# ---- design 1 ----
==> config.mk <==
export PLATFORM = sky130hd
export DESIGN_NAME = lc3_fetch
export DESIGN_NICKNAME = d
export VERILOG_FILES = /design/src/rtl/lc3_fetch.sv
export SDC_FILE = /design/constraint.sdc
export NUM_CORES = 1
export LEC_CHECK = 0
export ABC_AREA = 1
export CORE_ASPECT_RATIO = 1.2
export CORE_UTILIZATION = 45
export CTS_CLUSTER_SIZE = 8
export DETAILED_ROUTE_END_ITERATION = 8
export DONT_BUFFER_PORTS = 1
export GPL_TIMING_DRIVEN = 0
export PLACE_DENSITY_LB_ADDON = 0.12
export SLEW_MARGIN = 20
export SYNTH_ARGS = -nofsm -noshare
export SYNTH_HDL_FRONTEND = slang
export SYNTH_SLANG_ARGS = --single-unit
==> constraint.sdc <==
create_clock -name clk -period 2.9 [get_ports clk]
set_input_delay 0.58 -clock clk [delete_from_list [all_inputs] [get_ports clk]]
set_output_delay 0.58 -clock clk [all_outputs]
set_load 0.005 [all_outputs]
==> src/rtl/lc3_fetch.sv <==
`default_nettype none
// ============================================================================
// Module   : lc3_fetch
// Purpose  : LC-3 instruction-fetch unit. It captures the PC on a fetch
//            request and issues a single-beat read on the instruction-memory
//            req/ready handshake. A good word is latched into the IR, and
//            ir_valid/pc_inc pulse for one cycle when it is delivered.
//            A flush during the request phase discards the returned word.
// Option   : define LC3_FETCH_TIMEOUT_EN to abort a request that sees no
//            mem_ready for TIMEOUT_CYCLES cycles. The abort pulses fetch_err.
//            Without the macro, REQ waits forever and fetch_err is tied low.
// Ports    : clk, reset (sync, active-low)
//            pc[15:0], fetch_start, flush           <- control / PC
//            mem_req, mem_addr[15:0]                -> instruction memory
//            mem_ready, mem_rdata[15:0]             <- instruction memory
//            ir[15:0], ir_valid, pc_inc, busy, fetch_err -> core
// Revision : 1.0 - initial release
// ============================================================================
module lc3_fetch #(
  parameter int unsigned TIMEOUT_CYCLES = 64
) (
  input  logic        clk,
  input  logic        reset,
  input  logic [15:0] pc,
  input  logic        fetch_start,
  input  logic        flush,
  output logic        mem_req,
  output logic [15:0] mem_addr,
  input  logic        mem_ready,
  input  logic [15:0] mem_rdata,
  output logic [15:0] ir,
  output logic        ir_valid,
  output logic        pc_inc,
  output logic        busy,
  output logic        fetch_err
);

  localparam logic [15:0] c_reset_addr = 16'h3000;

  typedef enum logic [1:0] {
    S_IDLE = 2'd0,
    S_REQ  = 2'd1,
    S_DONE = 2'd2
  } state_t;

  state_t      r_state;
  state_t      w_state_nxt;
  logic [15:0] r_mem_addr;
  logic [15:0] r_ir;
  logic        r_flush_lat;
  logic        w_drop;
  logic        w_expire;

  // A flush seen in this REQ cycle or in any earlier one poisons the word.
  assign w_drop = r_flush_lat | flush;

  // The timeout must be between 1 and 65535 cycles. A value of zero would
  // make the 16-bit compare below meaningless. This block is kept empty so
  // the parameter stays referenced in builds without the timeout.
  if (TIMEOUT_CYCLES == 0) begin : g_timeout_zero
  end

`ifdef LC3_FETCH_TIMEOUT_EN
  localparam logic [15:0] c_to_last = 16'(TIMEOUT_CYCLES - 1);

  logic [15:0] r_to_cnt;
  logic        r_fetch_err;

  // r_to_cnt holds the number of REQ cycles already completed. It is zero
  // in the first REQ cycle because it is held clear outside REQ. A ready in
  // the expiring cycle takes priority and completes the fetch.
  assign w_expire = (r_state == S_REQ) && !mem_ready && (r_to_cnt == c_to_last);

  always_ff @(posedge clk) begin
    if (!reset) begin
      r_to_cnt    <= 16'h0000;
      r_fetch_err <= 1'b0;
    end else begin
      r_fetch_err <= w_expire;
      if (r_state == S_REQ) begin
        r_to_cnt <= r_to_cnt + 16'h0001;
      end else begin
        r_to_cnt <= 16'h0000;
      end
    end
  end

  assign fetch_err = r_fetch_err;
`else
  assign w_expire  = 1'b0;
  assign fetch_err = 1'b0;
`endif

  // Next-state logic
  always_comb begin
    w_state_nxt = r_state;
    case (r_state)
      S_IDLE: begin
        if (fetch_start) begin
          w_state_nxt = S_REQ;
        end
      end
      S_REQ: begin
        if (mem_ready) begin
          w_state_nxt = w_drop ? S_IDLE : S_DONE;
        end else if (w_expire) begin
          w_state_nxt = S_IDLE;
        end
      end
      S_DONE:  w_state_nxt = S_IDLE;
      default: w_state_nxt = S_IDLE;
    endcase
  end

  // State register
  always_ff @(posedge clk) begin
    if (!reset) begin
      r_state <= S_IDLE;
    end else begin
      r_state <= w_state_nxt;
    end
  end

  // Datapath: address capture, IR load and flush latch
  always_ff @(posedge clk) begin
    if (!reset) begin
      r_mem_addr  <= c_reset_addr;
      r_ir        <= 16'h0000;
      r_flush_lat <= 1'b0;
    end else begin
      // The address is captured only when leaving IDLE, so it stays
      // frozen for the whole request.
      if ((r_state == S_IDLE) && fetch_start) begin
        r_mem_addr <= pc;
      end
      if ((r_state == S_REQ) && mem_ready && !w_drop) begin
        r_ir <= mem_rdata;
      end
      // The latch is remembered only while the request continues. Any exit
      // from REQ, or no REQ at all, leaves it clear.
      r_flush_lat <= (r_state == S_REQ) && (w_state_nxt == S_REQ) && w_drop;
    end
  end

  // All outputs come from registers or from a decode of the state register.
  assign mem_req  = (r_state == S_REQ);
  assign mem_addr = r_mem_addr;
  assign ir       = r_ir;
  assign ir_valid = (r_state == S_DONE);
  assign pc_inc   = (r_state == S_DONE);
  assign busy     = (r_state != S_IDLE);

endmodule
`default_nettype wire

==> impl_metrics.ini <==
; physical design summary
[die]
die_w_um = 53.8
taps = 36

[pwr]
netSwitchingPower_w = 0.000243
switching_share_pct = 25.9
total_power_w = 0.000935
p_clk_share_pct = 31.8
intPower_w = 0.000692

[synthesis]
most_common_cell = nor2_1
compound_area_share_pct = 5.17
topCombFamilyByArea = simple AND/OR/NAND/NOR gates

[clocking]
clock_sinks = 35
clock_path_buffers = 2

[hold_path]
holdPathStages = 2
hold_end = mem_addr[13]$_SDFFE_PN1P_

[routing]
dr_wl_met2_um = 1550
routedWlPerCell_um = 12.3
wl_met1_um = 1090

[outcome]
outcome = completed

[placement]
gp_congestion = 0.646
portBuffers = 0

[final_layout]
lay_top_cells = 61 x nor2_1, 35 x dfxtp_1, 20 x nand2_1, 18 x inv_1, 16 x nand4_1
final_core_util_pct = 51.2
seq_cell_count = 35
seq_area_um2 = 701
design_area_um2 = 1570
area_growth_pct = 7.84
clk_share_pct = 4.40

[critical_path]
path_delay_family = flip-flops
rr_worst_depth = 6
crit_path_end = mem_req
r2r-start = r_state[0]$_SDFF_PN0_

[sta]
rsz0062_at_grt = false
setup-tns-final_ns = 0
min_period_ns = 1.79
skew_ns = 0.00588

[global_routing]
grt_pass1_wl_um = 4690
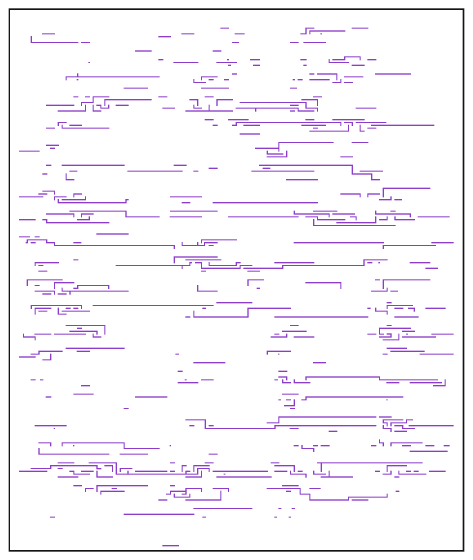
design_1/met1.png
wire length on this layer: 1090 um
longest straight run: 14.3 um
main direction: horizontal
share of all routed wire: 37%
GRT met1 Usage: 16.5%
Via Count: 1181
drt total wl: 2920 um

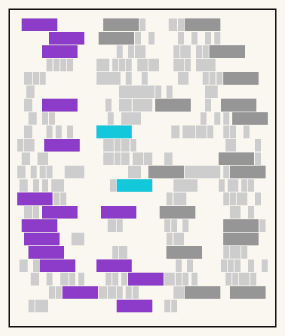
design_1/registers.png
Other sequential cells in the stronger grey, the rest of the logic in the fainter grey.
legend:
  cyan:
    netlist_name: `r_state`
    flops: 2
  purple:
    netlist_name: `mem_addr`
    flops: 16


# ---- design 2 ----
File: src/rtl/pll_ctrl_pkg.sv
// Shared types and helpers for the GW1N PLL reconfiguration sequencer.
package pll_ctrl_pkg;

  localparam int SEL_W_DEF = 6;

  typedef enum logic [2:0] {
    PRST      = 3'd0,
    WAIT_LOCK = 3'd1,
    STABLE    = 3'd2,
    RUN       = 3'd3,
    FAULT     = 3'd4
  } state_t;

  typedef struct packed {
    logic [SEL_W_DEF-1:0] idsel;
    logic [SEL_W_DEF-1:0] fbdsel;
    logic [SEL_W_DEF-1:0] odsel;
  } sel_t;

  // One spare bit above the largest terminal count keeps the saturating compare simple.
  function automatic int cnt_w(input int a, input int b, input int c);
    int m;
    m = (a > b) ? a : b;
    m = (m > c) ? m : c;
    return $clog2(m) + 1;
  endfunction

endpackage

File: src/rtl/pll_reconfig_ctrl_if.sv
// Configuration handshake between the LCD timing logic (master) and the PLL sequencer (slave).
interface pll_reconfig_ctrl_if import pll_ctrl_pkg::*; #(
  parameter int SEL_W = SEL_W_DEF
);
  logic             cfg_valid;
  logic             cfg_ready;
  logic [SEL_W-1:0] cfg_idsel;
  logic [SEL_W-1:0] cfg_fbdsel;
  logic [SEL_W-1:0] cfg_odsel;

  modport master (output cfg_valid, cfg_idsel, cfg_fbdsel, cfg_odsel, input cfg_ready);
  modport slave  (input cfg_valid, cfg_idsel, cfg_fbdsel, cfg_odsel, output cfg_ready);
endinterface

File: src/rtl/sync_2ff.sv
// Generic two-flop bit synchroniser with synchronous active-high reset.
module sync_2ff #(
  parameter logic RST_VAL = 1'b0
) (
  input  logic clk,
  input  logic reset,
  input  logic d,
  output logic q
);
  logic meta;

  always_ff @(posedge clk) begin
    if (reset) begin
      meta <= RST_VAL;
      q    <= RST_VAL;
    end else begin
      meta <= d;
      q    <= meta;
    end
  end
endmodule

File: src/rtl/pll_reconfig_ctrl.sv
// PLL reconfiguration sequencer: applies an IDSEL/FBDSEL/ODSEL triple, resets the PLL, qualifies lock.
// Optional macro PLL_RETRY_EN: retry on lock timeout, then one last attempt on the DEF_* selects.
//
// state     | meaning
// PRST      | PLL held in reset for RESET_CYCLES
// WAIT_LOCK | reset released, waiting for lock_s (timeout LOCK_TIMEOUT)
// STABLE    | counting consecutive lock_s cycles up to LOCK_STABLE
// RUN       | clock qualified, new config accepted
// FAULT     | lock never came; PLL parked in reset, new config accepted
module pll_reconfig_ctrl import pll_ctrl_pkg::*; #(
  parameter int               SEL_W        = SEL_W_DEF,
  parameter logic [SEL_W-1:0] DEF_IDSEL    = '0,
  parameter logic [SEL_W-1:0] DEF_FBDSEL   = '0,
  parameter logic [SEL_W-1:0] DEF_ODSEL    = '0,
  parameter int               RESET_CYCLES = 16,
  parameter int               LOCK_TIMEOUT = 24000,
  parameter int               LOCK_STABLE  = 64,
  parameter int               MAX_RETRY    = 3
) (
  input  logic             clkin,
  input  logic             reset,
  pll_reconfig_ctrl_if.slave cfg,
  input  logic             pll_lock,
  output logic             pll_reset,
  output logic [SEL_W-1:0] pll_idsel,
  output logic [SEL_W-1:0] pll_fbdsel,
  output logic [SEL_W-1:0] pll_odsel,
  output logic             clk_ok,
  output logic             lock_lost,
  output logic             err_timeout
);

  if (SEL_W != SEL_W_DEF || RESET_CYCLES < 1 || LOCK_TIMEOUT < 1 || LOCK_STABLE < 1 || MAX_RETRY < 0)
  begin : g_param_check
    $error("pll_reconfig_ctrl: illegal parameter set");
  end

  localparam int               CNT_W    = cnt_w(RESET_CYCLES, LOCK_TIMEOUT, LOCK_STABLE);
  localparam logic [CNT_W-1:0] RST_LAST = CNT_W'(RESET_CYCLES - 1);
  localparam logic [CNT_W-1:0] TMO_LAST = CNT_W'(LOCK_TIMEOUT - 1);
  localparam logic [CNT_W-1:0] STB_LAST = CNT_W'(LOCK_STABLE - 1);
  localparam sel_t             SEL_DEF  = '{idsel: DEF_IDSEL, fbdsel: DEF_FBDSEL, odsel: DEF_ODSEL};

  state_t           state, state_n;
  logic [CNT_W-1:0] cnt, cnt_n, cnt_inc;
  sel_t             sel_q, sel_n;
  logic             lock_s, accept, ready_q;
  logic             pll_reset_n, clk_ok_n, ready_n, lost_n, err_n;

`ifdef PLL_RETRY_EN
  localparam int RTRY_W = $clog2(MAX_RETRY + 2);
  logic [RTRY_W-1:0] retry_q, retry_n;
`endif

  sync_2ff #(.RST_VAL(1'b0)) u_lock_sync (
    .clk   (clkin),
    .reset (reset),
    .d     (pll_lock),
    .q     (lock_s)
  );

  assign accept        = cfg.cfg_valid & ready_q;
  assign cfg.cfg_ready = ready_q;
  assign cnt_inc       = (cnt == '1) ? cnt : cnt + 1'b1;
  assign pll_idsel     = sel_q.idsel;
  assign pll_fbdsel    = sel_q.fbdsel;
  assign pll_odsel     = sel_q.odsel;

  always_comb begin
    state_n = state;
    cnt_n   = cnt_inc;
    sel_n   = sel_q;
    err_n   = err_timeout;
    lost_n  = 1'b0;
`ifdef PLL_RETRY_EN
    retry_n = retry_q;
`endif
    case (state)
      PRST: begin
        if (cnt >= RST_LAST) begin
          state_n = WAIT_LOCK;
          cnt_n   = '0;
        end
      end
      WAIT_LOCK: begin
        if (lock_s) begin
          // The qualifying lock_s sample counts as the first stable cycle.
          state_n = (LOCK_STABLE == 1) ? RUN : STABLE;
          cnt_n   = CNT_W'(1);
        end else if (cnt >= TMO_LAST) begin
          cnt_n = '0;
`ifdef PLL_RETRY_EN
          if (retry_q < RTRY_W'(MAX_RETRY)) begin
            retry_n = retry_q + 1'b1;
            state_n = PRST;
          end else if (retry_q == RTRY_W'(MAX_RETRY)) begin
            retry_n = retry_q + 1'b1;
            err_n   = 1'b1;
            sel_n   = SEL_DEF;
            state_n = PRST;
          end else begin
            err_n   = 1'b1;
            state_n = FAULT;
          end
`else
          err_n   = 1'b1;
          state_n = FAULT;
`endif
        end
      end
      STABLE: begin
        if (!lock_s) begin
          state_n = WAIT_LOCK;
          cnt_n   = '0;
        end else if (cnt >= STB_LAST) begin
          state_n = RUN;
          cnt_n   = '0;
        end
      end
      RUN: begin
        cnt_n = '0;
        if (!lock_s) begin
          state_n = WAIT_LOCK;
          lost_n  = 1'b1;
        end
      end
      FAULT:   cnt_n = '0;
      default: begin
        state_n = PRST;
        cnt_n   = '0;
      end
    endcase
    // A new request overrides whatever the lock monitor decided this cycle.
    if (accept) begin
      state_n = PRST;
      cnt_n   = '0;
      sel_n   = '{idsel: cfg.cfg_idsel, fbdsel: cfg.cfg_fbdsel, odsel: cfg.cfg_odsel};
      err_n   = 1'b0;
      lost_n  = 1'b0;
`ifdef PLL_RETRY_EN
      retry_n = '0;
`endif
    end
    pll_reset_n = (state_n == PRST) || (state_n == FAULT);
    clk_ok_n    = (state_n == RUN);
    ready_n     = (state_n == RUN) || (state_n == FAULT);
  end

  always_ff @(posedge clkin) begin
    if (reset) begin
      state       <= PRST;
      cnt         <= '0;
      sel_q       <= SEL_DEF;
      pll_reset   <= 1'b1;
      clk_ok      <= 1'b0;
      ready_q     <= 1'b0;
      lock_lost   <= 1'b0;
      err_timeout <= 1'b0;
    end else begin
      state       <= state_n;
      cnt         <= cnt_n;
      sel_q       <= sel_n;
      pll_reset   <= pll_reset_n;
      clk_ok      <= clk_ok_n;
      ready_q     <= ready_n;
      lock_lost   <= lost_n;
      err_timeout <= err_n;
    end
  end

`ifdef PLL_RETRY_EN
  always_ff @(posedge clkin) begin
    if (reset) retry_q <= '0;
    else       retry_q <= retry_n;
  end
`endif

endmodule

File: src/flat_wrapper.sv
// flat-port wrapper written by rule: the top's interface ports become plain ports
module pll_reconfig_ctrl_flat import pll_ctrl_pkg::*;
#(
  parameter int               SEL_W        = SEL_W_DEF,
  parameter logic [SEL_W-1:0] DEF_IDSEL    = '0,
  parameter logic [SEL_W-1:0] DEF_FBDSEL   = '0,
  parameter logic [SEL_W-1:0] DEF_ODSEL    = '0,
  parameter int               RESET_CYCLES = 16,
  parameter int               LOCK_TIMEOUT = 24000,
  parameter int               LOCK_STABLE  = 64,
  parameter int               MAX_RETRY    = 3
)
  (clkin, reset, pll_lock, pll_reset, pll_idsel, pll_fbdsel, pll_odsel, clk_ok, lock_lost, err_timeout, cfg_cfg_valid, cfg_cfg_idsel, cfg_cfg_fbdsel, cfg_cfg_odsel, cfg_cfg_ready);
  pll_reconfig_ctrl_if #(.SEL_W(SEL_W)) cfg_i ();
  input  logic clkin;
  input  logic reset;
  input  logic pll_lock;
  output logic pll_reset;
  output logic [SEL_W-1:0] pll_idsel;
  output logic [SEL_W-1:0] pll_fbdsel;
  output logic [SEL_W-1:0] pll_odsel;
  output logic clk_ok;
  output logic lock_lost;
  output logic err_timeout;
  input wire logic [$bits(cfg_i.cfg_valid)-1:0] cfg_cfg_valid;
  input wire logic [$bits(cfg_i.cfg_idsel)-1:0] cfg_cfg_idsel;
  input wire logic [$bits(cfg_i.cfg_fbdsel)-1:0] cfg_cfg_fbdsel;
  input wire logic [$bits(cfg_i.cfg_odsel)-1:0] cfg_cfg_odsel;
  output wire logic [$bits(cfg_i.cfg_ready)-1:0] cfg_cfg_ready;
  assign cfg_i.cfg_valid = cfg_cfg_valid;
  assign cfg_i.cfg_idsel = cfg_cfg_idsel;
  assign cfg_i.cfg_fbdsel = cfg_cfg_fbdsel;
  assign cfg_i.cfg_odsel = cfg_cfg_odsel;
  assign cfg_cfg_ready = cfg_i.cfg_ready;
  pll_reconfig_ctrl #(.SEL_W(SEL_W), .DEF_IDSEL(DEF_IDSEL), .DEF_FBDSEL(DEF_FBDSEL), .DEF_ODSEL(DEF_ODSEL), .RESET_CYCLES(RESET_CYCLES), .LOCK_TIMEOUT(LOCK_TIMEOUT), .LOCK_STABLE(LOCK_STABLE), .MAX_RETRY(MAX_RETRY)) u_core (.clkin(clkin), .reset(reset), .cfg(cfg_i), .pll_lock(pll_lock), .pll_reset(pll_reset), .pll_idsel(pll_idsel), .pll_fbdsel(pll_fbdsel), .pll_odsel(pll_odsel), .clk_ok(clk_ok), .lock_lost(lock_lost), .err_timeout(err_timeout));
endmodule
File: config.mk
export PLATFORM = sky130hd
export DESIGN_NAME = pll_reconfig_ctrl_flat
export DESIGN_NICKNAME = d
export VERILOG_FILES = /design/src/rtl/pll_ctrl_pkg.sv /design/src/rtl/pll_reconfig_ctrl_if.sv /design/src/rtl/sync_2ff.sv /design/src/rtl/pll_reconfig_ctrl.sv /design/src/flat_wrapper.sv
export SDC_FILE = /design/constraint.sdc
export NUM_CORES = 1
export LEC_CHECK = 0
export CAP_MARGIN = 20
export CORE_MARGIN = 2
export CORE_UTILIZATION = 44
export DETAILED_ROUTE_END_ITERATION = 10
export PLACE_DENSITY = 0.78
export SETUP_SLACK_MARGIN = 0.5
export SLEW_MARGIN = 20
export SYNTH_ARGS = -nofsm -noshare
export SYNTH_HDL_FRONTEND = slang
export SYNTH_HIERARCHICAL = 1
export SYNTH_SLANG_ARGS = --single-unit
File: constraint.sdc
create_clock -name clkin -period 2.15 [get_ports clkin]
set_clock_uncertainty 0.15 [all_clocks]
set_input_delay 0.215 -clock clkin [delete_from_list [all_inputs] [get_ports clkin]]
set_output_delay 0.215 -clock clkin [all_outputs]
set_load 0.1 [all_outputs]
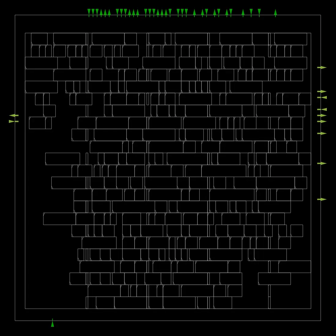
design_2/final_placement.png
fill cell count: 288
Rows: 23
n_taps: 50
Final Util: 70.8%
area of the core: 4060 um^2

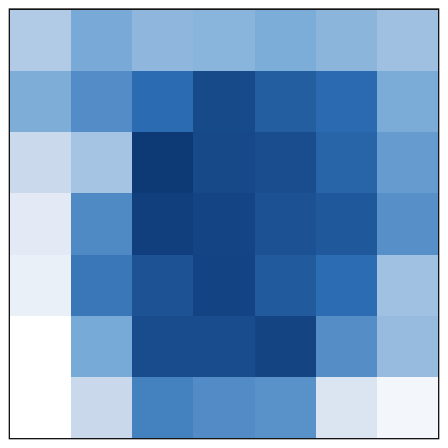
design_2/density.png
The die is cut into 7 by 7 equal tiles; white is low, dark blue is high, 0 to 100% covered.
emptiest ninth of the die: lower left
mean over tiles: 58%
nearly empty tiles: 4.1%
densest ninth of the die: centre
tiles over 75% full: 39%
fullest tile: 97%

==> impl_metrics.ini <==
; physical design summary
[die]
die_h_um = 69.4

[synthesis]
async_reset_ff_share_pct = 0
xor_share_pct = 3.26
area_leaders = dfxtp_1 47%, nand2_1 9.6%, a21oi_1 6.1%
top_area_cell = dfxtp_1

[sta]
layout_setup_ws_ns = -0.295
setup-violations-final = 19

[routing]
wl_met1_um = 2150
viasPerCell = 5.50

[final_layout]
antenna-diode-count = 0
design_area_um2 = 2870
largest-register = u_core/cnt

[outcome]
outcome = complete, but fails checks
violations = setup timing

[hold_path]
hold_end = u_core/u_lock_sync/q$_SDFF_PP0_

[pwr]
comb-power_w = 0.000319

[clocking]
clock_path_buffers = 2
hold_buffers = 0

# ---- design 3 ----
## config.mk

```make
export PLATFORM = sky130hd
export DESIGN_NAME = avr_bus_master
export DESIGN_NICKNAME = d
export VERILOG_FILES = /design/src/rtl/avr_bus_pkg.sv /design/src/rtl/avr_addr_shifter.sv /design/src/rtl/avr_bus_master.sv
export SDC_FILE = /design/constraint.sdc
export NUM_CORES = 1
export LEC_CHECK = 0
export CAP_MARGIN = 0
export CORE_MARGIN = 10
export CORE_UTILIZATION = 40
export CTS_CLUSTER_SIZE = 16
export DETAILED_ROUTE_END_ITERATION = 12
export PLACE_DENSITY = 0.68
export REMOVE_ABC_BUFFERS = 1
export SYNTH_ARGS = -nofsm -noshare
export SYNTH_HDL_FRONTEND = slang
export SYNTH_HIERARCHICAL = 1
export SYNTH_SLANG_ARGS = --single-unit
```

## constraint.sdc

```tcl
create_clock -name avr_clk -period 7.2 [get_ports avr_clk]
set_input_delay 1.44 -clock avr_clk [delete_from_list [all_inputs] [get_ports avr_clk]]
set_output_delay 1.44 -clock avr_clk [all_outputs]
set_load 0.05 [all_outputs]
```

## src/rtl/avr_bus_pkg.sv

```systemverilog
// Shared types and constants for the AVR-side SRAM bus master.
// Holds FSM states, avr_ctrl command codes and the default address width.
package avr_bus_pkg;

  localparam int ADDR_W_DEF = 21;

  typedef enum logic [2:0] {
    ST_IDLE,
    ST_SHIFT,
    ST_SETUP,
    ST_ACCESS,
    ST_HOLD
  } state_t;

  localparam logic [2:0] CTRL_IDLE  = 3'b000;
  localparam logic [2:0] CTRL_READ  = 3'b001;
  localparam logic [2:0] CTRL_WRITE = 3'b010;

endpackage

```

## src/rtl/avr_addr_shifter.sv

```systemverilog
// Parallel-load, MSB-first address serializer.
// o_done marks the final shift cycle so the master can leave SHIFT.
module avr_addr_shifter
  import avr_bus_pkg::*;
#(
  parameter int ADDR_W = ADDR_W_DEF
) (
  input  logic              i_clk,
  input  logic              i_rst_n,
  input  logic              i_load,
  input  logic [ADDR_W-1:0] i_data,
  input  logic              i_shift,
  output logic              o_bit,
  output logic              o_done
);

  localparam int CW = $clog2(ADDR_W + 1);

  logic [ADDR_W-1:0] r_sreg;
  logic [CW-1:0]     r_cnt;

  always_ff @(posedge i_clk) begin
    if (!i_rst_n) begin
      r_sreg <= '0;
      r_cnt  <= '0;
    end else if (i_load) begin
      r_sreg <= i_data;
      r_cnt  <= '0;
    end else if (i_shift) begin
      r_sreg <= {r_sreg[ADDR_W-2:0], 1'b0};
      r_cnt  <= r_cnt + 1'b1;
    end
  end

  assign o_bit  = r_sreg[ADDR_W-1];
  assign o_done = i_shift && (r_cnt == CW'(ADDR_W - 1));

endmodule

```

## src/rtl/avr_bus_master.sv

```systemverilog
// AVR-side initiator: serial address shift, then an oe/we strobe.
// Repeated accesses to the last shifted address skip the shift phase.
module avr_bus_master
  import avr_bus_pkg::*;
#(
  parameter int ADDR_W     = ADDR_W_DEF,
  parameter int ACC_CYCLES = 4
) (
  input  logic              avr_clk,
  input  logic              avr_reset,
  input  logic              req_valid,
  output logic              req_ready,
  input  logic              req_write,
  input  logic [ADDR_W-1:0] req_addr,
  input  logic [7:0]        req_wdata,
  output logic              rsp_valid,
  output logic [7:0]        rsp_rdata,
  output logic              avr_si,
  output logic              avr_sreg_en,
  output logic              avr_ce,
  output logic              avr_oe,
  output logic              avr_we,
  output logic [2:0]        avr_ctrl,
  output logic [7:0]        avr_data_out,
  output logic              avr_data_oe,
  input  logic [7:0]        avr_data_in
);

  state_t            r_state;
  state_t            w_next;
  logic [ADDR_W-1:0] r_addr;
  logic [ADDR_W-1:0] r_last_addr;
  logic              r_last_valid;
  logic [7:0]        r_wdata;
  logic              r_write;
  logic [3:0]        r_acc_cnt;
  logic [7:0]        r_rdata;

  logic w_accept;
  logic w_hit;
  logic w_sh_bit;
  logic w_sh_done;
  logic w_acc_last;
  logic w_busy;
  logic w_access;

  assign w_accept   = req_valid && req_ready;
  assign w_hit      = r_last_valid && (req_addr == r_last_addr);
  assign w_acc_last = (r_acc_cnt == 4'(ACC_CYCLES - 1));

  avr_addr_shifter #(
    .ADDR_W(ADDR_W)
  ) u_shifter (
    .i_clk  (avr_clk),
    .i_rst_n(avr_reset),
    .i_load (w_accept),
    .i_data (req_addr),
    .i_shift(r_state == ST_SHIFT),
    .o_bit  (w_sh_bit),
    .o_done (w_sh_done)
  );

  always_comb begin
    w_next = r_state;
    unique case (r_state)
      ST_IDLE:   if (w_accept) w_next = w_hit ? ST_SETUP : ST_SHIFT;
      ST_SHIFT:  if (w_sh_done) w_next = ST_SETUP;
      ST_SETUP:  w_next = ST_ACCESS;
      ST_ACCESS: if (w_acc_last) w_next = ST_HOLD;
      ST_HOLD:   w_next = ST_IDLE;
      default:   w_next = ST_IDLE;
    endcase
  end

  always_ff @(posedge avr_clk) begin
    if (!avr_reset) begin
      r_state      <= ST_IDLE;
      r_addr       <= '0;
      r_last_addr  <= '0;
      r_last_valid <= 1'b0;
      r_wdata      <= '0;
      r_write      <= 1'b0;
      r_acc_cnt    <= '0;
      r_rdata      <= '0;
    end else begin
      r_state <= w_next;
      if (w_accept) begin
        r_addr  <= req_addr;
        r_wdata <= req_wdata;
        r_write <= req_write;
      end
      if (r_state == ST_SHIFT && w_sh_done) begin
        r_last_addr  <= r_addr;
        r_last_valid <= 1'b1;
      end
      r_acc_cnt <= w_access ? r_acc_cnt + 1'b1 : '0;
      // Read data is captured on the closing edge of the strobe window.
      if (w_access && w_acc_last && !r_write)
        r_rdata <= avr_data_in;
    end
  end

  assign w_access = (r_state == ST_ACCESS);
  assign w_busy   = (r_state == ST_SETUP) || w_access ||
                    (r_state == ST_HOLD);

  assign req_ready    = (r_state == ST_IDLE) && avr_reset;
  assign rsp_valid    = (r_state == ST_HOLD);
  assign rsp_rdata    = r_rdata;
  assign avr_sreg_en  = (r_state != ST_SHIFT);
  assign avr_si       = (r_state == ST_SHIFT) && w_sh_bit;
  assign avr_ce       = !w_busy;
  assign avr_oe       = !(w_access && !r_write);
  assign avr_we       = !(w_access && r_write);
  assign avr_ctrl     = !w_busy ? CTRL_IDLE :
                        (r_write ? CTRL_WRITE : CTRL_READ);
  assign avr_data_oe  = w_busy && r_write;
  assign avr_data_out = avr_data_oe ? r_wdata : 8'h00;

endmodule
```

==> impl_metrics.ini <==
; physical design summary
[critical_path]
arrival_ns = 3.34
rr_worst_depth = 7
path_delay_family = buffers and inverters
cp-end-kind = output port
r2r-end = r_last_addr[17]$_SDFFE_PN0P_

[final_layout]
comb_area_um2 = 2120
seq_cell_count = 93
lay_top_count = nand2_1
area_growth_pct = 21.7
comb_cells = 332
comb-cell-share_pct = 41.7
largest_class = logic gates

[hold_path]
hold_end = r_wdata[0]$_SDFFE_PN0P_
holdPathStages = 2

[pwr]
p_seq_w = 0.000549
power_frac_seq_pct = 52.8
maxPowerGroup = sequential cells
netSwitchingPower_w = 0.000249
power_clock_w = 0.000373

[outcome]
outcome = completed

[synthesis]
ys_cells = 465
netlist_instances = 465
async_reset_ff_share_pct = 0
ys.flops = 93
synth_simple_gate_area_share_pct = 25.8
top_cells_by_count = 108 x nand2_1, 93 x dfxtp_1, 33 x nand3_1, 20 x mux2_2, 20 x o211a_1

[global_routing]
grt_antenna_before_repair = 0
grt_overflow = 0
grtUsageMet3_pct = 2.87

[die]
io_pins = 68
die_w_um = 122
taps = 136

[sta]
setup-tns-final_ns = 0
slew_viol_final = 0

[routing]
drtIter0Drc = 172
viasPerCell = 4.87
drcViolationCount = 0
num_vias = 3174

[placement]
portBuffers = 66
dpl_cell_area_um2 = 4860
gp_congestion = 0.790

[clocking]
cts_resized = 0
clock_sinks = 93
cts_max_level = 3
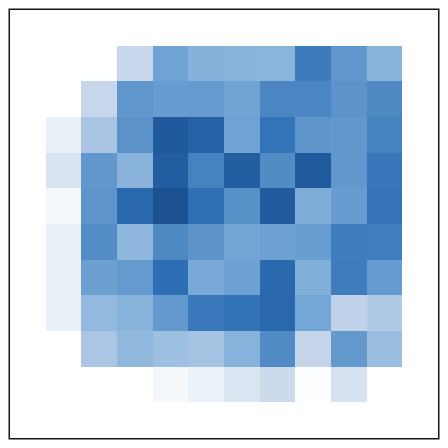
design_3/density.png
The die is cut into 12 by 12 equal tiles; white is low, dark blue is high, 0 to 100% covered.
densest ninth of the die: centre
emptiest ninth of the die: lower left
mean over tiles: 33%
nearly empty tiles: 37%
fullest tile: 87%
Final Util: 49.6%
Core Util at FP: 40.7%

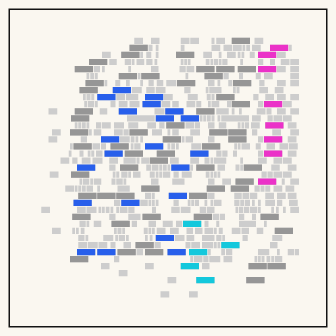
design_3/registers.png
Other sequential cells in the stronger grey, the rest of the logic in the fainter grey.
legend:
  cyan:
    netlist_name: `u_shifter/r_cnt`
    flops: 5
    where: bottom centre
  blue:
    netlist_name: `u_shifter/r_sreg`
    flops: 21
  magenta:
    netlist_name: `rsp_rdata`
    flops: 8
not coloured: 59


# ---- design 4 ----
File: config.mk
export PLATFORM = sky130hd
export DESIGN_NAME = spi_arbiter
export DESIGN_NICKNAME = d
export VERILOG_FILES = /design/src/rtl/spi_arbiter.sv
export SDC_FILE = /design/constraint.sdc
export NUM_CORES = 1
export LEC_CHECK = 0
export ABC_CLOCK_PERIOD_IN_PS = 2440
export CAP_MARGIN = 0
export CORE_MARGIN = 8
export CORE_UTILIZATION = 49
export CTS_BUF_LIST = sky130_fd_sc_hd__clkbuf_4 sky130_fd_sc_hd__clkbuf_8
export DETAILED_ROUTE_END_ITERATION = 8
export PLACE_DENSITY = 0.82
export SLEW_MARGIN = 40
export SYNTH_ARGS = -nofsm -noshare
export SYNTH_HDL_FRONTEND = slang
export SYNTH_SLANG_ARGS = --single-unit
File: constraint.sdc
create_clock -name clk -period 2.44 [get_ports clk]
set_input_delay 0.366 -clock clk [delete_from_list [all_inputs] [get_ports clk]]
set_output_delay 0.366 -clock clk [all_outputs]
set_load 0.1 [all_outputs]
File: src/rtl/spi_arbiter.sv
// Two-requester round-robin arbiter in front of a single SPI engine.
// One transaction in flight; WAIT aborts with rsp_err after TIMEOUT cycles.
module spi_arbiter #(
    parameter int unsigned TIMEOUT = 64
) (
    input  logic       clk,
    input  logic       reset,
    input  logic       req0_valid,
    input  logic       req1_valid,
    input  logic [7:0] req0_data,
    input  logic [7:0] req1_data,
    output logic       req0_ready,
    output logic       req1_ready,
    output logic       rsp0_valid,
    output logic       rsp1_valid,
    output logic [7:0] rsp_data,
    output logic       rsp_err,
    output logic       spi_start,
    output logic [7:0] spi_tx_data,
    input  logic       spi_done,
    input  logic       spi_busy,
    input  logic [7:0] spi_rx_data
);

    typedef enum logic [1:0] {
        IDLE,
        ISSUE,
        WAIT,
        RESP
    } state_e;

    localparam logic [15:0] CNT_MAX = 16'(TIMEOUT - 1);

    state_e      state_q, state_d;
    logic [15:0] cnt_q, cnt_d;
    logic        last_q, last_d;
    logic        gnt_q, gnt_d;
    logic [7:0]  tx_q, tx_d;
    logic [7:0]  rdata_q, rdata_d;
    logic        err_q, err_d;
    logic        pick;

    // On a tie the requester not granted last wins
    assign pick = (req0_valid && req1_valid) ? ~last_q : req1_valid;

    always_ff @(posedge clk or negedge reset) begin
        if (!reset) begin
            state_q <= IDLE;
            cnt_q   <= '0;
            last_q  <= 1'b1;
            gnt_q   <= 1'b0;
            tx_q    <= '0;
            rdata_q <= '0;
            err_q   <= 1'b0;
        end else begin
            state_q <= state_d;
            cnt_q   <= cnt_d;
            last_q  <= last_d;
            gnt_q   <= gnt_d;
            tx_q    <= tx_d;
            rdata_q <= rdata_d;
            err_q   <= err_d;
        end
    end

    always_comb begin
        state_d    = state_q;
        cnt_d      = cnt_q;
        last_d     = last_q;
        gnt_d      = gnt_q;
        tx_d       = tx_q;
        rdata_d    = rdata_q;
        err_d      = err_q;
        req0_ready = 1'b0;
        req1_ready = 1'b0;
        spi_start  = 1'b0;
        rsp0_valid = 1'b0;
        rsp1_valid = 1'b0;
        unique case (state_q)
            IDLE: begin
                // reset gates ready since it is combinational
                if ((req0_valid || req1_valid) && !spi_busy && reset) begin
                    req0_ready = ~pick;
                    req1_ready = pick;
                    gnt_d      = pick;
                    tx_d       = pick ? req1_data : req0_data;
                    state_d    = ISSUE;
                end
            end
            ISSUE: begin
                spi_start = 1'b1;
                cnt_d     = '0;
                state_d   = WAIT;
            end
            WAIT: begin
                if (spi_done) begin
                    rdata_d = spi_rx_data;
                    err_d   = 1'b0;
                    state_d = RESP;
                end else if (cnt_q == CNT_MAX) begin
                    rdata_d = 8'h00;
                    err_d   = 1'b1;
                    state_d = RESP;
                end else begin
                    cnt_d = cnt_q + 16'd1;
                end
            end
            RESP: begin
                rsp0_valid = ~gnt_q;
                rsp1_valid = gnt_q;
                last_d     = gnt_q;
                state_d    = IDLE;
            end
            default: state_d = IDLE;
        endcase
    end

    assign spi_tx_data = tx_q;
    assign rsp_data    = rdata_q;
    assign rsp_err     = err_q;

endmodule

==> impl_metrics.ini <==
; physical design summary
[placement]
hpwl_um = 3420
place_inst = 276

[pwr]
netSwitchingPower_w = 0.00185
intPower_w = 0.00161
maxPowerGroup = combinational logic
power_density_nw_per_um2 = 1370

[critical_path]
crit_path_end = req1_ready
arrival_ns = 1.69
crit_buf_inv = 3
r2r-end = state_q[1]$_DFFE_PN0P_

[clocking]
clock_sinks = 37
root_buffer = clkbuf_8
clock_path_buffers = 2
post_cts_buffers = 0
path_clk_slew_ns = 0.07
cts_resized = 0

[final_layout]
inv_count = 4
sh_seq_area_pct = 36.6
lay_top_count = dfrtp_1
final_cells = 284
largest-register = cnt_q
nClkBuffers = 6
finalNetCount = 271

[routing]
routedWlPerCell_um = 15.8
top_layer = met4
wl_met1_um = 1900

[synthesis]
area_leaders = dfrtp_1 48%, mux2i_1 8.6%, nand2_1 5.2%
yosys.area_share.adder_pct = 4.03
top_cells_by_count = 36 x dfrtp_1, 26 x nand2_1, 16 x mux2i_1, 12 x nand3_1, 11 x o21ai_0

[global_routing]
grt_max_degree = 38
grtUsageMet3_pct = 5.65
grtUsageMet1_pct = 17.0

[sta]
finalHoldViolCount = 0
slew_headroom_pct = 63.5

[die]
die-area_um2 = 6030

[outcome]
outcome = completed
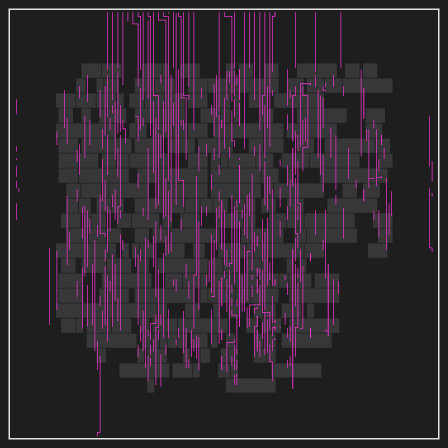
design_4/met2.png
share of all routed wire: 52%
longest straight run: 34.7 um
drt total wl: 4490 um
GRT met2 Usage: 26.5%
Via Count: 1539

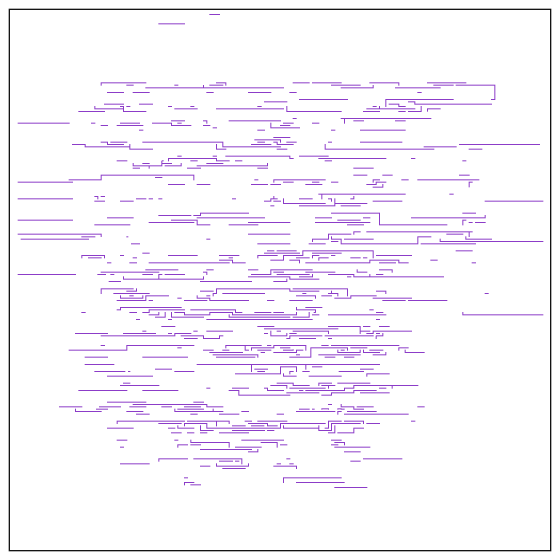
design_4/met1.png
main direction: horizontal
longest straight run: 26.2 um
share of all routed wire: 42%
wire length on this layer: 1900 um


# ---- design 5 ----
design_5/met1.png
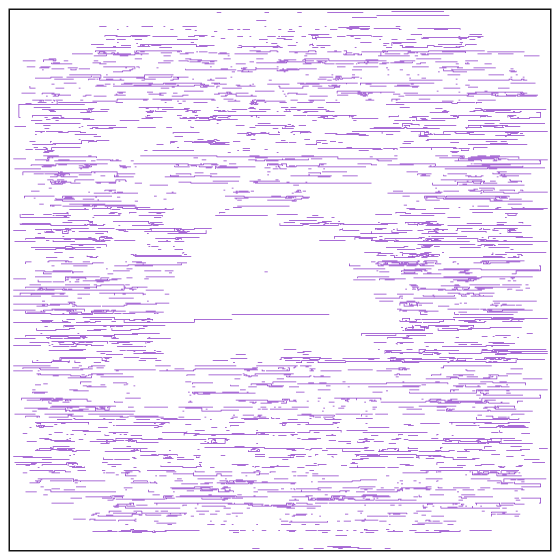
design_5/final_placement.png
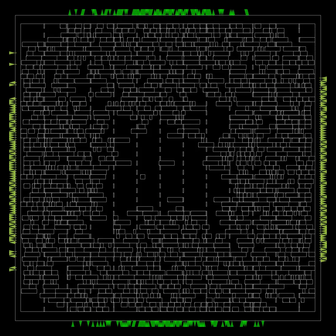
design_5/registers.png
Other sequential cells in the stronger grey, the rest of the logic in the fainter grey.
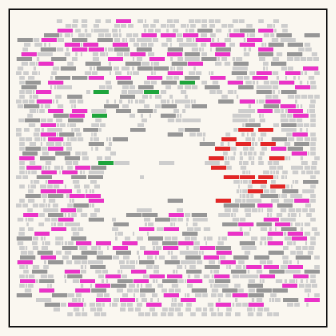
==> config.mk <==
export PLATFORM = sky130hd
export DESIGN_NAME = pipe_stage_reg
export DESIGN_NICKNAME = d
export VERILOG_FILES = /design/src/rtl/pipe_stage_reg.sv
export SDC_FILE = /design/constraint.sdc
export NUM_CORES = 1
export LEC_CHECK = 0
export CAP_MARGIN = 20
export CORE_MARGIN = 3
export CORE_UTILIZATION = 40
export DETAILED_ROUTE_END_ITERATION = 8
export GPL_TIMING_DRIVEN = 1
export PLACE_DENSITY = 0.66
export SETUP_SLACK_MARGIN = 0.15
export SLEW_MARGIN = 0
export SYNTH_ARGS = -nofsm -noshare
export SYNTH_HDL_FRONTEND = slang
export SYNTH_SLANG_ARGS = --single-unit
==> constraint.sdc <==
create_clock -name clk -period 10.8 [get_ports clk]
set_input_delay 2.7 -clock clk [delete_from_list [all_inputs] [get_ports clk]]
set_output_delay 2.7 -clock clk [all_outputs]
set_load 0.02 [all_outputs]
==> src/rtl/pipe_stage_reg.sv <==
`timescale 1ns/1ps
// Pipeline stage register with valid/ready handshake, optional skid entry, synchronous flush and a stall counter.
// Latency: one cycle from accept to out_valid; one entry per cycle while out_ready is high.
// Backpressure: SKID=1 absorbs one extra entry behind a registered in_ready; SKID=0 uses in_ready = !out_valid || out_ready.
module pipe_stage_reg #(
    parameter int DATA_W   = 32,
    parameter int NUM_DATA = 4,
    parameter int CTRL_W   = 5,
    parameter int ADDR_W   = 5,
    parameter int SKID     = 1
) (
    input  logic                       clk,
    input  logic                       rst,
    input  logic                       in_valid,
    output logic                       in_ready,
    input  logic [CTRL_W-1:0]          in_ctrl,
    input  logic [ADDR_W-1:0]          in_waddr,
    input  logic [NUM_DATA*DATA_W-1:0] in_data,
    input  logic                       flush,
    output logic                       out_valid,
    input  logic                       out_ready,
    output logic [CTRL_W-1:0]          out_ctrl,
    output logic [ADDR_W-1:0]          out_waddr,
    output logic [NUM_DATA*DATA_W-1:0] out_data,
    output logic [1:0]                 occupancy,
    output logic [15:0]                stall_cnt
);

    localparam int DW = NUM_DATA * DATA_W;

    // Main entry drives the outputs; the skid entry only holds the one
    // instruction accepted during the first cycle of back-pressure.
    logic              main_vld_q,   main_vld_d;
    logic [CTRL_W-1:0] main_ctrl_q,  main_ctrl_d;
    logic [ADDR_W-1:0] main_waddr_q, main_waddr_d;
    logic [DW-1:0]     main_data_q,  main_data_d;
    logic              skid_vld_q,   skid_vld_d;
    logic [CTRL_W-1:0] skid_ctrl_q,  skid_ctrl_d;
    logic [ADDR_W-1:0] skid_waddr_q, skid_waddr_d;
    logic [DW-1:0]     skid_data_q,  skid_data_d;
    logic              in_rdy_q,     in_rdy_d;
    logic [15:0]       stall_cnt_q,  stall_cnt_d;

    logic pop;
    logic acc;

    assign pop      = main_vld_q && out_ready;
    // With a skid entry the upstream sees a pure flop, so no ready path
    // runs combinationally from downstream to upstream.
    assign in_ready = (SKID != 0) ? in_rdy_q : (!main_vld_q || out_ready);
    assign acc      = in_valid && in_ready;

    // Next-state selection for both entries; flush overrides everything
    // except the stall counter and leaves the data registers untouched.
    always_comb begin
        main_vld_d   = main_vld_q;
        main_ctrl_d  = main_ctrl_q;
        main_waddr_d = main_waddr_q;
        main_data_d  = main_data_q;
        skid_vld_d   = skid_vld_q;
        skid_ctrl_d  = skid_ctrl_q;
        skid_waddr_d = skid_waddr_q;
        skid_data_d  = skid_data_q;

        if (flush) begin
            main_vld_d = 1'b0;
            skid_vld_d = 1'b0;
        end else if (skid_vld_q) begin
            // in_ready is low while the skid is full, so only a refill can happen here.
            if (pop) begin
                main_vld_d   = 1'b1;
                main_ctrl_d  = skid_ctrl_q;
                main_waddr_d = skid_waddr_q;
                main_data_d  = skid_data_q;
                skid_vld_d   = 1'b0;
            end
        end else if (!main_vld_q || pop) begin
            main_vld_d = acc;
            if (acc) begin
                main_ctrl_d  = in_ctrl;
                main_waddr_d = in_waddr;
                main_data_d  = in_data;
            end
        end else if (acc) begin
            // Main is held by back-pressure; only reachable with SKID=1.
            skid_vld_d   = 1'b1;
            skid_ctrl_d  = in_ctrl;
            skid_waddr_d = in_waddr;
            skid_data_d  = in_data;
        end

        in_rdy_d = !skid_vld_d;
    end

    // Stall counter: one count per cycle the main entry waits on downstream, saturating.
    always_comb begin
        stall_cnt_d = stall_cnt_q;
        if (main_vld_q && !out_ready && (stall_cnt_q != 16'hFFFF)) begin
            stall_cnt_d = stall_cnt_q + 16'd1;
        end
    end

    // State registers; reset clears everything immediately.
    always_ff @(posedge clk or posedge rst) begin
        if (rst) begin
            main_vld_q   <= 1'b0;
            main_ctrl_q  <= '0;
            main_waddr_q <= '0;
            main_data_q  <= '0;
            skid_vld_q   <= 1'b0;
            skid_ctrl_q  <= '0;
            skid_waddr_q <= '0;
            skid_data_q  <= '0;
            in_rdy_q     <= 1'b1;
            stall_cnt_q  <= 16'd0;
        end else begin
            main_vld_q   <= main_vld_d;
            main_ctrl_q  <= main_ctrl_d;
            main_waddr_q <= main_waddr_d;
            main_data_q  <= main_data_d;
            skid_vld_q   <= skid_vld_d;
            skid_ctrl_q  <= skid_ctrl_d;
            skid_waddr_q <= skid_waddr_d;
            skid_data_q  <= skid_data_d;
            in_rdy_q     <= in_rdy_d;
            stall_cnt_q  <= stall_cnt_d;
        end
    end

    // Bubbles must never carry a live write or memory enable downstream.
    assign out_valid = main_vld_q;
    assign out_ctrl  = main_vld_q ? main_ctrl_q  : '0;
    assign out_waddr = main_vld_q ? main_waddr_q : '0;
    assign out_data  = main_data_q;
    assign occupancy = {1'b0, main_vld_q} + {1'b0, skid_vld_q};
    assign stall_cnt = stall_cnt_q;

endmodule

==> impl_metrics.ini <==
; physical design summary
[final_layout]
largest_class = sequential cells
finalNetCount = 1416
nonClkBufAreaFrac_pct = 18.6

[routing]
routedWlPerCell_um = 17.6
wl_met1_um = 13000
drt.antenna.violating_nets = 0

[placement]
dpl_cell_area_um2 = 15700
place_inst = 1627

[hold_path]
hold_path_class = reg2reg
holdPathStages = 1

[flow_run]
tool_warnings = 32
drv_cap = 0

[die]
die-area_um2 = 33100
die_h_um = 182

[sta]
fin_crit_sh_pct = 47.3
setup-violations-final = 0

[critical_path]
worstPathRequired_ns = 11.26
crit_top_cell = buf_4
crit_buf_inv = 3
worst-path-stages = 7

[clocking]
cts_buffers = 31

[outcome]
outcome = completed

[pwr]
comb-power_w = 0.000817

[synthesis]
xor_share_pct = 0.708
muxShareOfSynthArea_pct = 24.0
About design_5/met1.png:
share of all routed wire: 44%
nets with wire on the layer: 1267
main direction: horizontal
wire length on this layer: 13000 um
GRT met1 Usage: 23.8%
Via Count: 8472
drt total wl: 29700 um

About design_5/final_placement.png:
area of the core: 30000 um^2
Rows: 63

About design_5/registers.png:
legend:
  green:
    netlist_name: `skid_ctrl_q`
    flops: 5
  magenta:
    netlist_name: `out_data`
    flops: 128
    where: widely spread
  red:
    netlist_name: `stall_cnt`
    flops: 16
    where: middle right


# ---- design 6 ----
`config.mk`:
```
export PLATFORM = sky130hd
export DESIGN_NAME = reg_dump_unit
export DESIGN_NICKNAME = d
export VERILOG_FILES = /design/src/rtl/reg_dump_unit.sv
export SDC_FILE = /design/constraint.sdc
export NUM_CORES = 1
export LEC_CHECK = 0
export CORE_MARGIN = 8
export CORE_UTILIZATION = 29
export CTS_CLUSTER_DIAMETER = 80
export DETAILED_ROUTE_END_ITERATION = 8
export PLACE_DENSITY = 0.67
export SETUP_SLACK_MARGIN = 0.2
export SYNTH_ARGS = -nofsm -noshare
export SYNTH_HDL_FRONTEND = slang
export SYNTH_SLANG_ARGS = --single-unit
```
`constraint.sdc`:
```
create_clock -name clk -period 2.4 [get_ports clk]
set_clock_uncertainty 0.15 [all_clocks]
set_input_delay 0.24 -clock clk [delete_from_list [all_inputs] [get_ports clk]]
set_output_delay 0.24 -clock clk [all_outputs]
set_load 0.005 [all_outputs]
```
`src/rtl/reg_dump_unit.sv`:
```
// reg_dump_unit: debug read-out engine for the integer register file.
// Owns one register-file read port while busy and walks [first_reg..last_reg].
// It streams each register over a valid/ready beat interface.
// Optional feature macro: REG_DUMP_CHECKSUM_EN. When it is defined, a trailing
// beat carries the XOR of all dumped words, with idx=0 and last=1.
module reg_dump_unit #(
    parameter int ADDR_W = 5,
    parameter int DATA_W = 32
) (
    input  logic              clk,
    input  logic              rst,
    input  logic              start,
    input  logic [ADDR_W-1:0] first_reg,
    input  logic [ADDR_W-1:0] last_reg,
    input  logic              abort,
    output logic [ADDR_W-1:0] rf_addr,
    input  logic [DATA_W-1:0] rf_data,
    output logic              busy,
    output logic              dump_valid,
    input  logic              dump_ready,
    output logic [DATA_W-1:0] dump_data,
    output logic [ADDR_W-1:0] dump_idx,
    output logic              dump_last,
    output logic              done,
    output logic              range_err
);

    typedef enum logic [1:0] {S_IDLE, S_READ, S_OUT, S_FIN} state_e;

    state_e              state_q, state_d;
    logic [ADDR_W-1:0]   idx_q, idx_d;
    logic [ADDR_W-1:0]   last_q, last_d;
    logic                err_q, err_d;
    logic [DATA_W-1:0]   data_q, data_d;
    logic [ADDR_W-1:0]   didx_q, didx_d;
    logic                dlast_q, dlast_d;
`ifdef REG_DUMP_CHECKSUM_EN
    logic [DATA_W-1:0]   csum_q, csum_d;
    logic                csum_beat_q, csum_beat_d;
`endif

    logic hs;
    logic at_last;

    assign dump_valid = (state_q == S_OUT);
    assign hs         = dump_valid & dump_ready;
    // The last register is found by comparison, so idx never has to wrap.
    assign at_last    = (idx_q == last_q);

    assign rf_addr    = (state_q == S_IDLE) ? '0 : idx_q;
    // A rejected range goes straight to FIN and never raises busy.
    assign busy       = (state_q == S_READ) || (state_q == S_OUT) ||
                        ((state_q == S_FIN) && !err_q);
    assign done       = (state_q == S_FIN);
    assign range_err  = (state_q == S_FIN) && err_q;
    assign dump_data  = data_q;
    assign dump_idx   = didx_q;
    assign dump_last  = dlast_q;

    // State and beat registers; reset discards any dump in progress.
    always_ff @(posedge clk) begin
        if (!rst) begin
            state_q <= S_IDLE;
            idx_q   <= '0;
            last_q  <= '0;
            err_q   <= 1'b0;
            data_q  <= '0;
            didx_q  <= '0;
            dlast_q <= 1'b0;
`ifdef REG_DUMP_CHECKSUM_EN
            csum_q      <= '0;
            csum_beat_q <= 1'b0;
`endif
        end else begin
            state_q <= state_d;
            idx_q   <= idx_d;
            last_q  <= last_d;
            err_q   <= err_d;
            data_q  <= data_d;
            didx_q  <= didx_d;
            dlast_q <= dlast_d;
`ifdef REG_DUMP_CHECKSUM_EN
            csum_q      <= csum_d;
            csum_beat_q <= csum_beat_d;
`endif
        end
    end

    // Next-state logic: IDLE -> READ -> OUT (-> READ ...) -> FIN -> IDLE.
    always_comb begin
        state_d = state_q;
        idx_d   = idx_q;
        last_d  = last_q;
        err_d   = err_q;
        data_d  = data_q;
        didx_d  = didx_q;
        dlast_d = dlast_q;
`ifdef REG_DUMP_CHECKSUM_EN
        csum_d      = csum_q;
        csum_beat_d = csum_beat_q;
`endif
        case (state_q)
            S_IDLE: begin
                if (start) begin
                    last_d = last_reg;
                    idx_d  = first_reg;
`ifdef REG_DUMP_CHECKSUM_EN
                    csum_d      = '0;
                    csum_beat_d = 1'b0;
`endif
                    if (first_reg <= last_reg) begin
                        state_d = S_READ;
                    end else begin
                        err_d   = 1'b1;
                        state_d = S_FIN;
                    end
                end
            end
            S_READ: begin
                data_d = rf_data;
                didx_d = idx_q;
`ifdef REG_DUMP_CHECKSUM_EN
                dlast_d = 1'b0;
                csum_d  = csum_q ^ rf_data;
`else
                dlast_d = at_last;
`endif
                state_d = S_OUT;
            end
            S_OUT: begin
                if (hs) begin
`ifdef REG_DUMP_CHECKSUM_EN
                    if (csum_beat_q) begin
                        state_d = S_FIN;
                    end else if (at_last) begin
                        // Reload the beat registers with the checksum and stay in OUT.
                        data_d      = csum_q;
                        didx_d      = '0;
                        dlast_d     = 1'b1;
                        csum_beat_d = 1'b1;
                    end else begin
                        idx_d   = idx_q + 1'b1;
                        state_d = S_READ;
                    end
`else
                    if (at_last) begin
                        state_d = S_FIN;
                    end else begin
                        idx_d   = idx_q + 1'b1;
                        state_d = S_READ;
                    end
`endif
                end
            end
            S_FIN: begin
                err_d   = 1'b0;
                state_d = S_IDLE;
            end
            default: state_d = S_IDLE;
        endcase
        // Abort overrides any transition. A beat handshaken in the same cycle still counts as delivered.
        if (abort && (state_q != S_IDLE)) begin
            state_d = S_IDLE;
            err_d   = 1'b0;
`ifdef REG_DUMP_CHECKSUM_EN
            csum_beat_d = 1'b0;
`endif
        end
    end

endmodule

```
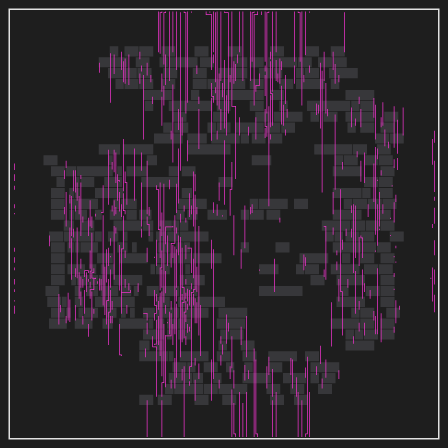
design_6/met2.png
wire length on this layer: 2950 um
nets with wire on the layer: 326
drt total wl: 6230 um
Via Count: 2006
GRT met2 Usage: 17.1%

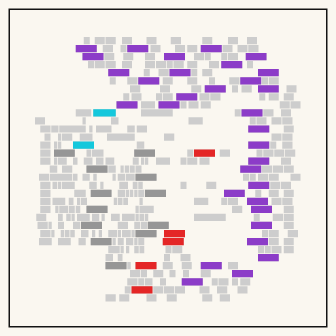
design_6/registers.png
Other sequential cells in the stronger grey, the rest of the logic in the fainter grey.
legend:
  cyan:
    netlist_name: `state_q`
    flops: 2
  purple:
    netlist_name: `dump_data`
    flops: 32
  red:
    netlist_name: `dump_idx`
    flops: 5
not coloured: 12
Final Util: 44.6%
Seq. cell area: 1020 um^2
sequential share of cell area: 28.3%
sequential cell power: 0.00122 W

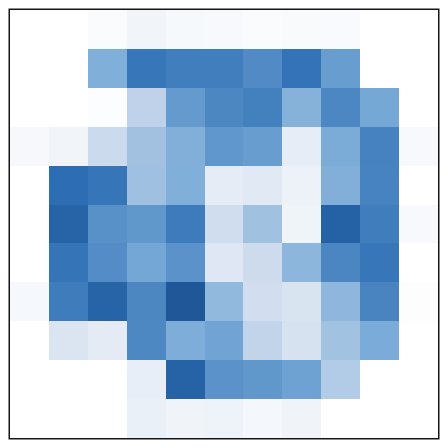
design_6/density.png
The die is cut into 11 by 11 equal tiles; white is low, dark blue is high, 0 to 100% covered.
emptiest ninth of the die: upper left
mean over tiles: 31%
tiles over 75% full: 5.0%
fullest tile: 84%
nearly empty tiles: 26%

==> impl_metrics.ini <==
; physical design summary
[clocking]
cts_tree = built

[pwr]
intPower_w = 0.00244
power_frac_seq_pct = 33.2

[critical_path]
crit_type = reg2out
slowest_delay_ns = 0.55
r2r-end = idx_q[0]$_SDFFE_PN0P_

[synthesis]
synth_simple_gate_area_share_pct = 19.3
ys_chip_area_um2 = 2400

[routing]
drcViolationCount = 0

[placement]
hpwl_um = 4750
dpl_cell_area_um2 = 3460

[final_layout]
n_all_buffers = 102
nonClkBufAreaFrac_pct = 27.6

[outcome]
outcome = completed

[hold_path]
holdPathStages = 2
hold_path_class = reg2reg

[global_routing]
grtUsageMet1_pct = 12.9

[die]
taps = 105

# ---- design 7 ----
### src/rtl/dshot_receiver_pkg.sv
// Shared DShot definitions. The transmit-side encoder uses the same field
// widths and CRC, so both sides stay consistent.
//   CmdW/TeleW/CrcW : packet field widths (11/1/4)
//   FrameLen        : bits per frame (16)
//   St*             : receiver state encodings
//   dshot_crc()     : 4-bit DShot checksum over the 12-bit value field
package dshot_receiver_pkg;

  localparam int unsigned CmdW     = 11;
  localparam int unsigned TeleW    = 1;
  localparam int unsigned CrcW     = 4;
  localparam int unsigned ValueW   = CmdW + TeleW;
  localparam int unsigned FrameLen = ValueW + CrcW;

  typedef logic [1:0] state_t;
  localparam state_t StIdle  = 2'd0;
  localparam state_t StHigh  = 2'd1;
  localparam state_t StLow   = 2'd2;
  localparam state_t StCheck = 2'd3;

  function automatic logic [CrcW-1:0] dshot_crc(input logic [ValueW-1:0] value);
    logic [ValueW-1:0] folded;
    folded = value ^ (value >> 4) ^ (value >> 8);
    return folded[CrcW-1:0];
  endfunction

endpackage

### src/rtl/dshot_packet_decoder.sv
// Combinational split of a 16-bit DShot frame into command, telemetry request
// and an accept flag.
//   frame_i     : received frame, MSB first as shifted in
//   command_o   : value[11:1]
//   telemetry_o : value[0]
//   accept_o    : frame may be taken
// Build option: DSHOT_RX_CRC_CHECK_EN makes accept_o depend on the CRC match;
// without it every complete frame is accepted.
module dshot_packet_decoder
  import dshot_receiver_pkg::*;
(
  input  logic [FrameLen-1:0] frame_i,
  output logic [CmdW-1:0]     command_o,
  output logic                telemetry_o,
  output logic                accept_o
);

  logic [ValueW-1:0] value;

  assign value       = frame_i[FrameLen-1:CrcW];
  assign command_o   = value[ValueW-1:1];
  assign telemetry_o = value[0];

`ifdef DSHOT_RX_CRC_CHECK_EN
  assign accept_o = (dshot_crc(value) == frame_i[CrcW-1:0]);
`else
  logic unused_crc;
  assign unused_crc = ^frame_i[CrcW-1:0];
  assign accept_o   = 1'b1;
`endif

endmodule

### src/rtl/dshot_receiver.sv
// DShot frame receiver: synchronises the line, measures high/low widths,
// assembles 16 bits and hands them to dshot_packet_decoder.
//   clock        : sole clock, rising edge
//   resetN       : synchronous active-low reset
//   rxIn         : asynchronous DShot line
//   command      : command of last accepted frame
//   telemetryReq : telemetry bit of last accepted frame
//   valid        : one-cycle pulse when command/telemetryReq update
//   frameError   : one-cycle pulse on a rejected frame
// Build option: DSHOT_RX_CRC_CHECK_EN (see dshot_packet_decoder).
module dshot_receiver
  import dshot_receiver_pkg::*;
#(
  parameter int unsigned BASE_FREQ  = 16000000,
  parameter int unsigned DSHOT_FREQ = 600000
) (
  input  logic            clock,
  input  logic            resetN,
  input  logic            rxIn,
  output logic [CmdW-1:0] command,
  output logic            telemetryReq,
  output logic            valid,
  output logic            frameError
);

  localparam int unsigned ClksPerBit = BASE_FREQ / DSHOT_FREQ;
  localparam int unsigned CntW       = $clog2(2 * ClksPerBit + 1);
  localparam int unsigned IdxW       = $clog2(FrameLen);

  localparam logic [CntW-1:0] CntOne     = CntW'(1);
  localparam logic [CntW-1:0] CntMax     = '1;
  localparam logic [CntW-1:0] HalfBit    = CntW'(ClksPerBit / 2);
  localparam logic [CntW-1:0] GlitchMin  = CntW'(ClksPerBit / 8);
  localparam logic [CntW-1:0] StuckHigh  = CntW'(ClksPerBit);
  localparam logic [CntW-1:0] LowTimeout = CntW'(2 * ClksPerBit);
  localparam logic [IdxW-1:0] LastBit    = IdxW'(FrameLen - 1);

  logic                sync1_q, sync2_q, line_prev_q;
  state_t              state_q, state_d;
  logic [CntW-1:0]     cnt_q, cnt_d, cnt_inc;
  logic [IdxW-1:0]     bit_idx_q, bit_idx_d;
  logic [FrameLen-1:0] shift_q, shift_d;
  logic                stuck_q, stuck_d;
  logic [CmdW-1:0]     command_q, command_d;
  logic                tele_q, tele_d;
  logic                valid_q, valid_d;
  logic                frame_error_q, frame_error_d;

  logic [CmdW-1:0]     dec_command;
  logic                dec_tele, dec_accept;

  dshot_packet_decoder u_decoder (
    .frame_i     (shift_q),
    .command_o   (dec_command),
    .telemetry_o (dec_tele),
    .accept_o    (dec_accept)
  );

  // Saturating increment so long stuck/idle periods never wrap into a valid width.
  assign cnt_inc = (cnt_q == CntMax) ? cnt_q : cnt_q + CntOne;

  always_comb begin
    state_d       = state_q;
    cnt_d         = cnt_q;
    bit_idx_d     = bit_idx_q;
    shift_d       = shift_q;
    stuck_d       = stuck_q;
    command_d     = command_q;
    tele_d        = tele_q;
    valid_d       = 1'b0;
    frame_error_d = 1'b0;

    case (state_q)
      StIdle: begin
        if (sync2_q && !line_prev_q) begin
          cnt_d     = CntOne;
          bit_idx_d = '0;
          stuck_d   = 1'b0;
          state_d   = StHigh;
        end
      end
      StHigh: begin
        if (!sync2_q) begin
          if (stuck_q) begin
            // Error already reported while high; just drop the frame.
            state_d = StIdle;
          end else if (cnt_q < GlitchMin) begin
            frame_error_d = 1'b1;
            state_d       = StIdle;
          end else begin
            shift_d   = {shift_q[FrameLen-2:0], (cnt_q >= HalfBit)};
            bit_idx_d = bit_idx_q + 1'b1;
            cnt_d     = CntOne;
            state_d   = (bit_idx_q == LastBit) ? StCheck : StLow;
          end
        end else begin
          cnt_d = cnt_inc;
          if (cnt_q >= StuckHigh && !stuck_q) begin
            frame_error_d = 1'b1;
            stuck_d       = 1'b1;
          end
        end
      end
      StLow: begin
        if (sync2_q) begin
          cnt_d   = CntOne;
          state_d = StHigh;
        end else if (cnt_q >= LowTimeout) begin
          frame_error_d = 1'b1;
          state_d       = StIdle;
        end else begin
          cnt_d = cnt_inc;
        end
      end
      StCheck: begin
        if (dec_accept) begin
          command_d = dec_command;
          tele_d    = dec_tele;
          valid_d   = 1'b1;
        end else begin
          frame_error_d = 1'b1;
        end
        state_d = StIdle;
      end
      default: state_d = StIdle;
    endcase
  end

  always_ff @(posedge clock) begin
    if (!resetN) begin
      sync1_q       <= 1'b0;
      sync2_q       <= 1'b0;
      line_prev_q   <= 1'b0;
      state_q       <= StIdle;
      cnt_q         <= '0;
      bit_idx_q     <= '0;
      shift_q       <= '0;
      stuck_q       <= 1'b0;
      command_q     <= '0;
      tele_q        <= 1'b0;
      valid_q       <= 1'b0;
      frame_error_q <= 1'b0;
    end else begin
      sync1_q       <= rxIn;
      sync2_q       <= sync1_q;
      line_prev_q   <= sync2_q;
      state_q       <= state_d;
      cnt_q         <= cnt_d;
      bit_idx_q     <= bit_idx_d;
      shift_q       <= shift_d;
      stuck_q       <= stuck_d;
      command_q     <= command_d;
      tele_q        <= tele_d;
      valid_q       <= valid_d;
      frame_error_q <= frame_error_d;
    end
  end

  assign command      = command_q;
  assign telemetryReq = tele_q;
  assign valid        = valid_q;
  assign frameError   = frame_error_q;

endmodule

### config.mk
export PLATFORM = sky130hd
export DESIGN_NAME = dshot_receiver
export DESIGN_NICKNAME = d
export VERILOG_FILES = /design/src/rtl/dshot_receiver_pkg.sv /design/src/rtl/dshot_packet_decoder.sv /design/src/rtl/dshot_receiver.sv
export SDC_FILE = /design/constraint.sdc
export NUM_CORES = 1
export LEC_CHECK = 0
export CAP_MARGIN = 0
export CORE_MARGIN = 2
export CORE_UTILIZATION = 54
export CTS_BUF_LIST = sky130_fd_sc_hd__clkbuf_2
export DETAILED_ROUTE_END_ITERATION = 8
export GPL_TIMING_DRIVEN = 0
export PLACE_DENSITY_LB_ADDON = 0.25
export SETUP_SLACK_MARGIN = 0.02
export SLEW_MARGIN = 30
export SYNTH_ARGS = -nofsm -noshare
export SYNTH_HDL_FRONTEND = slang
export SYNTH_SLANG_ARGS = --single-unit
export TNS_END_PERCENT = 100
### constraint.sdc
create_clock -name clock -period 1.58 [get_ports clock]
set_input_delay 0.395 -clock clock [delete_from_list [all_inputs] [get_ports clock]]
set_output_delay 0.395 -clock clock [all_outputs]
set_load 0.05 [all_outputs]
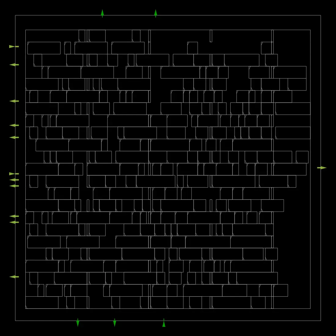
design_7/final_placement.png
Rows: 23
n_taps: 50
area of the core: 4000 um^2
registers: 46
fill cell count: 286

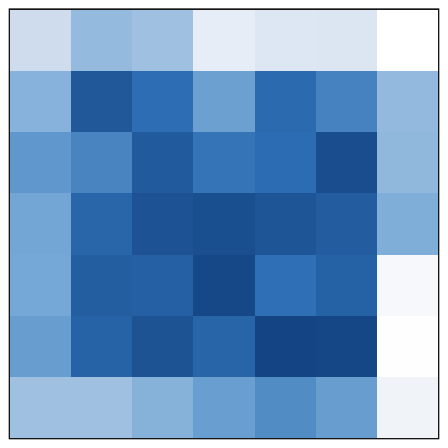
design_7/density.png
The die is cut into 7 by 7 equal tiles; white is low, dark blue is high, 0 to 100% covered.
mean over tiles: 58%
tiles over 75% full: 41%
fullest tile: 92%

==> impl_metrics.ini <==
; physical design summary
[outcome]
outcome = complete, but fails checks
violations = setup timing

[routing]
finalWirelength_um = 4990
num_vias = 1815
routedWlPerCell_um = 15.5

[final_layout]
largest_class = logic gates
final_core_util_pct = 69.7
nClkBuffers = 5
comb-cell-share_pct = 47.6
comb_area_um2 = 1330
drive_gt1_share_pct = 33.5

[synthesis]
muxShareOfSynthArea_pct = 12.5
synth.cell_area_um2 = 2250
synth_cell_types = 47
top_area_share_pct = 40.9
xor_share_pct = 0
synth_area_per_cell_um2 = 9.70
yosys_warnings = 0
topCombFamilyByArea = simple AND/OR/NAND/NOR gates
top_cells_by_count = 46 x dfxtp_1, 34 x nor2_1, 28 x mux2i_1, 10 x ha_1, 8 x inv_1

[pwr]
switching_share_pct = 29.3
power_frac_seq_pct = 58.1
pwr-share-comb_pct = 17.4

[critical_path]
rr_worst_depth = 7
critPathMaxFanout = 7
crit_buf_inv = 2
r2r-end = cnt_q[0]$_SDFFE_PN0P_
worstPathRequired_ns = 1.95

[sta]
finalHoldViolCount = 0
layout_setup_ws_ns = -0.0764
setup-violations-final = 9

[clocking]
clock_sinks = 46
hold_buffers = 0
cts_buffers = 5

[hold_path]
holdPathStages = 1

[placement]
hpwl_um = 3050

[die]
die_w_um = 68.6

[global_routing]
grt_pass1_wl_um = 8200

# ---- design 8 ----
design_8/density.png
The die is cut into 12 by 12 equal tiles; white is low, dark blue is high, 0 to 100% covered.
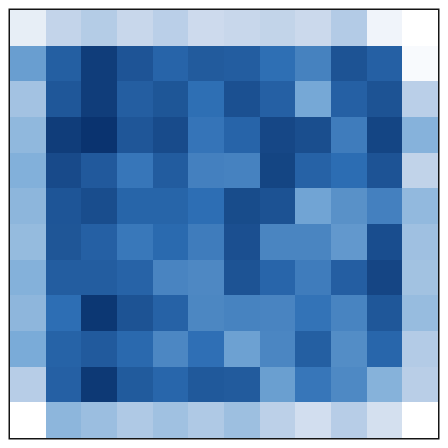
$ cat src/rtl/mem_image_loader.sv
// mem_image_loader: parses a little-endian byte frame {base, N, 4*N data, xor csum} and writes it to memory as 32-bit words
// Latency: one byte accepted per cycle outside WRITE; each word adds a WRITE cycle (>=5 cycles/word); done/error one cycle after csum byte
// Backpressure: o_byte_ready low in IDLE/WRITE/DONE/ERROR; WRITE holds addr/wdata stable until i_mem_ready
// Ports: i_clk/i_rst (sync, active-high); i_start pulse; i_byte/i_byte_valid/o_byte_ready byte stream;
//        o_mem_we/o_mem_addr/o_mem_wdata/i_mem_ready word write port; o_cpu_hold, o_done, o_error, o_words_written status.
// Build option: define LOADER_RANGE_CHECK_EN to reject frames whose [base, base+4*N) leaves [MEM_BASE, MEM_BASE+MEM_SIZE).
module mem_image_loader #(
  parameter int              XLEN     = 32,
  parameter logic [XLEN-1:0] MEM_BASE = 32'h0000_0000,
  parameter logic [XLEN-1:0] MEM_SIZE = 32'h0001_0000
) (
  input  logic            i_clk,
  input  logic            i_rst,
  input  logic            i_start,
  input  logic [7:0]      i_byte,
  input  logic            i_byte_valid,
  output logic            o_byte_ready,
  output logic            o_mem_we,
  output logic [XLEN-1:0] o_mem_addr,
  output logic [XLEN-1:0] o_mem_wdata,
  input  logic            i_mem_ready,
  output logic            o_cpu_hold,
  output logic            o_done,
  output logic            o_error,
  output logic [XLEN-1:0] o_words_written
);

`ifdef LOADER_RANGE_CHECK_EN
  localparam bit RANGE_EN = 1'b1;
`else
  localparam bit RANGE_EN = 1'b0;
`endif

  // One spare bit beyond base + 4*N so the end-address sum itself cannot wrap.
  localparam int RW = XLEN + 3;

  typedef enum logic [2:0] {
    S_IDLE, S_ADDR, S_LEN, S_DATA, S_WRITE, S_CSUM, S_DONE, S_ERROR
  } state_t;

  state_t          r_state, w_next;
  logic [1:0]      r_idx;
  logic [XLEN-1:0] r_addr, r_wdata, r_len, r_words;
  logic [7:0]      r_csum;
  logic            r_done, r_error;

  logic            w_xfer, w_last, w_start_ok, w_reject, w_range_bad;
  logic [XLEN-1:0] w_len_full;
  logic [RW-1:0]   w_end, w_limit;

  assign w_xfer     = i_byte_valid & o_byte_ready;
  assign w_last     = (r_idx == 2'd3);
  assign w_start_ok = i_start & ((r_state == S_IDLE) | (r_state == S_DONE) | (r_state == S_ERROR));
  // Full word count as it stands once the 4th LEN byte arrives.
  assign w_len_full = {i_byte, r_len[XLEN-9:0]};

  assign w_end       = {3'b000, r_addr} + {1'b0, w_len_full, 2'b00};
  assign w_limit     = {3'b000, MEM_BASE} + {3'b000, MEM_SIZE};
  assign w_range_bad = (r_addr < MEM_BASE) | (w_end > w_limit);
  assign w_reject    = RANGE_EN & w_range_bad;

  // State register
  always_ff @(posedge i_clk) begin
    if (i_rst) r_state <= S_IDLE;
    else       r_state <= w_next;
  end

  // Next-state logic
  always_comb begin
    w_next = r_state;
    case (r_state)
      S_IDLE:  if (i_start) w_next = S_ADDR;
      S_ADDR:  if (w_xfer && w_last) w_next = S_LEN;
      S_LEN:   if (w_xfer && w_last) begin
                 if (w_reject)               w_next = S_ERROR;
                 else if (w_len_full == '0)  w_next = S_CSUM;
                 else                        w_next = S_DATA;
               end
      S_DATA:  if (w_xfer && w_last) w_next = S_WRITE;
      S_WRITE: if (i_mem_ready) w_next = (r_len == XLEN'(1)) ? S_CSUM : S_DATA;
      S_CSUM:  if (w_xfer) w_next = (i_byte == r_csum) ? S_DONE : S_ERROR;
      S_DONE, S_ERROR: if (i_start) w_next = S_ADDR;
      default: w_next = S_IDLE;
    endcase
  end

  // Outputs decoded from state
  always_comb begin
    o_byte_ready = 1'b0;
    o_mem_we     = 1'b0;
    o_cpu_hold   = 1'b0;
    case (r_state)
      S_ADDR, S_LEN, S_DATA, S_CSUM: begin
        o_byte_ready = 1'b1;
        o_cpu_hold   = 1'b1;
      end
      S_WRITE: begin
        o_mem_we   = 1'b1;
        o_cpu_hold = 1'b1;
      end
      default: ;
    endcase
  end

  // Datapath: field assembly, checksum, write bookkeeping, sticky status
  always_ff @(posedge i_clk) begin
    if (i_rst) begin
      r_idx   <= '0;
      r_addr  <= '0;
      r_wdata <= '0;
      r_len   <= '0;
      r_words <= '0;
      r_csum  <= '0;
      r_done  <= 1'b0;
      r_error <= 1'b0;
    end else begin
      if (w_start_ok) begin
        r_done  <= 1'b0;
        r_error <= 1'b0;
        r_words <= '0;
        r_idx   <= '0;
        r_csum  <= '0;
      end
      case (r_state)
        S_ADDR: if (w_xfer) begin
          // Force word alignment as the lowest byte lands.
          r_addr[{r_idx, 3'b000} +: 8] <= (r_idx == 2'd0) ? (i_byte & 8'hFC) : i_byte;
          r_idx <= r_idx + 2'd1;
        end
        S_LEN: if (w_xfer) begin
          r_len[{r_idx, 3'b000} +: 8] <= i_byte;
          r_idx <= r_idx + 2'd1;
          if (w_last && w_reject) r_error <= 1'b1;
        end
        S_DATA: if (w_xfer) begin
          r_wdata[{r_idx, 3'b000} +: 8] <= i_byte;
          r_csum <= r_csum ^ i_byte;
          r_idx  <= r_idx + 2'd1;
        end
        S_WRITE: if (i_mem_ready) begin
          r_words <= r_words + XLEN'(1);
          r_addr  <= r_addr + XLEN'(4);
          r_len   <= r_len - XLEN'(1);
        end
        S_CSUM: if (w_xfer) begin
          if (i_byte == r_csum) r_done  <= 1'b1;
          else                  r_error <= 1'b1;
        end
        default: ;
      endcase
    end
  end

  assign o_mem_addr      = r_addr;
  assign o_mem_wdata     = r_wdata;
  assign o_done          = r_done;
  assign o_error         = r_error;
  assign o_words_written = r_words;

endmodule

$ cat config.mk
export PLATFORM = sky130hd
export DESIGN_NAME = mem_image_loader
export DESIGN_NICKNAME = d
export VERILOG_FILES = /design/src/rtl/mem_image_loader.sv
export SDC_FILE = /design/constraint.sdc
export NUM_CORES = 1
export LEC_CHECK = 0
export ABC_CLOCK_PERIOD_IN_PS = 5530
export CAP_MARGIN = 20
export CORE_MARGIN = 4
export CORE_UTILIZATION = 59
export DETAILED_ROUTE_END_ITERATION = 12
export GPL_TIMING_DRIVEN = 0
export PLACE_DENSITY = 0.86
export SYNTH_ARGS = -nofsm -noshare
export SYNTH_HDL_FRONTEND = slang
export SYNTH_SLANG_ARGS = --single-unit
$ cat constraint.sdc
create_clock -name i_clk -period 5.53 [get_ports i_clk]
set_clock_uncertainty 0.05 [all_clocks]
set_input_delay 0.553 -clock i_clk [delete_from_list [all_inputs] [get_ports i_clk]]
set_output_delay 0.553 -clock i_clk [all_outputs]
set_load 0.1 [all_outputs]
==> impl_metrics.ini <==
; physical design summary
[outcome]
outcome = completed

[placement]
gp_congestion = 1.05
place_inst = 1317
dpl_cell_area_um2 = 9250

[sta]
finalHoldViolCount = 0

[synthesis]
muxShareOfSynthArea_pct = 1.19
ys_chip_area_um2 = 7890
synth.cell_area_um2 = 7890
ys_cells = 1029
dominantRegCellSynth = dfxtp_1
most_common_cell = dfxtp_1

[die]
taps = 172
io_pins = 114

[clocking]
post_cts_buffers = 0

[global_routing]
grtUsageMet3_pct = 11.0
met2_usage_pct = 55.5
grt_max_degree = 17

[critical_path]
path_delay_family = buffers and inverters
path_cells = clkbuf_1 -> or3b_2 -> inv_1 -> clkbuf_1 -> clkbuf_1 -> clkdlybuf4s50_1

[flow_run]
tool_warnings = 31

[final_layout]
design_area_um2 = 9890
lay_top_count = dfxtp_1
n_all_buffers = 190
comb_cells = 792

[pwr]
leakage_nw = 3.19
power_clock_w = 0.00124

[routing]
drcViolationCount = 0
About design_8/density.png:
nearly empty tiles: 2.1%
mean over tiles: 63%
fullest tile: 99%
tiles over 75% full: 46%
area of the core: 12900 um^2
Final Util: 76.8%
Core Util at FP: 61.3%


# ---- design 9 ----
<file path="config.mk">
export PLATFORM = sky130hd
export DESIGN_NAME = load_store_unit
export DESIGN_NICKNAME = d
export VERILOG_FILES = /design/src/rtl/lsu_pkg.sv /design/src/rtl/lsu_load_align.sv /design/src/rtl/load_store_unit.sv
export SDC_FILE = /design/constraint.sdc
export NUM_CORES = 1
export LEC_CHECK = 0
export CORE_ASPECT_RATIO = 0.75
export CORE_MARGIN = 2
export CORE_UTILIZATION = 40
export DETAILED_ROUTE_END_ITERATION = 8
export GPL_TIMING_DRIVEN = 1
export PLACE_DENSITY = 0.74
export SLEW_MARGIN = 20
export SYNTH_ARGS = -nofsm -noshare
export SYNTH_HDL_FRONTEND = slang
export SYNTH_HIERARCHICAL = 1
export SYNTH_SLANG_ARGS = --single-unit
</file>
<file path="constraint.sdc">
create_clock -name clk -period 2.4 [get_ports clk]
set_clock_uncertainty 0.15 [all_clocks]
set_input_delay 0.24 -clock clk [delete_from_list [all_inputs] [get_ports clk]]
set_output_delay 0.24 -clock clk [all_outputs]
set_load 0.01 [all_outputs]
</file>
<file path="src/rtl/lsu_pkg.sv">
// Shared constants, state encoding and request decode helpers for the load/store unit.
package lsu_pkg;

    localparam logic [2:0] F3_B  = 3'b000;
    localparam logic [2:0] F3_H  = 3'b001;
    localparam logic [2:0] F3_W  = 3'b010;
    localparam logic [2:0] F3_BU = 3'b100;
    localparam logic [2:0] F3_HU = 3'b101;

    localparam logic [3:0] MASK_B = 4'b0001;
    localparam logic [3:0] MASK_H = 4'b0011;
    localparam logic [3:0] MASK_W = 4'b1111;

    typedef enum logic [1:0] {
        ST_IDLE,
        ST_ISSUE,
        ST_RESP
    } lsu_state_e;

    // Illegal codes (and unsigned widths on a store) are reported as misaligned.
    function automatic logic lsu_misaligned(input logic store, input logic [2:0] funct3,
                                            input logic [1:0] ea_lo);
        logic mis;
        case (funct3)
            F3_B:    mis = 1'b0;
            F3_H:    mis = ea_lo[0];
            F3_W:    mis = (ea_lo != 2'b00);
            F3_BU:   mis = store;
            F3_HU:   mis = store | ea_lo[0];
            default: mis = 1'b1;
        endcase
        return mis;
    endfunction

    function automatic logic [3:0] lsu_store_mask(input logic [2:0] funct3, input logic [1:0] ea_lo);
        logic [3:0] m;
        case (funct3)
            F3_B:    m = MASK_B << ea_lo;
            F3_H:    m = MASK_H << ea_lo;
            F3_W:    m = MASK_W;
            default: m = '0;
        endcase
        return m;
    endfunction

    function automatic logic [31:0] lsu_store_data(input logic [2:0] funct3, input logic [31:0] sdata);
        logic [31:0] d;
        case (funct3)
            F3_B:    d = {4{sdata[7:0]}};
            F3_H:    d = {2{sdata[15:0]}};
            default: d = sdata;
        endcase
        return d;
    endfunction

endpackage

</file>
<file path="src/rtl/lsu_load_align.sv">
// Selects the addressed lane of a loaded word and sign/zero-extends it per funct3.
module lsu_load_align
    import lsu_pkg::*;
(
    input  logic [31:0] mem_ldata,
    input  logic [1:0]  ea,
    input  logic [2:0]  funct3,
    output logic [31:0] rdata
);

    logic [15:0] lane;

    always_comb begin
        lane  = 16'(mem_ldata >> {ea, 3'b000});
        rdata = '0;
        case (funct3)
            F3_B:    rdata = {{24{lane[7]}}, lane[7:0]};
            F3_BU:   rdata = {24'b0, lane[7:0]};
            F3_H:    rdata = {{16{lane[15]}}, lane[15:0]};
            F3_HU:   rdata = {16'b0, lane[15:0]};
            F3_W:    rdata = mem_ldata;
            default: rdata = '0;
        endcase
    end

endmodule

</file>
<file path="src/rtl/load_store_unit.sv">
// RV32I load/store unit: one request at a time through IDLE -> ISSUE -> RESP,
// with misaligned or illegal requests answered directly without a bus access.
module load_store_unit
    import lsu_pkg::*;
#(
    parameter int XLEN = 32
) (
    input  logic            clk,
    input  logic            rst,
    input  logic            req_valid,
    output logic            req_ready,
    input  logic            req_store,
    input  logic [2:0]      req_funct3,
    input  logic [XLEN-1:0] req_base,
    input  logic [XLEN-1:0] req_offset,
    input  logic [XLEN-1:0] req_sdata,
    input  logic [4:0]      req_rd,
    output logic            resp_valid,
    input  logic            resp_ready,
    output logic [XLEN-1:0] resp_rdata,
    output logic [4:0]      resp_rd,
    output logic            resp_misalign,
    output logic [XLEN-1:0] mem_addr,
    output logic [XLEN-1:0] mem_sdata,
    output logic            mem_lenable,
    output logic [3:0]      mem_mask,
    input  logic [XLEN-1:0] mem_ldata
);

    lsu_state_e      state;
    logic [XLEN-1:0] ea;
    logic            acc_misalign;
    logic            store_q;
    logic [2:0]      funct3_q;
    logic [XLEN-1:0] load_rdata;

    assign ea           = req_base + req_offset;
    assign acc_misalign = lsu_misaligned(req_store, req_funct3, ea[1:0]);
    assign req_ready    = (state == ST_IDLE);

    always_ff @(posedge clk or posedge rst) begin
        if (rst) begin
            state         <= ST_IDLE;
            resp_valid    <= 1'b0;
            resp_misalign <= 1'b0;
            resp_rd       <= '0;
            mem_addr      <= '0;
            mem_sdata     <= '0;
            mem_lenable   <= 1'b0;
            mem_mask      <= '0;
            store_q       <= 1'b0;
            funct3_q      <= '0;
        end else begin
            case (state)
                ST_IDLE: begin
                    if (req_valid) begin
                        mem_addr <= ea;
                        resp_rd  <= req_rd;
                        store_q  <= req_store;
                        funct3_q <= req_funct3;
                        if (acc_misalign) begin
                            state         <= ST_RESP;
                            resp_valid    <= 1'b1;
                            resp_misalign <= 1'b1;
                        end else begin
                            state         <= ST_ISSUE;
                            resp_misalign <= 1'b0;
                            mem_lenable   <= ~req_store;
                            mem_mask      <= req_store ? lsu_store_mask(req_funct3, ea[1:0]) : '0;
                            if (req_store) begin
                                mem_sdata <= lsu_store_data(req_funct3, req_sdata);
                            end
                        end
                    end
                end
                ST_ISSUE: begin
                    state       <= ST_RESP;
                    resp_valid  <= 1'b1;
                    mem_lenable <= 1'b0;
                    mem_mask    <= '0;
                end
                ST_RESP: begin
                    if (resp_ready) begin
                        state         <= ST_IDLE;
                        resp_valid    <= 1'b0;
                        resp_misalign <= 1'b0;
                    end
                end
                default: state <= ST_IDLE;
            endcase
        end
    end

    lsu_load_align u_align (
        .mem_ldata (mem_ldata),
        .ea        (mem_addr[1:0]),
        .funct3    (funct3_q),
        .rdata     (load_rdata)
    );

    // Load data arrives one clock after ISSUE and the bus holds it, so the
    // response word is taken combinationally while sitting in RESP.
    assign resp_rdata = (state == ST_RESP && !resp_misalign && !store_q) ? load_rdata : '0;

endmodule

</file>
==> impl_metrics.ini <==
; physical design summary
[pwr]
pwr-share-comb_pct = 57.5
p_seq_w = 0.00237
power_clock_w = 0.00136

[synthesis]
syn_nets = 931
top_area_share_pct = 32.9
edf_count = 0
most_common_cell = nand2_1

[final_layout]
fillers = 1194
lay_top_count = clkdlybuf4s50_1
reg_top3 = mem_addr x32, mem_sdata x32, resp_rd x5
seq_area_um2 = 2050
clk_share_pct = 2.71
area_growth_pct = 70.4
final_core_util_pct = 69.8

[routing]
drt.antenna.violating_nets = 0
num_vias = 7072
dr_wl_met2_um = 10600
drcViolationCount = 0

[global_routing]
grt.total_usage_pct = 26.0
grtUsageMet1_pct = 35.5
met2_usage_pct = 41.9

[die]
taps = 205

[sta]
finalHoldViolCount = 0
setup-tns-final_ns = -0.858
setup-violations-final = 19
layout_setup_ws_ns = -0.126

[critical_path]
crit_buf_inv = 4
cpMaxStageDelayCell = dfrtp_2

[clocking]
path_clk_slew_ns = 0.07

[outcome]
violations = setup timing
outcome = complete, but fails checks
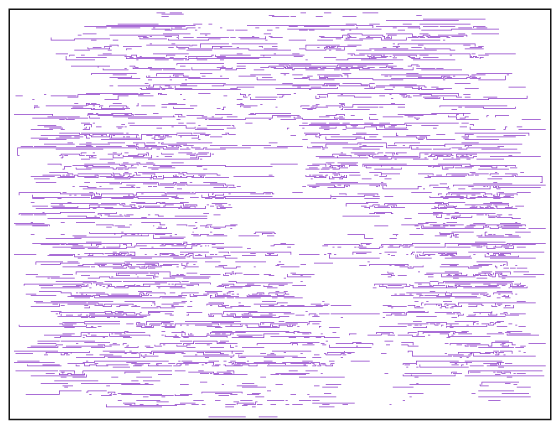
design_9/met1.png
share of all routed wire: 44%
main direction: horizontal

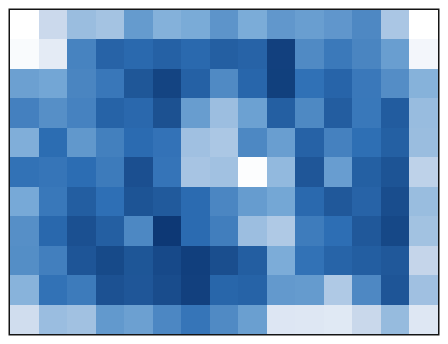
design_9/density.png
The die is cut into 15 by 11 equal tiles; white is low, dark blue is high, 0 to 100% covered.
fullest tile: 97%
nearly empty tiles: 1.8%
tiles over 75% full: 37%
mean over tiles: 62%


# ---- design 10 ----
design_10/met2.png
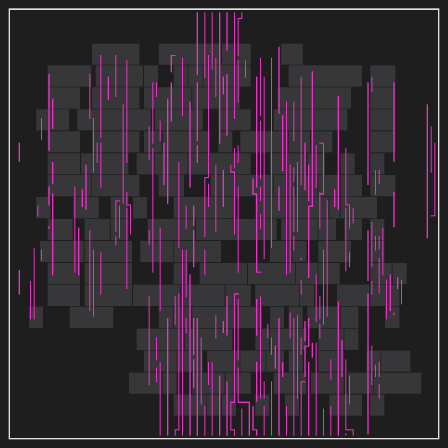
design_10/final_placement.png
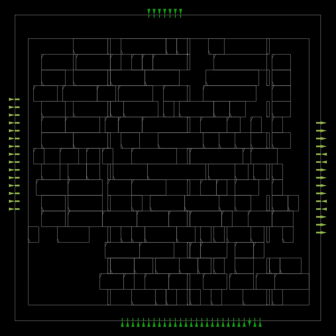
design_10/density.png
The die is cut into 11 by 11 equal tiles; white is low, dark blue is high, 0 to 100% covered.
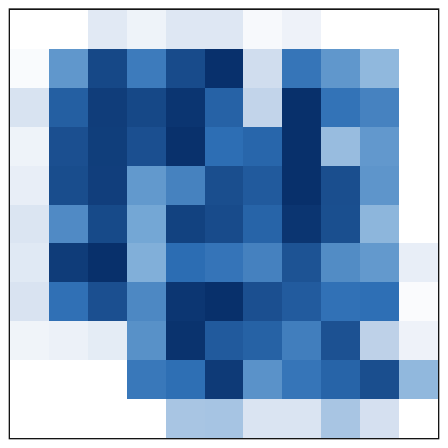
$ cat config.mk
export PLATFORM = sky130hd
export DESIGN_NAME = hazard_unit
export DESIGN_NICKNAME = d
export VERILOG_FILES = /design/src/rtl/hazard_unit.sv
export SDC_FILE = /design/constraint.sdc
export NUM_CORES = 1
export LEC_CHECK = 0
export CORE_MARGIN = 2
export CORE_UTILIZATION = 25
export DETAILED_ROUTE_END_ITERATION = 8
export HOLD_SLACK_MARGIN = 0.05
export PLACE_DENSITY = 0.74
export SLEW_MARGIN = 40
export SYNTH_ARGS = -nofsm -noshare
export SYNTH_HDL_FRONTEND = slang
export SYNTH_SLANG_ARGS = --single-unit
$ cat constraint.sdc
create_clock -name CLK -period 1.2 [get_ports CLK]
set_input_delay 0.24 -clock CLK [delete_from_list [all_inputs] [get_ports CLK]]
set_output_delay 0.24 -clock CLK [all_outputs]
set_load 0.005 [all_outputs]
$ cat src/rtl/hazard_unit.sv
`default_nettype none
// ============================================================================
// Module      : hazard_unit
// Description : Forwarding select, load-use / PC-write hazard stall and flush
//               control for the 5-stage pipeline, plus a registered match
//               status vector for debug.
// Revision    : 1.0  initial release
// ============================================================================
module hazard_unit #(
    parameter int AW = 6
) (
    input  logic          CLK,
    input  logic          reset,
    input  logic          RegWriteM,
    input  logic          RegWriteW,
    input  logic          MemToRegE,
    input  logic          BranchTakenE,
    input  logic          PCSrcD,
    input  logic          PCSrcE,
    input  logic          PCSrcM,
    input  logic          PCSrcW,
    input  logic [AW-1:0] RA1D,
    input  logic [AW-1:0] RA2D,
    input  logic [AW-1:0] RA1E,
    input  logic [AW-1:0] RA2E,
    input  logic [AW-1:0] WA3E,
    input  logic [AW-1:0] WA3M,
    input  logic [AW-1:0] WA3W,
    output logic          StallF,
    output logic          StallD,
    output logic          FlushD,
    output logic          FlushE,
    output logic [1:0]    FowardAE,
    output logic [1:0]    FowardBE,
    output logic [3:0]    match
);

    localparam logic [1:0] c_FWD_REG = 2'b00;
    localparam logic [1:0] c_FWD_WB  = 2'b01;
    localparam logic [1:0] c_FWD_MEM = 2'b10;

    logic w_m1m;
    logic w_m1w;
    logic w_m2m;
    logic w_m2w;
    logic w_ldrStall;
    logic w_pcWrPendingF;
    logic [3:0] w_matchNext;

    assign w_m1m = (RA1E == WA3M);
    assign w_m1w = (RA1E == WA3W);
    assign w_m2m = (RA2E == WA3M);
    assign w_m2w = (RA2E == WA3W);

    assign w_ldrStall     = MemToRegE & ((RA1D == WA3E) | (RA2D == WA3E));
    assign w_pcWrPendingF = PCSrcD | PCSrcE | PCSrcM;

    assign w_matchNext = {w_m1m & RegWriteM, w_m1w & RegWriteW,
                          w_m2m & RegWriteM, w_m2w & RegWriteW};

    // Reset forces a bubble into Decode/Execute and suppresses all forwarding.
    always_comb begin
        StallF   = 1'b0;
        StallD   = 1'b0;
        FlushD   = 1'b1;
        FlushE   = 1'b1;
        FowardAE = c_FWD_REG;
        FowardBE = c_FWD_REG;
        if (!reset) begin
            StallF = w_ldrStall | w_pcWrPendingF;
            StallD = w_ldrStall;
            FlushD = w_pcWrPendingF | PCSrcW | BranchTakenE;
            FlushE = w_ldrStall | BranchTakenE;

            // Memory stage holds the younger result, so it wins over Writeback.
            if (w_matchNext[3])
                FowardAE = c_FWD_MEM;
            else if (w_matchNext[2])
                FowardAE = c_FWD_WB;

            if (w_matchNext[1])
                FowardBE = c_FWD_MEM;
            else if (w_matchNext[0])
                FowardBE = c_FWD_WB;
        end
    end

    always_ff @(posedge CLK or posedge reset) begin
        if (reset)
            match <= 4'b0000;
        else
            match <= w_matchNext;
    end

endmodule
`default_nettype wire

==> impl_metrics.ini <==
; physical design summary
[routing]
drt.antenna.violating_nets = 0
drcViolationCount = 0
viasPerCell = 4.50
drt_first_pass_iters = 3

[synthesis]
yosys_warnings = 0
dominantRegCellSynth = dfrtp_1
ys_chip_area_um2 = 602
xor_share_pct = 52.4
most_common_cell = xnor2_1
async_reset_ff_share_pct = 100

[sta]
setup-tns-final_ns = -1.53
setup-violations-final = 8
clock.fmax_mhz = 675
layout_setup_ws_ns = -0.281

[pwr]
p_clk_share_pct = 22.6
p_seq_w = 0.000137
power_density_nw_per_um2 = 498
max-vdd-ir-drop_v = 0.000295
switching_share_pct = 31.0

[final_layout]
reg_top3 = match x4
nonClkBufAreaFrac_pct = 40.2
inv_count = 1
seq_cell_count = 4

[global_routing]
grt_max_degree = 6
grt.total_usage_pct = 17.0

[clocking]
post_cts_buffers = 6
root_buffer = clkbuf_4

[critical_path]
path_cells = buf_6 -> or3_4 -> or4_1 -> buf_2
worstPathRequired_ns = 0.96
cpMaxStageDelayCell = or4_1
crit_path_end = FlushD
arrival_ns = 1.24
critPathMaxFanout = 2
cp-end-kind = output port

[outcome]
outcome = complete, but fails checks
violations = setup timing

[flow_run]
tool_warnings = 29

[placement]
dpl_cell_area_um2 = 1290
gp_congestion = 0.662

[die]
io_pins = 64
die_h_um = 53.1
die_w_um = 53.1

[hold_path]
hold_path_class = in2async
About design_10/met2.png:
longest straight run: 23.5 um
share of all routed wire: 58%
main direction: vertical
nets with wire on the layer: 177
wire length on this layer: 1280 um
GRT met2 Usage: 35.8%
drt total wl: 2200 um
Via Count: 743

About design_10/final_placement.png:
Rows: 17
fill cell count: 189

About design_10/density.png:
tiles over 75% full: 36%
nearly empty tiles: 15%
densest ninth of the die: centre


# ---- design 11 ----
design_11/met1.png
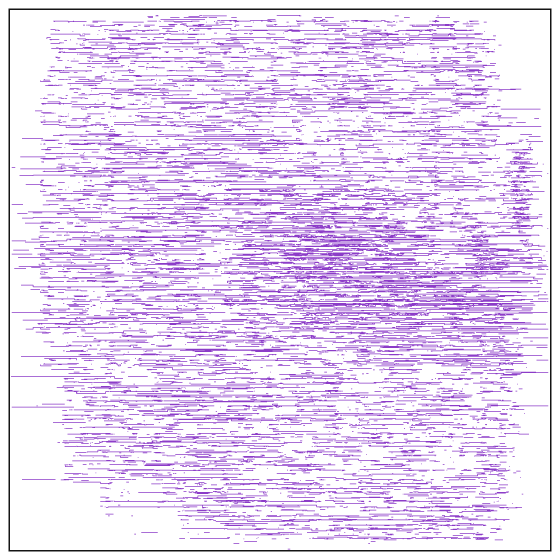
design_11/registers.png
Other sequential cells in the stronger grey, the rest of the logic in the fainter grey.
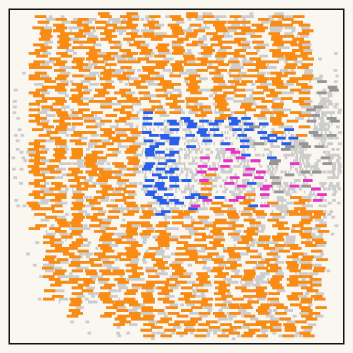
`src/rtl/gouram_trace_pkg.sv`:
```
// Shared constants and types for the Gouram trace path (trace unit and trace sink).
package gouram_trace_pkg;

  localparam int TRACE_W         = 129;
  localparam int TRACE_PAYLOAD_W = 128;
  localparam int BEAT_W          = 32;
  localparam int BEATS_PER_REC   = 4;

  typedef enum logic [2:0] {
    IDLE,
    BEAT0,
    BEAT1,
    BEAT2,
    BEAT3
  } sink_state_t;

endpackage

```
`src/rtl/gouram_trace_fifo.sv`:
```
// Synchronous record FIFO; push/pop are self-qualified so a push while full only
// lands when a pop frees the slot in the same cycle.
module gouram_trace_fifo #(
  parameter int DEPTH = 8,
  parameter int WIDTH = 128
) (
  input  logic                     clk,
  input  logic                     rst,
  input  logic                     clear,
  input  logic                     push,
  input  logic                     pop,
  input  logic [WIDTH-1:0]         wdata,
  output logic [WIDTH-1:0]         rdata,
  output logic                     full,
  output logic                     empty,
  output logic [$clog2(DEPTH):0]   count
);

  localparam int PW = $clog2(DEPTH);

  logic [WIDTH-1:0] mem [DEPTH];
  logic [PW-1:0]    wr_ptr;
  logic [PW-1:0]    rd_ptr;
  logic             do_push;
  logic             do_pop;

  assign full    = (count == (PW+1)'(DEPTH));
  assign empty   = (count == '0);
  assign do_pop  = pop & ~empty & ~clear;
  assign do_push = push & (~full | do_pop) & ~clear;
  assign rdata   = mem[rd_ptr];

  // NOTE: sequential state uses non-blocking assignments so every flop samples pre-edge values.
  always_ff @(posedge clk or posedge rst) begin
    if (rst) begin
      wr_ptr <= '0;
      rd_ptr <= '0;
      count  <= '0;
    end else if (clear) begin
      wr_ptr <= '0;
      rd_ptr <= '0;
      count  <= '0;
    end else begin
      if (do_push) wr_ptr <= wr_ptr + PW'(1);
      if (do_pop)  rd_ptr <= rd_ptr + PW'(1);
      case ({do_push, do_pop})
        2'b10:   count <= count + (PW+1)'(1);
        2'b01:   count <= count - (PW+1)'(1);
        default: count <= count;
      endcase
    end
  end

  // NOTE: storage array is not reset; count/pointers alone define which entries are live.
  always_ff @(posedge clk) begin
    if (do_push) mem[wr_ptr] <= wdata;
  end

endmodule

```
`src/rtl/gouram_trace_sink.sv`:
```
// Gouram trace sink: buffers 129-bit trace records and serialises each into four
// 32-bit beats on a valid/ready stream, counting records dropped on overflow.
module gouram_trace_sink
  import gouram_trace_pkg::*;
#(
  parameter int DEPTH     = 8,
  parameter int OVF_WIDTH = 16
) (
  input  logic                   clk,
  input  logic                   rst,
  input  logic [TRACE_W-1:0]     trace_data_i,
  input  logic                   clear_i,
  output logic [BEAT_W-1:0]      out_data,
  output logic                   out_valid,
  output logic                   out_last,
  input  logic                   out_ready,
  output logic [$clog2(DEPTH):0] fifo_level,
  output logic [OVF_WIDTH-1:0]   overflow_count
);

  localparam int HOLD_W = BEAT_W * BEATS_PER_REC;

  sink_state_t                state, state_next;
  logic [HOLD_W-1:0]          hold;
  logic [TRACE_PAYLOAD_W-1:0] head;
  logic [BEAT_W-1:0]          data_next;
  logic                       valid_next, last_next;
  logic                       strobe, full, empty, accept, load;

  assign strobe = trace_data_i[TRACE_W-1];
  assign accept = out_valid & out_ready;
  // Reload straight from BEAT3 so consecutive records stream without a bubble.
  assign load   = ~clear_i & ~empty & ((state == IDLE) | ((state == BEAT3) & accept));

  gouram_trace_fifo #(
    .DEPTH (DEPTH),
    .WIDTH (TRACE_PAYLOAD_W)
  ) u_fifo (
    .clk   (clk),
    .rst   (rst),
    .clear (clear_i),
    .push  (strobe),
    .pop   (load),
    .wdata (trace_data_i[TRACE_PAYLOAD_W-1:0]),
    .rdata (head),
    .full  (full),
    .empty (empty),
    .count (fifo_level)
  );

  // NOTE: every always_comb output is given a default first so no path can infer a latch.
  always_comb begin
    state_next = state;
    data_next  = out_data;
    valid_next = out_valid;
    last_next  = out_last;
    if (clear_i) begin
      state_next = IDLE;
      data_next  = '0;
      valid_next = 1'b0;
      last_next  = 1'b0;
    end else if (load) begin
      state_next = BEAT0;
      data_next  = head[0 +: BEAT_W];
      valid_next = 1'b1;
      last_next  = 1'b0;
    end else if (accept) begin
      case (state)
        BEAT0: begin
          state_next = BEAT1;
          data_next  = hold[BEAT_W*1 +: BEAT_W];
        end
        BEAT1: begin
          state_next = BEAT2;
          data_next  = hold[BEAT_W*2 +: BEAT_W];
        end
        BEAT2: begin
          state_next = BEAT3;
          data_next  = hold[BEAT_W*3 +: BEAT_W];
          last_next  = 1'b1;
        end
        BEAT3: begin
          state_next = IDLE;
          data_next  = '0;
          valid_next = 1'b0;
          last_next  = 1'b0;
        end
        default: state_next = IDLE;
      endcase
    end
  end

  always_ff @(posedge clk or posedge rst) begin
    if (rst) begin
      state     <= IDLE;
      hold      <= '0;
      out_data  <= '0;
      out_valid <= 1'b0;
      out_last  <= 1'b0;
    end else begin
      state     <= state_next;
      out_data  <= data_next;
      out_valid <= valid_next;
      out_last  <= last_next;
      if (load) hold <= head;
    end
  end

  // A strobe while full is dropped unless a load frees the slot in the same cycle.
  always_ff @(posedge clk or posedge rst) begin
    if (rst) begin
      overflow_count <= '0;
    end else if (clear_i) begin
      overflow_count <= '0;
    end else if (strobe & full & ~load & (overflow_count != '1)) begin
      overflow_count <= overflow_count + OVF_WIDTH'(1);
    end
  end

endmodule

```
`config.mk`:
```
export PLATFORM = sky130hd
export DESIGN_NAME = gouram_trace_sink
export DESIGN_NICKNAME = d
export VERILOG_FILES = /design/src/rtl/gouram_trace_pkg.sv /design/src/rtl/gouram_trace_fifo.sv /design/src/rtl/gouram_trace_sink.sv
export SDC_FILE = /design/constraint.sdc
export NUM_CORES = 1
export LEC_CHECK = 0
export CAP_MARGIN = 15
export CORE_UTILIZATION = 45
export DETAILED_ROUTE_END_ITERATION = 12
export GPL_ROUTABILITY_DRIVEN = 0
export PLACE_DENSITY_LB_ADDON = 0.12
export SLEW_MARGIN = 20
export SYNTH_ARGS = -nofsm -noshare
export SYNTH_HDL_FRONTEND = slang
export SYNTH_SLANG_ARGS = --single-unit
```
`constraint.sdc`:
```
create_clock -name clk -period 14.4 [get_ports clk]
set_clock_uncertainty 0.2 [all_clocks]
set_input_delay 3.6 -clock clk [delete_from_list [all_inputs] [get_ports clk]]
set_output_delay 3.6 -clock clk [all_outputs]
set_load 0.1 [all_outputs]
```
==> impl_metrics.ini <==
; physical design summary
[sta]
worst-slew-pin-transition_ns = 1.16
fin_crit_sh_pct = 49.0

[synthesis]
synth_area_per_cell_um2 = 19.6
synth.cell_area_um2 = 45700
syn_nets = 2462
edf_count = 1024
postSynthSeqShare_pct = 76.1
area_leaders = edfxtp_1 67%, mux4_2 13%, dfrtp_1 8.7%

[final_layout]
finalNetCount = 2666
inv_count = 7

[critical_path]
slowest_delay_ns = 0.74
cpMaxStageDelayCell = buf_4
path_delay_family = buffers and inverters
arrival_ns = 7.18
crit_top_cell = buf_4
worstSetupStartpoint = clear_i
rr_worst_depth = 5
rrSetupSlack_ns = 9.89

[pwr]
power_density_nw_per_um2 = 175
max-vdd-ir-drop_v = 0.000229
intPower_w = 0.00651
pwr-share-comb_pct = 21.9
maxPowerGroup = sequential cells

[routing]
drcViolationCount = 0
drt_first_pass_iters = 5
viasPerCell = 5.61
dr_wl_met3_um = 6300

[die]
io_pins = 187
rows = 116
fp.coreArea_um2 = 100000
die_w_um = 321

[outcome]
outcome = completed

[clocking]
cts_resized = 0
clock_sinks = 1183

[global_routing]
met2_usage_pct = 33.6
grt_max_degree = 136

[hold_path]
holdPathStages = 2
Notes on design_11/met1.png above:
share of all routed wire: 44%
longest straight run: 98.9 um
wire length on this layer: 46.7 mm
main direction: horizontal
nets with wire on the layer: 2545
Via Count: 22.4k
drt total wl: 107000 um
GRT met1 Usage: 30.3%

Notes on design_11/registers.png above:
legend:
  orange:
    netlist_name: `u_fifo.mem`
    flops: 1024
    where: widely spread
  magenta:
    netlist_name: `out_data`
    flops: 32
  blue:
    netlist_name: `hold`
    flops: 96
    where: centre
not coloured: 31
Seq. cell area: 34700 um^2
sequential share of cell area: 65.5%
sequential cell power: 0.00423 W
Final Util: 52.9%


# ---- design 12 ----
design_12/final_placement.png
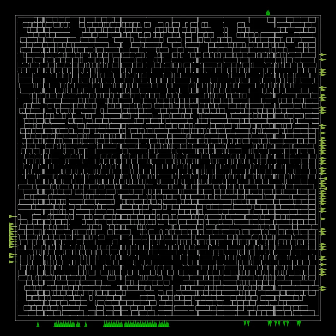
design_12/met2.png
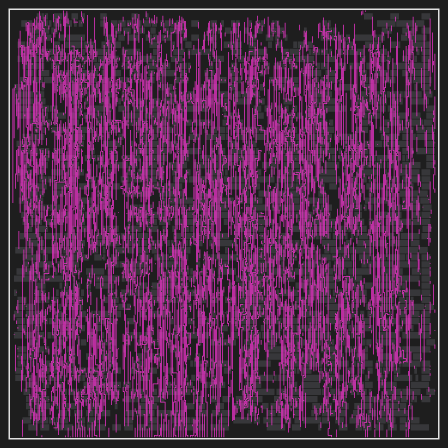
design_12/met1.png
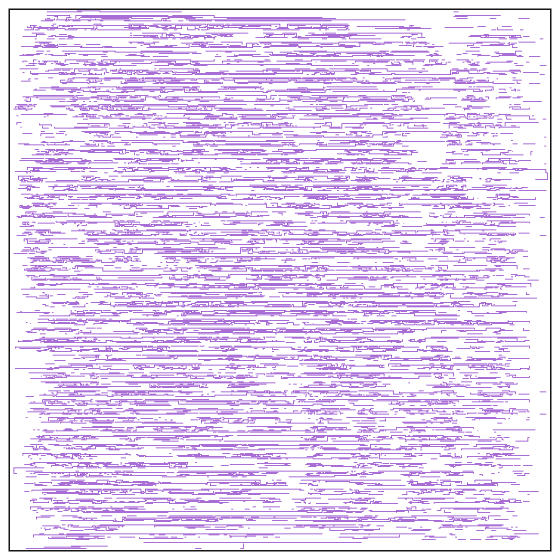
--- config.mk ---
export PLATFORM = sky130hd
export DESIGN_NAME = mult_div_seq_flat
export DESIGN_NICKNAME = d
export VERILOG_FILES = /design/src/rtl/mult_div_seq_pkg.sv /design/src/rtl/mult_div_seq_if.sv /design/src/rtl/mult_div_seq.sv /design/src/flat_wrapper.sv
export SDC_FILE = /design/constraint.sdc
export NUM_CORES = 1
export LEC_CHECK = 0
export CAP_MARGIN = 40
export CORE_UTILIZATION = 56
export DETAILED_ROUTE_END_ITERATION = 12
export GPL_TIMING_DRIVEN = 0
export HOLD_SLACK_MARGIN = 0.08
export PLACE_DENSITY = 0.78
export SKIP_LAST_GASP = 1
export SLEW_MARGIN = 20
export SYNTH_ARGS = -nofsm -noshare
export SYNTH_HDL_FRONTEND = slang
export SYNTH_SLANG_ARGS = --single-unit
--- constraint.sdc ---
create_clock -name clk -period 7.7 [get_ports clk]
set_input_delay 1.54 -clock clk [delete_from_list [all_inputs] [get_ports clk]]
set_output_delay 1.54 -clock clk [all_outputs]
set_load 0.005 [all_outputs]
--- src/rtl/mult_div_seq_pkg.sv ---
// Shared CPU constants for the multiply/divide sequencer: FSM state
// encoding and the mult/div op encoding also used by the control unit.
package mult_div_seq_pkg;

  typedef logic [1:0] state_t;

  localparam logic [1:0] ST_IDLE = 2'd0;
  localparam logic [1:0] ST_RUN  = 2'd1;
  localparam logic [1:0] ST_FIX  = 2'd2;
  localparam logic [1:0] ST_DONE = 2'd3;

  localparam logic OP_MULT = 1'b0;
  localparam logic OP_DIV  = 1'b1;

endpackage

--- src/rtl/mult_div_seq_if.sv ---
// Control-unit <-> mult/div sequencer bus. The control unit is the master:
// it issues start/op/operands and observes status plus the Hi/Lo pair.
interface mult_div_seq_if #(
  parameter int DATA_W = 32
) ();

  logic              start;
  logic              op;
  logic [DATA_W-1:0] a_in;
  logic [DATA_W-1:0] b_in;
  logic              busy;
  logic              done;
  logic              div_zero;
  logic [DATA_W-1:0] hi_out;
  logic [DATA_W-1:0] lo_out;

  modport master (
    output start, op, a_in, b_in,
    input  busy, done, div_zero, hi_out, lo_out
  );

  modport slave (
    input  start, op, a_in, b_in,
    output busy, done, div_zero, hi_out, lo_out
  );

endinterface

--- src/rtl/mult_div_seq.sv ---
// Iterative signed multiply/divide sequencer owning the Hi/Lo registers.
// Multiply: radix-2 Booth, one step per cycle. Divide: restoring division
// on magnitudes, one step per cycle, followed by a sign fix-up cycle.
module mult_div_seq
  import mult_div_seq_pkg::*;
#(
  parameter int DATA_W = 32
) (
  input  logic          clk,
  input  logic          reset,
  mult_div_seq_if.slave bus
);

  localparam int CNT_W = $clog2(DATA_W) + 1;
  localparam logic [CNT_W-1:0]  LAST_STEP = CNT_W'(DATA_W - 1);
  localparam logic [DATA_W-1:0] ONE_W     = {{(DATA_W-1){1'b0}}, 1'b1};

  // Two's-complement negate (mod 2^DATA_W) when en is set.
  function automatic logic [DATA_W-1:0] neg_if(input logic [DATA_W-1:0] v,
                                               input logic en);
    neg_if = en ? (~v + ONE_W) : v;
  endfunction

  // FSM and status registers
  state_t           state_r;
  state_t           state_nxt_s;
  logic [CNT_W-1:0] cnt_r;
  logic             busy_r;
  logic             done_r;
  logic             div_zero_r;

  // Datapath registers. acc_r is the Booth accumulator (one guard bit so the
  // most negative multiplicand cannot overflow) and doubles as the divide
  // remainder; sreg_r is the multiplier shift register / quotient; opnd_r is
  // the multiplicand / divisor magnitude.
  logic              op_r;
  logic              sign_a_r;
  logic              sign_b_r;
  logic [DATA_W:0]   acc_r;
  logic [DATA_W-1:0] sreg_r;
  logic [DATA_W-1:0] opnd_r;
  logic              q_m1_r;
  logic [DATA_W-1:0] hi_r;
  logic [DATA_W-1:0] lo_r;

  // Combinational helpers
  logic              accept_s;
  logic              dz_s;
  logic [DATA_W:0]   m_ext_s;
  logic [DATA_W:0]   booth_sum_s;
  logic [DATA_W:0]   div_shift_s;
  logic [DATA_W+1:0] div_diff_s;

  assign accept_s = (state_r == ST_IDLE) && bus.start &&
                    ((bus.op == OP_MULT) || (bus.b_in != {DATA_W{1'b0}}));
  assign dz_s     = (state_r == ST_IDLE) && bus.start &&
                    (bus.op == OP_DIV) && (bus.b_in == {DATA_W{1'b0}});

  // Next-state decode for the sequencer FSM.
  always_comb begin
    state_nxt_s = state_r;
    case (state_r)
      ST_IDLE: begin
        if (accept_s) begin
          state_nxt_s = ST_RUN;
        end else if (dz_s) begin
          state_nxt_s = ST_DONE;
        end else begin
          state_nxt_s = ST_IDLE;
        end
      end
      ST_RUN: begin
        if (cnt_r == LAST_STEP) begin
          state_nxt_s = ST_FIX;
        end else begin
          state_nxt_s = ST_RUN;
        end
      end
      ST_FIX:  state_nxt_s = ST_DONE;
      ST_DONE: state_nxt_s = ST_IDLE;
      default: state_nxt_s = ST_IDLE;
    endcase
  end

  // One arithmetic step: Booth add/sub of the multiplicand, or restoring
  // trial subtraction of the divisor magnitude from the shifted remainder.
  always_comb begin
    m_ext_s = {opnd_r[DATA_W-1], opnd_r};
    case ({sreg_r[0], q_m1_r})
      2'b01:   booth_sum_s = acc_r + m_ext_s;
      2'b10:   booth_sum_s = acc_r - m_ext_s;
      default: booth_sum_s = acc_r;
    endcase
    div_shift_s = {acc_r[DATA_W-1:0], sreg_r[DATA_W-1]};
    div_diff_s  = {1'b0, div_shift_s} - {2'b00, opnd_r};
  end

  // FSM state, step counter and registered status outputs.
  always_ff @(posedge clk) begin
    if (reset) begin
      state_r    <= ST_IDLE;
      cnt_r      <= {CNT_W{1'b0}};
      busy_r     <= 1'b0;
      done_r     <= 1'b0;
      div_zero_r <= 1'b0;
    end else begin
      state_r    <= state_nxt_s;
      busy_r     <= (state_nxt_s == ST_RUN) || (state_nxt_s == ST_FIX);
      done_r     <= (state_nxt_s == ST_DONE);
      div_zero_r <= dz_s;
      if (accept_s) begin
        cnt_r <= {CNT_W{1'b0}};
      end else if (state_r == ST_RUN) begin
        cnt_r <= cnt_r + {{(CNT_W-1){1'b0}}, 1'b1};
      end else begin
        cnt_r <= cnt_r;
      end
    end
  end

  // Datapath: operand latch, iteration steps, and Hi/Lo write-back at FIX.
  always_ff @(posedge clk) begin
    if (reset) begin
      op_r     <= OP_MULT;
      sign_a_r <= 1'b0;
      sign_b_r <= 1'b0;
      acc_r    <= {(DATA_W+1){1'b0}};
      sreg_r   <= {DATA_W{1'b0}};
      opnd_r   <= {DATA_W{1'b0}};
      q_m1_r   <= 1'b0;
      hi_r     <= {DATA_W{1'b0}};
      lo_r     <= {DATA_W{1'b0}};
    end else begin
      case (state_r)
        ST_IDLE: begin
          if (accept_s) begin
            op_r     <= bus.op;
            sign_a_r <= bus.a_in[DATA_W-1];
            sign_b_r <= bus.b_in[DATA_W-1];
            acc_r    <= {(DATA_W+1){1'b0}};
            q_m1_r   <= 1'b0;
            if (bus.op == OP_MULT) begin
              opnd_r <= bus.a_in;
              sreg_r <= bus.b_in;
            end else begin
              opnd_r <= neg_if(bus.b_in, bus.b_in[DATA_W-1]);
              sreg_r <= neg_if(bus.a_in, bus.a_in[DATA_W-1]);
            end
          end
        end
        ST_RUN: begin
          if (op_r == OP_MULT) begin
            // Arithmetic right shift of {acc, multiplier, q-1}.
            acc_r  <= {booth_sum_s[DATA_W], booth_sum_s[DATA_W:1]};
            sreg_r <= {booth_sum_s[0], sreg_r[DATA_W-1:1]};
            q_m1_r <= sreg_r[0];
          end else if (div_diff_s[DATA_W+1]) begin
            acc_r  <= div_shift_s;
            sreg_r <= {sreg_r[DATA_W-2:0], 1'b0};
          end else begin
            acc_r  <= div_diff_s[DATA_W:0];
            sreg_r <= {sreg_r[DATA_W-2:0], 1'b1};
          end
        end
        ST_FIX: begin
          if (op_r == OP_MULT) begin
            hi_r <= acc_r[DATA_W-1:0];
            lo_r <= sreg_r;
          end else begin
            lo_r <= neg_if(sreg_r, sign_a_r ^ sign_b_r);
            hi_r <= neg_if(acc_r[DATA_W-1:0], sign_a_r);
          end
        end
        default: begin
          hi_r <= hi_r;
          lo_r <= lo_r;
        end
      endcase
    end
  end

  assign bus.busy     = busy_r;
  assign bus.done     = done_r;
  assign bus.div_zero = div_zero_r;
  assign bus.hi_out   = hi_r;
  assign bus.lo_out   = lo_r;

endmodule

--- src/flat_wrapper.sv ---
// flat-port wrapper written by rule: the top's interface ports become plain ports
module mult_div_seq_flat import mult_div_seq_pkg::*;
#(
  parameter int DATA_W = 32
)
  (clk, reset, bus_start, bus_op, bus_a_in, bus_b_in, bus_busy, bus_done, bus_div_zero, bus_hi_out, bus_lo_out);
  mult_div_seq_if #(.DATA_W(DATA_W)) bus_i ();
  input  logic clk;
  input  logic reset;
  input wire logic [$bits(bus_i.start)-1:0] bus_start;
  input wire logic [$bits(bus_i.op)-1:0] bus_op;
  input wire logic [$bits(bus_i.a_in)-1:0] bus_a_in;
  input wire logic [$bits(bus_i.b_in)-1:0] bus_b_in;
  output wire logic [$bits(bus_i.busy)-1:0] bus_busy;
  output wire logic [$bits(bus_i.done)-1:0] bus_done;
  output wire logic [$bits(bus_i.div_zero)-1:0] bus_div_zero;
  output wire logic [$bits(bus_i.hi_out)-1:0] bus_hi_out;
  output wire logic [$bits(bus_i.lo_out)-1:0] bus_lo_out;
  assign bus_i.start = bus_start;
  assign bus_i.op = bus_op;
  assign bus_i.a_in = bus_a_in;
  assign bus_i.b_in = bus_b_in;
  assign bus_busy = bus_i.busy;
  assign bus_done = bus_i.done;
  assign bus_div_zero = bus_i.div_zero;
  assign bus_hi_out = bus_i.hi_out;
  assign bus_lo_out = bus_i.lo_out;
  mult_div_seq #(.DATA_W(DATA_W)) u_core (.clk(clk), .reset(reset), .bus(bus_i));
endmodule
==> impl_metrics.ini <==
; physical design summary
[routing]
routedWlPerCell_um = 22.8

[critical_path]
slowest_delay_ns = 0.71
crit_buf_inv = 2
arrival_ns = 5.38

[sta]
setup-violations-final = 0

[clocking]
clk_latency_ns = 0.46

[final_layout]
n_all_buffers = 278

[synthesis]
synth_cell_types = 82
yosys_warnings = 0

[global_routing]
grt_overflow = 0
grt_antenna_before_repair = 1
grtUsageMet3_pct = 8.28

[pwr]
maxPowerGroup = combinational logic

[die]
taps = 335

[outcome]
outcome = completed

[flow_run]
drv_cap = 0

[hold_path]
hold_end = u_core.bus.hi_out[29]$_SDFFE_PP0N_
Notes on design_12/final_placement.png above:
sequential share of cell area: 20.6%
Final Util: 66.0%
Rows: 59

Notes on design_12/met2.png above:
nets with wire on the layer: 1819
wire length on this layer: 23.6 mm
main direction: vertical
longest straight run: 62.4 um
drt total wl: 55400 um
Via Count: 16.1k
GRT met2 Usage: 61.3%

Notes on design_12/met1.png above:
main direction: horizontal
nets with wire on the layer: 2065
share of all routed wire: 43%
wire length on this layer: 24.0 mm


# ---- design 13 ----
design_13/density.png
The die is cut into 22 by 17 equal tiles; white is low, dark blue is high, 0 to 100% covered.
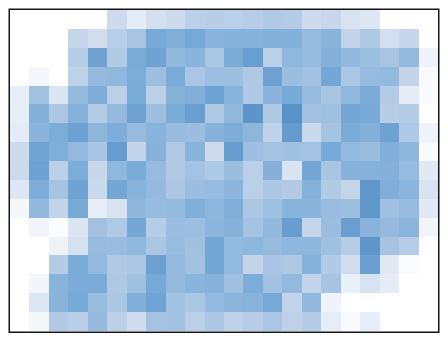
design_13/met1.png
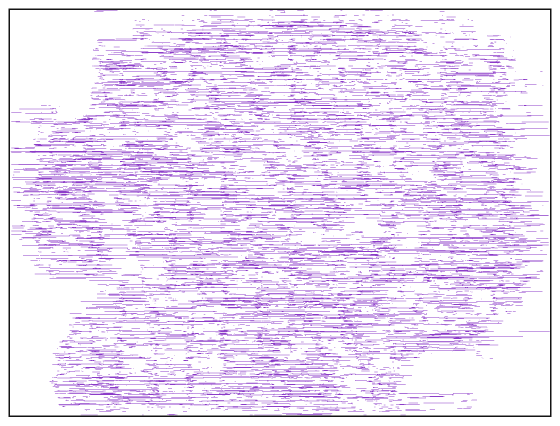
design_13/met2.png
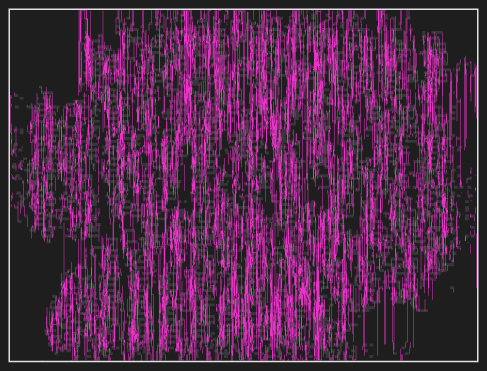
==> config.mk <==
export PLATFORM = sky130hd
export DESIGN_NAME = fetch_queue
export DESIGN_NICKNAME = d
export VERILOG_FILES = /design/src/rtl/fetch_queue.sv
export SDC_FILE = /design/constraint.sdc
export NUM_CORES = 1
export LEC_CHECK = 0
export CAP_MARGIN = 20
export CELL_PAD_IN_SITES_DETAIL_PLACEMENT = 2
export CELL_PAD_IN_SITES_GLOBAL_PLACEMENT = 2
export CORE_ASPECT_RATIO = 0.75
export CORE_UTILIZATION = 29
export CTS_BUF_LIST = sky130_fd_sc_hd__clkbuf_4
export CTS_CLUSTER_DIAMETER = 50
export DETAILED_ROUTE_END_ITERATION = 12
export PLACE_DENSITY = 0.57
export SYNTH_ARGS = -nofsm -noshare
export SYNTH_HDL_FRONTEND = slang
export SYNTH_SLANG_ARGS = --single-unit
==> constraint.sdc <==
create_clock -name clk_i -period 34.8 [get_ports clk_i]
set_input_delay 5.22 -clock clk_i [delete_from_list [all_inputs] [get_ports clk_i]]
set_output_delay 5.22 -clock clk_i [all_outputs]
set_load 0.05 [all_outputs]
==> src/rtl/fetch_queue.sv <==
// Instruction fetch queue: compacts and truncates multi-lane fetch bundles into a
// circular buffer and hands entries to decode one per cycle under valid/ack.
package tortoise_pkg;
    localparam int unsigned IFQ_DEPTH       = 8;
    localparam int unsigned INSTR_PER_FETCH = 2;

    typedef struct packed {
        logic        valid;
        logic [3:0]  cause;
    } exception_t;

    typedef struct packed {
        logic        is_taken;
        logic [31:0] target;
    } predict_t;

    typedef struct packed {
        logic        valid;
        logic [31:0] addr;
        logic [31:0] instr;
        exception_t  ex;
        predict_t    predict;
    } fetch_entry_t;
endpackage

module fetch_queue_chk #(
    parameter int unsigned DEPTH = 8,
    parameter int unsigned CW    = 4
) (
    input logic          clk_i,
    input logic          rst_ni,
    input logic [CW-1:0] count_i
);
    // Occupancy can never exceed the storage size.
    a_no_overflow: assert property (@(posedge clk_i) disable iff (!rst_ni)
        count_i <= CW'(DEPTH));
endmodule

module fetch_queue
    import tortoise_pkg::*;
#(
    parameter int unsigned DEPTH    = IFQ_DEPTH,
    parameter int unsigned IN_WIDTH = INSTR_PER_FETCH
) (
    input  logic                        clk_i,
    input  logic                        rst_ni,
    input  logic                        flush_i,
    input  logic                        fetch_valid_i,
    input  fetch_entry_t [IN_WIDTH-1:0] fetch_entry_i,
    output logic                        fetch_ready_o,
    output logic                        decode_valid_o,
    output fetch_entry_t                decode_entry_o,
    input  logic                        decode_ack_i,
    output logic [$clog2(DEPTH):0]      count_o
);
    localparam int unsigned PW = $clog2(DEPTH);
    localparam int unsigned CW = PW + 1;

    fetch_entry_t mem_q [DEPTH];
    logic [PW-1:0] rd_ptr_q, rd_ptr_d;
    logic [PW-1:0] wr_ptr_q, wr_ptr_d;
    logic [CW-1:0] count_q, count_d;

    logic [IN_WIDTH-1:0] keep_s;
    logic [PW-1:0]       lane_off_s [IN_WIDTH];
    logic [CW-1:0]       n_push_s;
    logic                accept_s;
    logic                pop_s;

    // A valid lane that is taken or faulting ends the bundle; it is kept, younger lanes are not.
    always_comb begin
        logic          stop_v;
        logic [PW-1:0] run_v;
        stop_v   = 1'b0;
        run_v    = '0;
        keep_s   = '0;
        n_push_s = '0;
        for (int i = 0; i < int'(IN_WIDTH); i++) begin
            lane_off_s[i] = run_v;
            if (fetch_entry_i[i].valid && !stop_v) begin
                keep_s[i] = 1'b1;
                run_v     = run_v + PW'(1'b1);
                n_push_s  = n_push_s + CW'(1'b1);
                if (fetch_entry_i[i].ex.valid || fetch_entry_i[i].predict.is_taken) begin
                    stop_v = 1'b1;
                end else begin
                    stop_v = stop_v;
                end
            end else begin
                keep_s[i] = 1'b0;
            end
        end
    end

    assign fetch_ready_o  = (CW'(DEPTH) - count_q) >= CW'(IN_WIDTH);
    assign decode_valid_o = (count_q != '0);
    assign accept_s       = fetch_valid_i & fetch_ready_o & ~flush_i;
    assign pop_s          = decode_valid_o & decode_ack_i & ~flush_i;
    assign count_o        = count_q;

    // Next pointer and occupancy; flush wins over any push or pop in the same cycle.
    always_comb begin
        rd_ptr_d = rd_ptr_q;
        wr_ptr_d = wr_ptr_q;
        count_d  = count_q;
        if (flush_i) begin
            rd_ptr_d = '0;
            wr_ptr_d = '0;
            count_d  = '0;
        end else begin
            if (pop_s) begin
                rd_ptr_d = rd_ptr_q + PW'(1'b1);
            end else begin
                rd_ptr_d = rd_ptr_q;
            end
            if (accept_s) begin
                wr_ptr_d = wr_ptr_q + n_push_s[PW-1:0];
            end else begin
                wr_ptr_d = wr_ptr_q;
            end
            count_d = count_q + (accept_s ? n_push_s : CW'(1'b0)) - CW'(pop_s);
        end
    end

    // Pointer and count registers.
    always_ff @(posedge clk_i or negedge rst_ni) begin
        if (!rst_ni) begin
            rd_ptr_q <= '0;
            wr_ptr_q <= '0;
            count_q  <= '0;
        end else begin
            rd_ptr_q <= rd_ptr_d;
            wr_ptr_q <= wr_ptr_d;
            count_q  <= count_d;
        end
    end

    // Entry storage; contents are meaningless outside [rd_ptr, rd_ptr+count) so no reset.
    always_ff @(posedge clk_i) begin
        for (int i = 0; i < int'(IN_WIDTH); i++) begin
            if (accept_s && keep_s[i]) begin
                mem_q[wr_ptr_q + lane_off_s[i]] <= fetch_entry_i[i];
            end
        end
    end

    assign decode_entry_o = decode_valid_o ? mem_q[rd_ptr_q] : '0;

    fetch_queue_chk #(.DEPTH(DEPTH), .CW(CW)) u_chk (
        .clk_i  (clk_i),
        .rst_ni (rst_ni),
        .count_i(count_q)
    );
endmodule

==> impl_metrics.ini <==
; physical design summary
[die]
taps = 1891
fp_util_pct = 29.4

[critical_path]
crit_top_cell = buf_4
worstPathRequired_ns = 29.58
r2r-end = mem_q[3][67]$_DFFE_PP_

[sta]
fin_crit_sh_pct = 32.7
fin_hold_ws_ns = 0.748
rsz0062_at_grt = false
min_period_ns = 11.39
slew_headroom_pct = 20.6

[synthesis]
compound_area_share_pct = 0.334
ys.flops = 834
top_area_share_pct = 58.5
postSynthSeqShare_pct = 59.1
synth.cell_area_um2 = 42300

[global_routing]
grt_antenna_before_repair = 24
grt.total_usage_pct = 19.5
grtUsageMet3_pct = 3.43

[pwr]
p_seq_w = 0.00120
power_clock_w = 0.000955
power_frac_seq_pct = 35.0
maxPowerGroup = combinational logic

[routing]
top_layer = met5
dr_wl_met3_um = 4820
wl_met1_um = 59700
drtIter0Drc = 1259

[placement]
hpwl_um = 82000

[clocking]
hold_buffers = 0

[flow_run]
drv_cap = 0
tool_warnings = 33

[outcome]
outcome = completed

[final_layout]
comb-cell-share_pct = 32.6
seq_cell_count = 834

[hold_path]
holdPathStages = 2
About design_13/density.png:
mean over tiles: 33%
nearly empty tiles: 10%
fullest tile: 60%

About design_13/met1.png:
share of all routed wire: 41%
wire length on this layer: 59.7 mm
nets with wire on the layer: 3076
longest straight run: 112 um
drt total wl: 144000 um
GRT met1 Usage: 23.0%

About design_13/met2.png:
wire length on this layer: 75.7 mm
longest straight run: 140 um
main direction: vertical
nets with wire on the layer: 3009
Via Count: 25.3k
GRT met2 Usage: 35.1%



==> layout pictures side by side <==
M1 wires.
shot_01.png
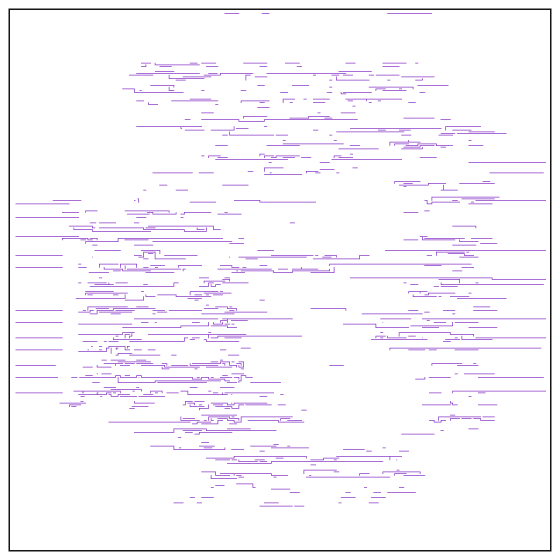
shot_02.png
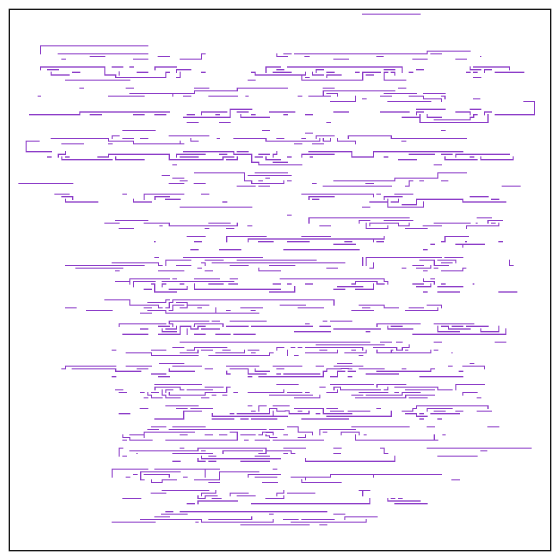
shot_03.png
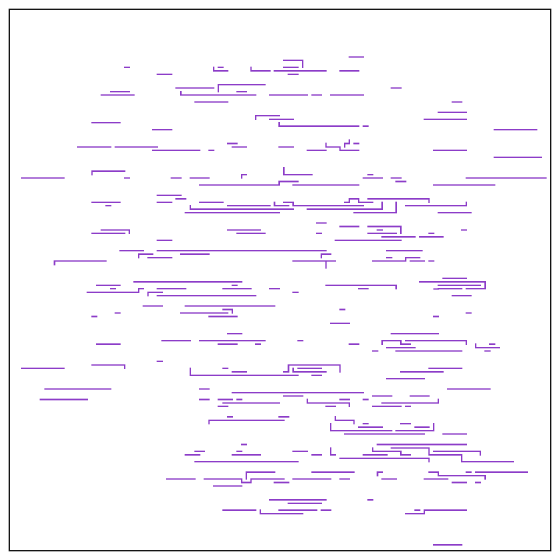
shot_04.png
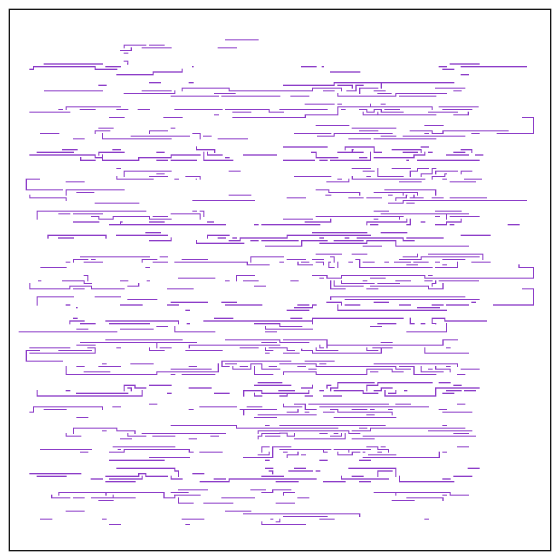
shot_05.png
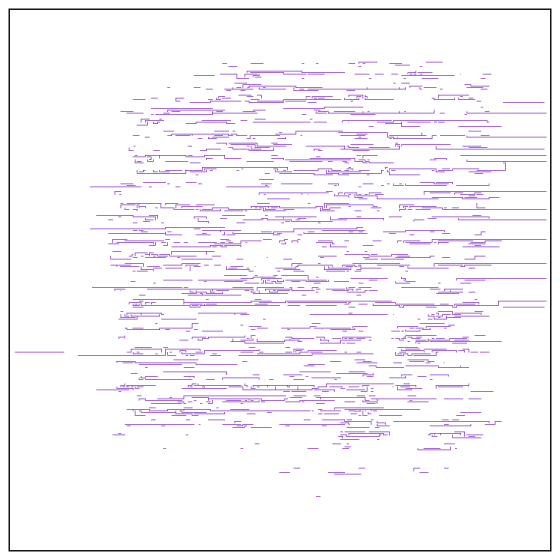
shot_06.png
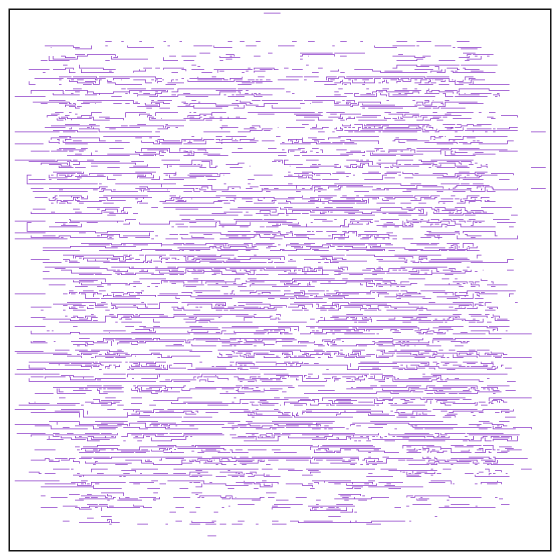
For design 10, see shot_03.png.
For design 8, see shot_06.png.
For design 2, see shot_02.png.
For design 7, see shot_04.png.
For design 6, see shot_01.png.
For design 3, see shot_05.png.

Key to shot_04.png:
share of all routed wire: 46%
main direction: horizontal
wire length on this layer: 2300 um


==> screenshots <==
Sequential cells coloured by netlist name.
Other sequential cells in the stronger grey, the rest of the logic in the fainter grey.
image #1
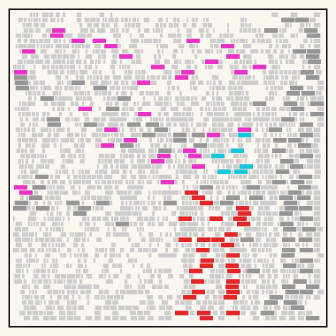
image #2
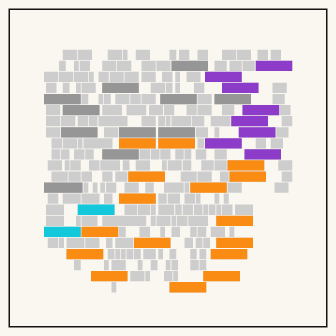
image #3
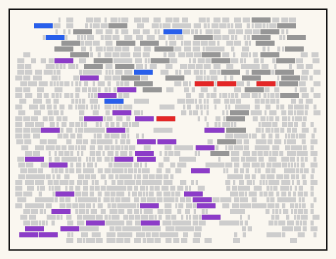
image #4
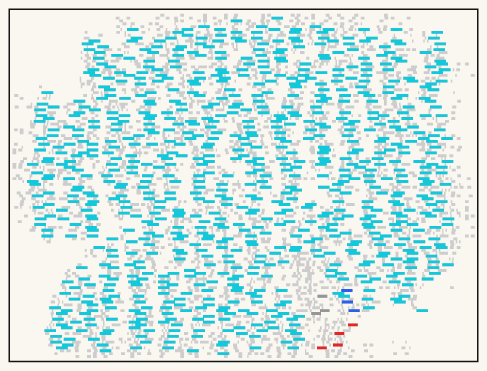
image #5
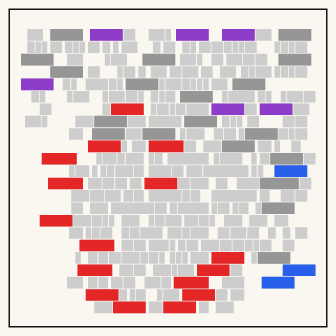
image #6
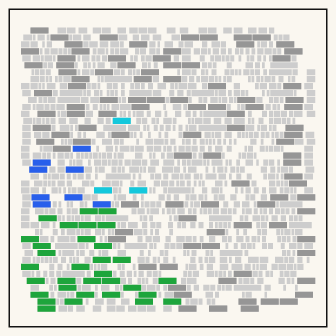
For design 2, see image #5.
For design 9, see image #3.
For design 4, see image #2.
For design 8, see image #6.
For design 13, see image #4.
For design 12, see image #1.
Of these, most cells: image #4
Of these, fewest cells: image #2

Power is estimated from default activity; no workload was simulated.
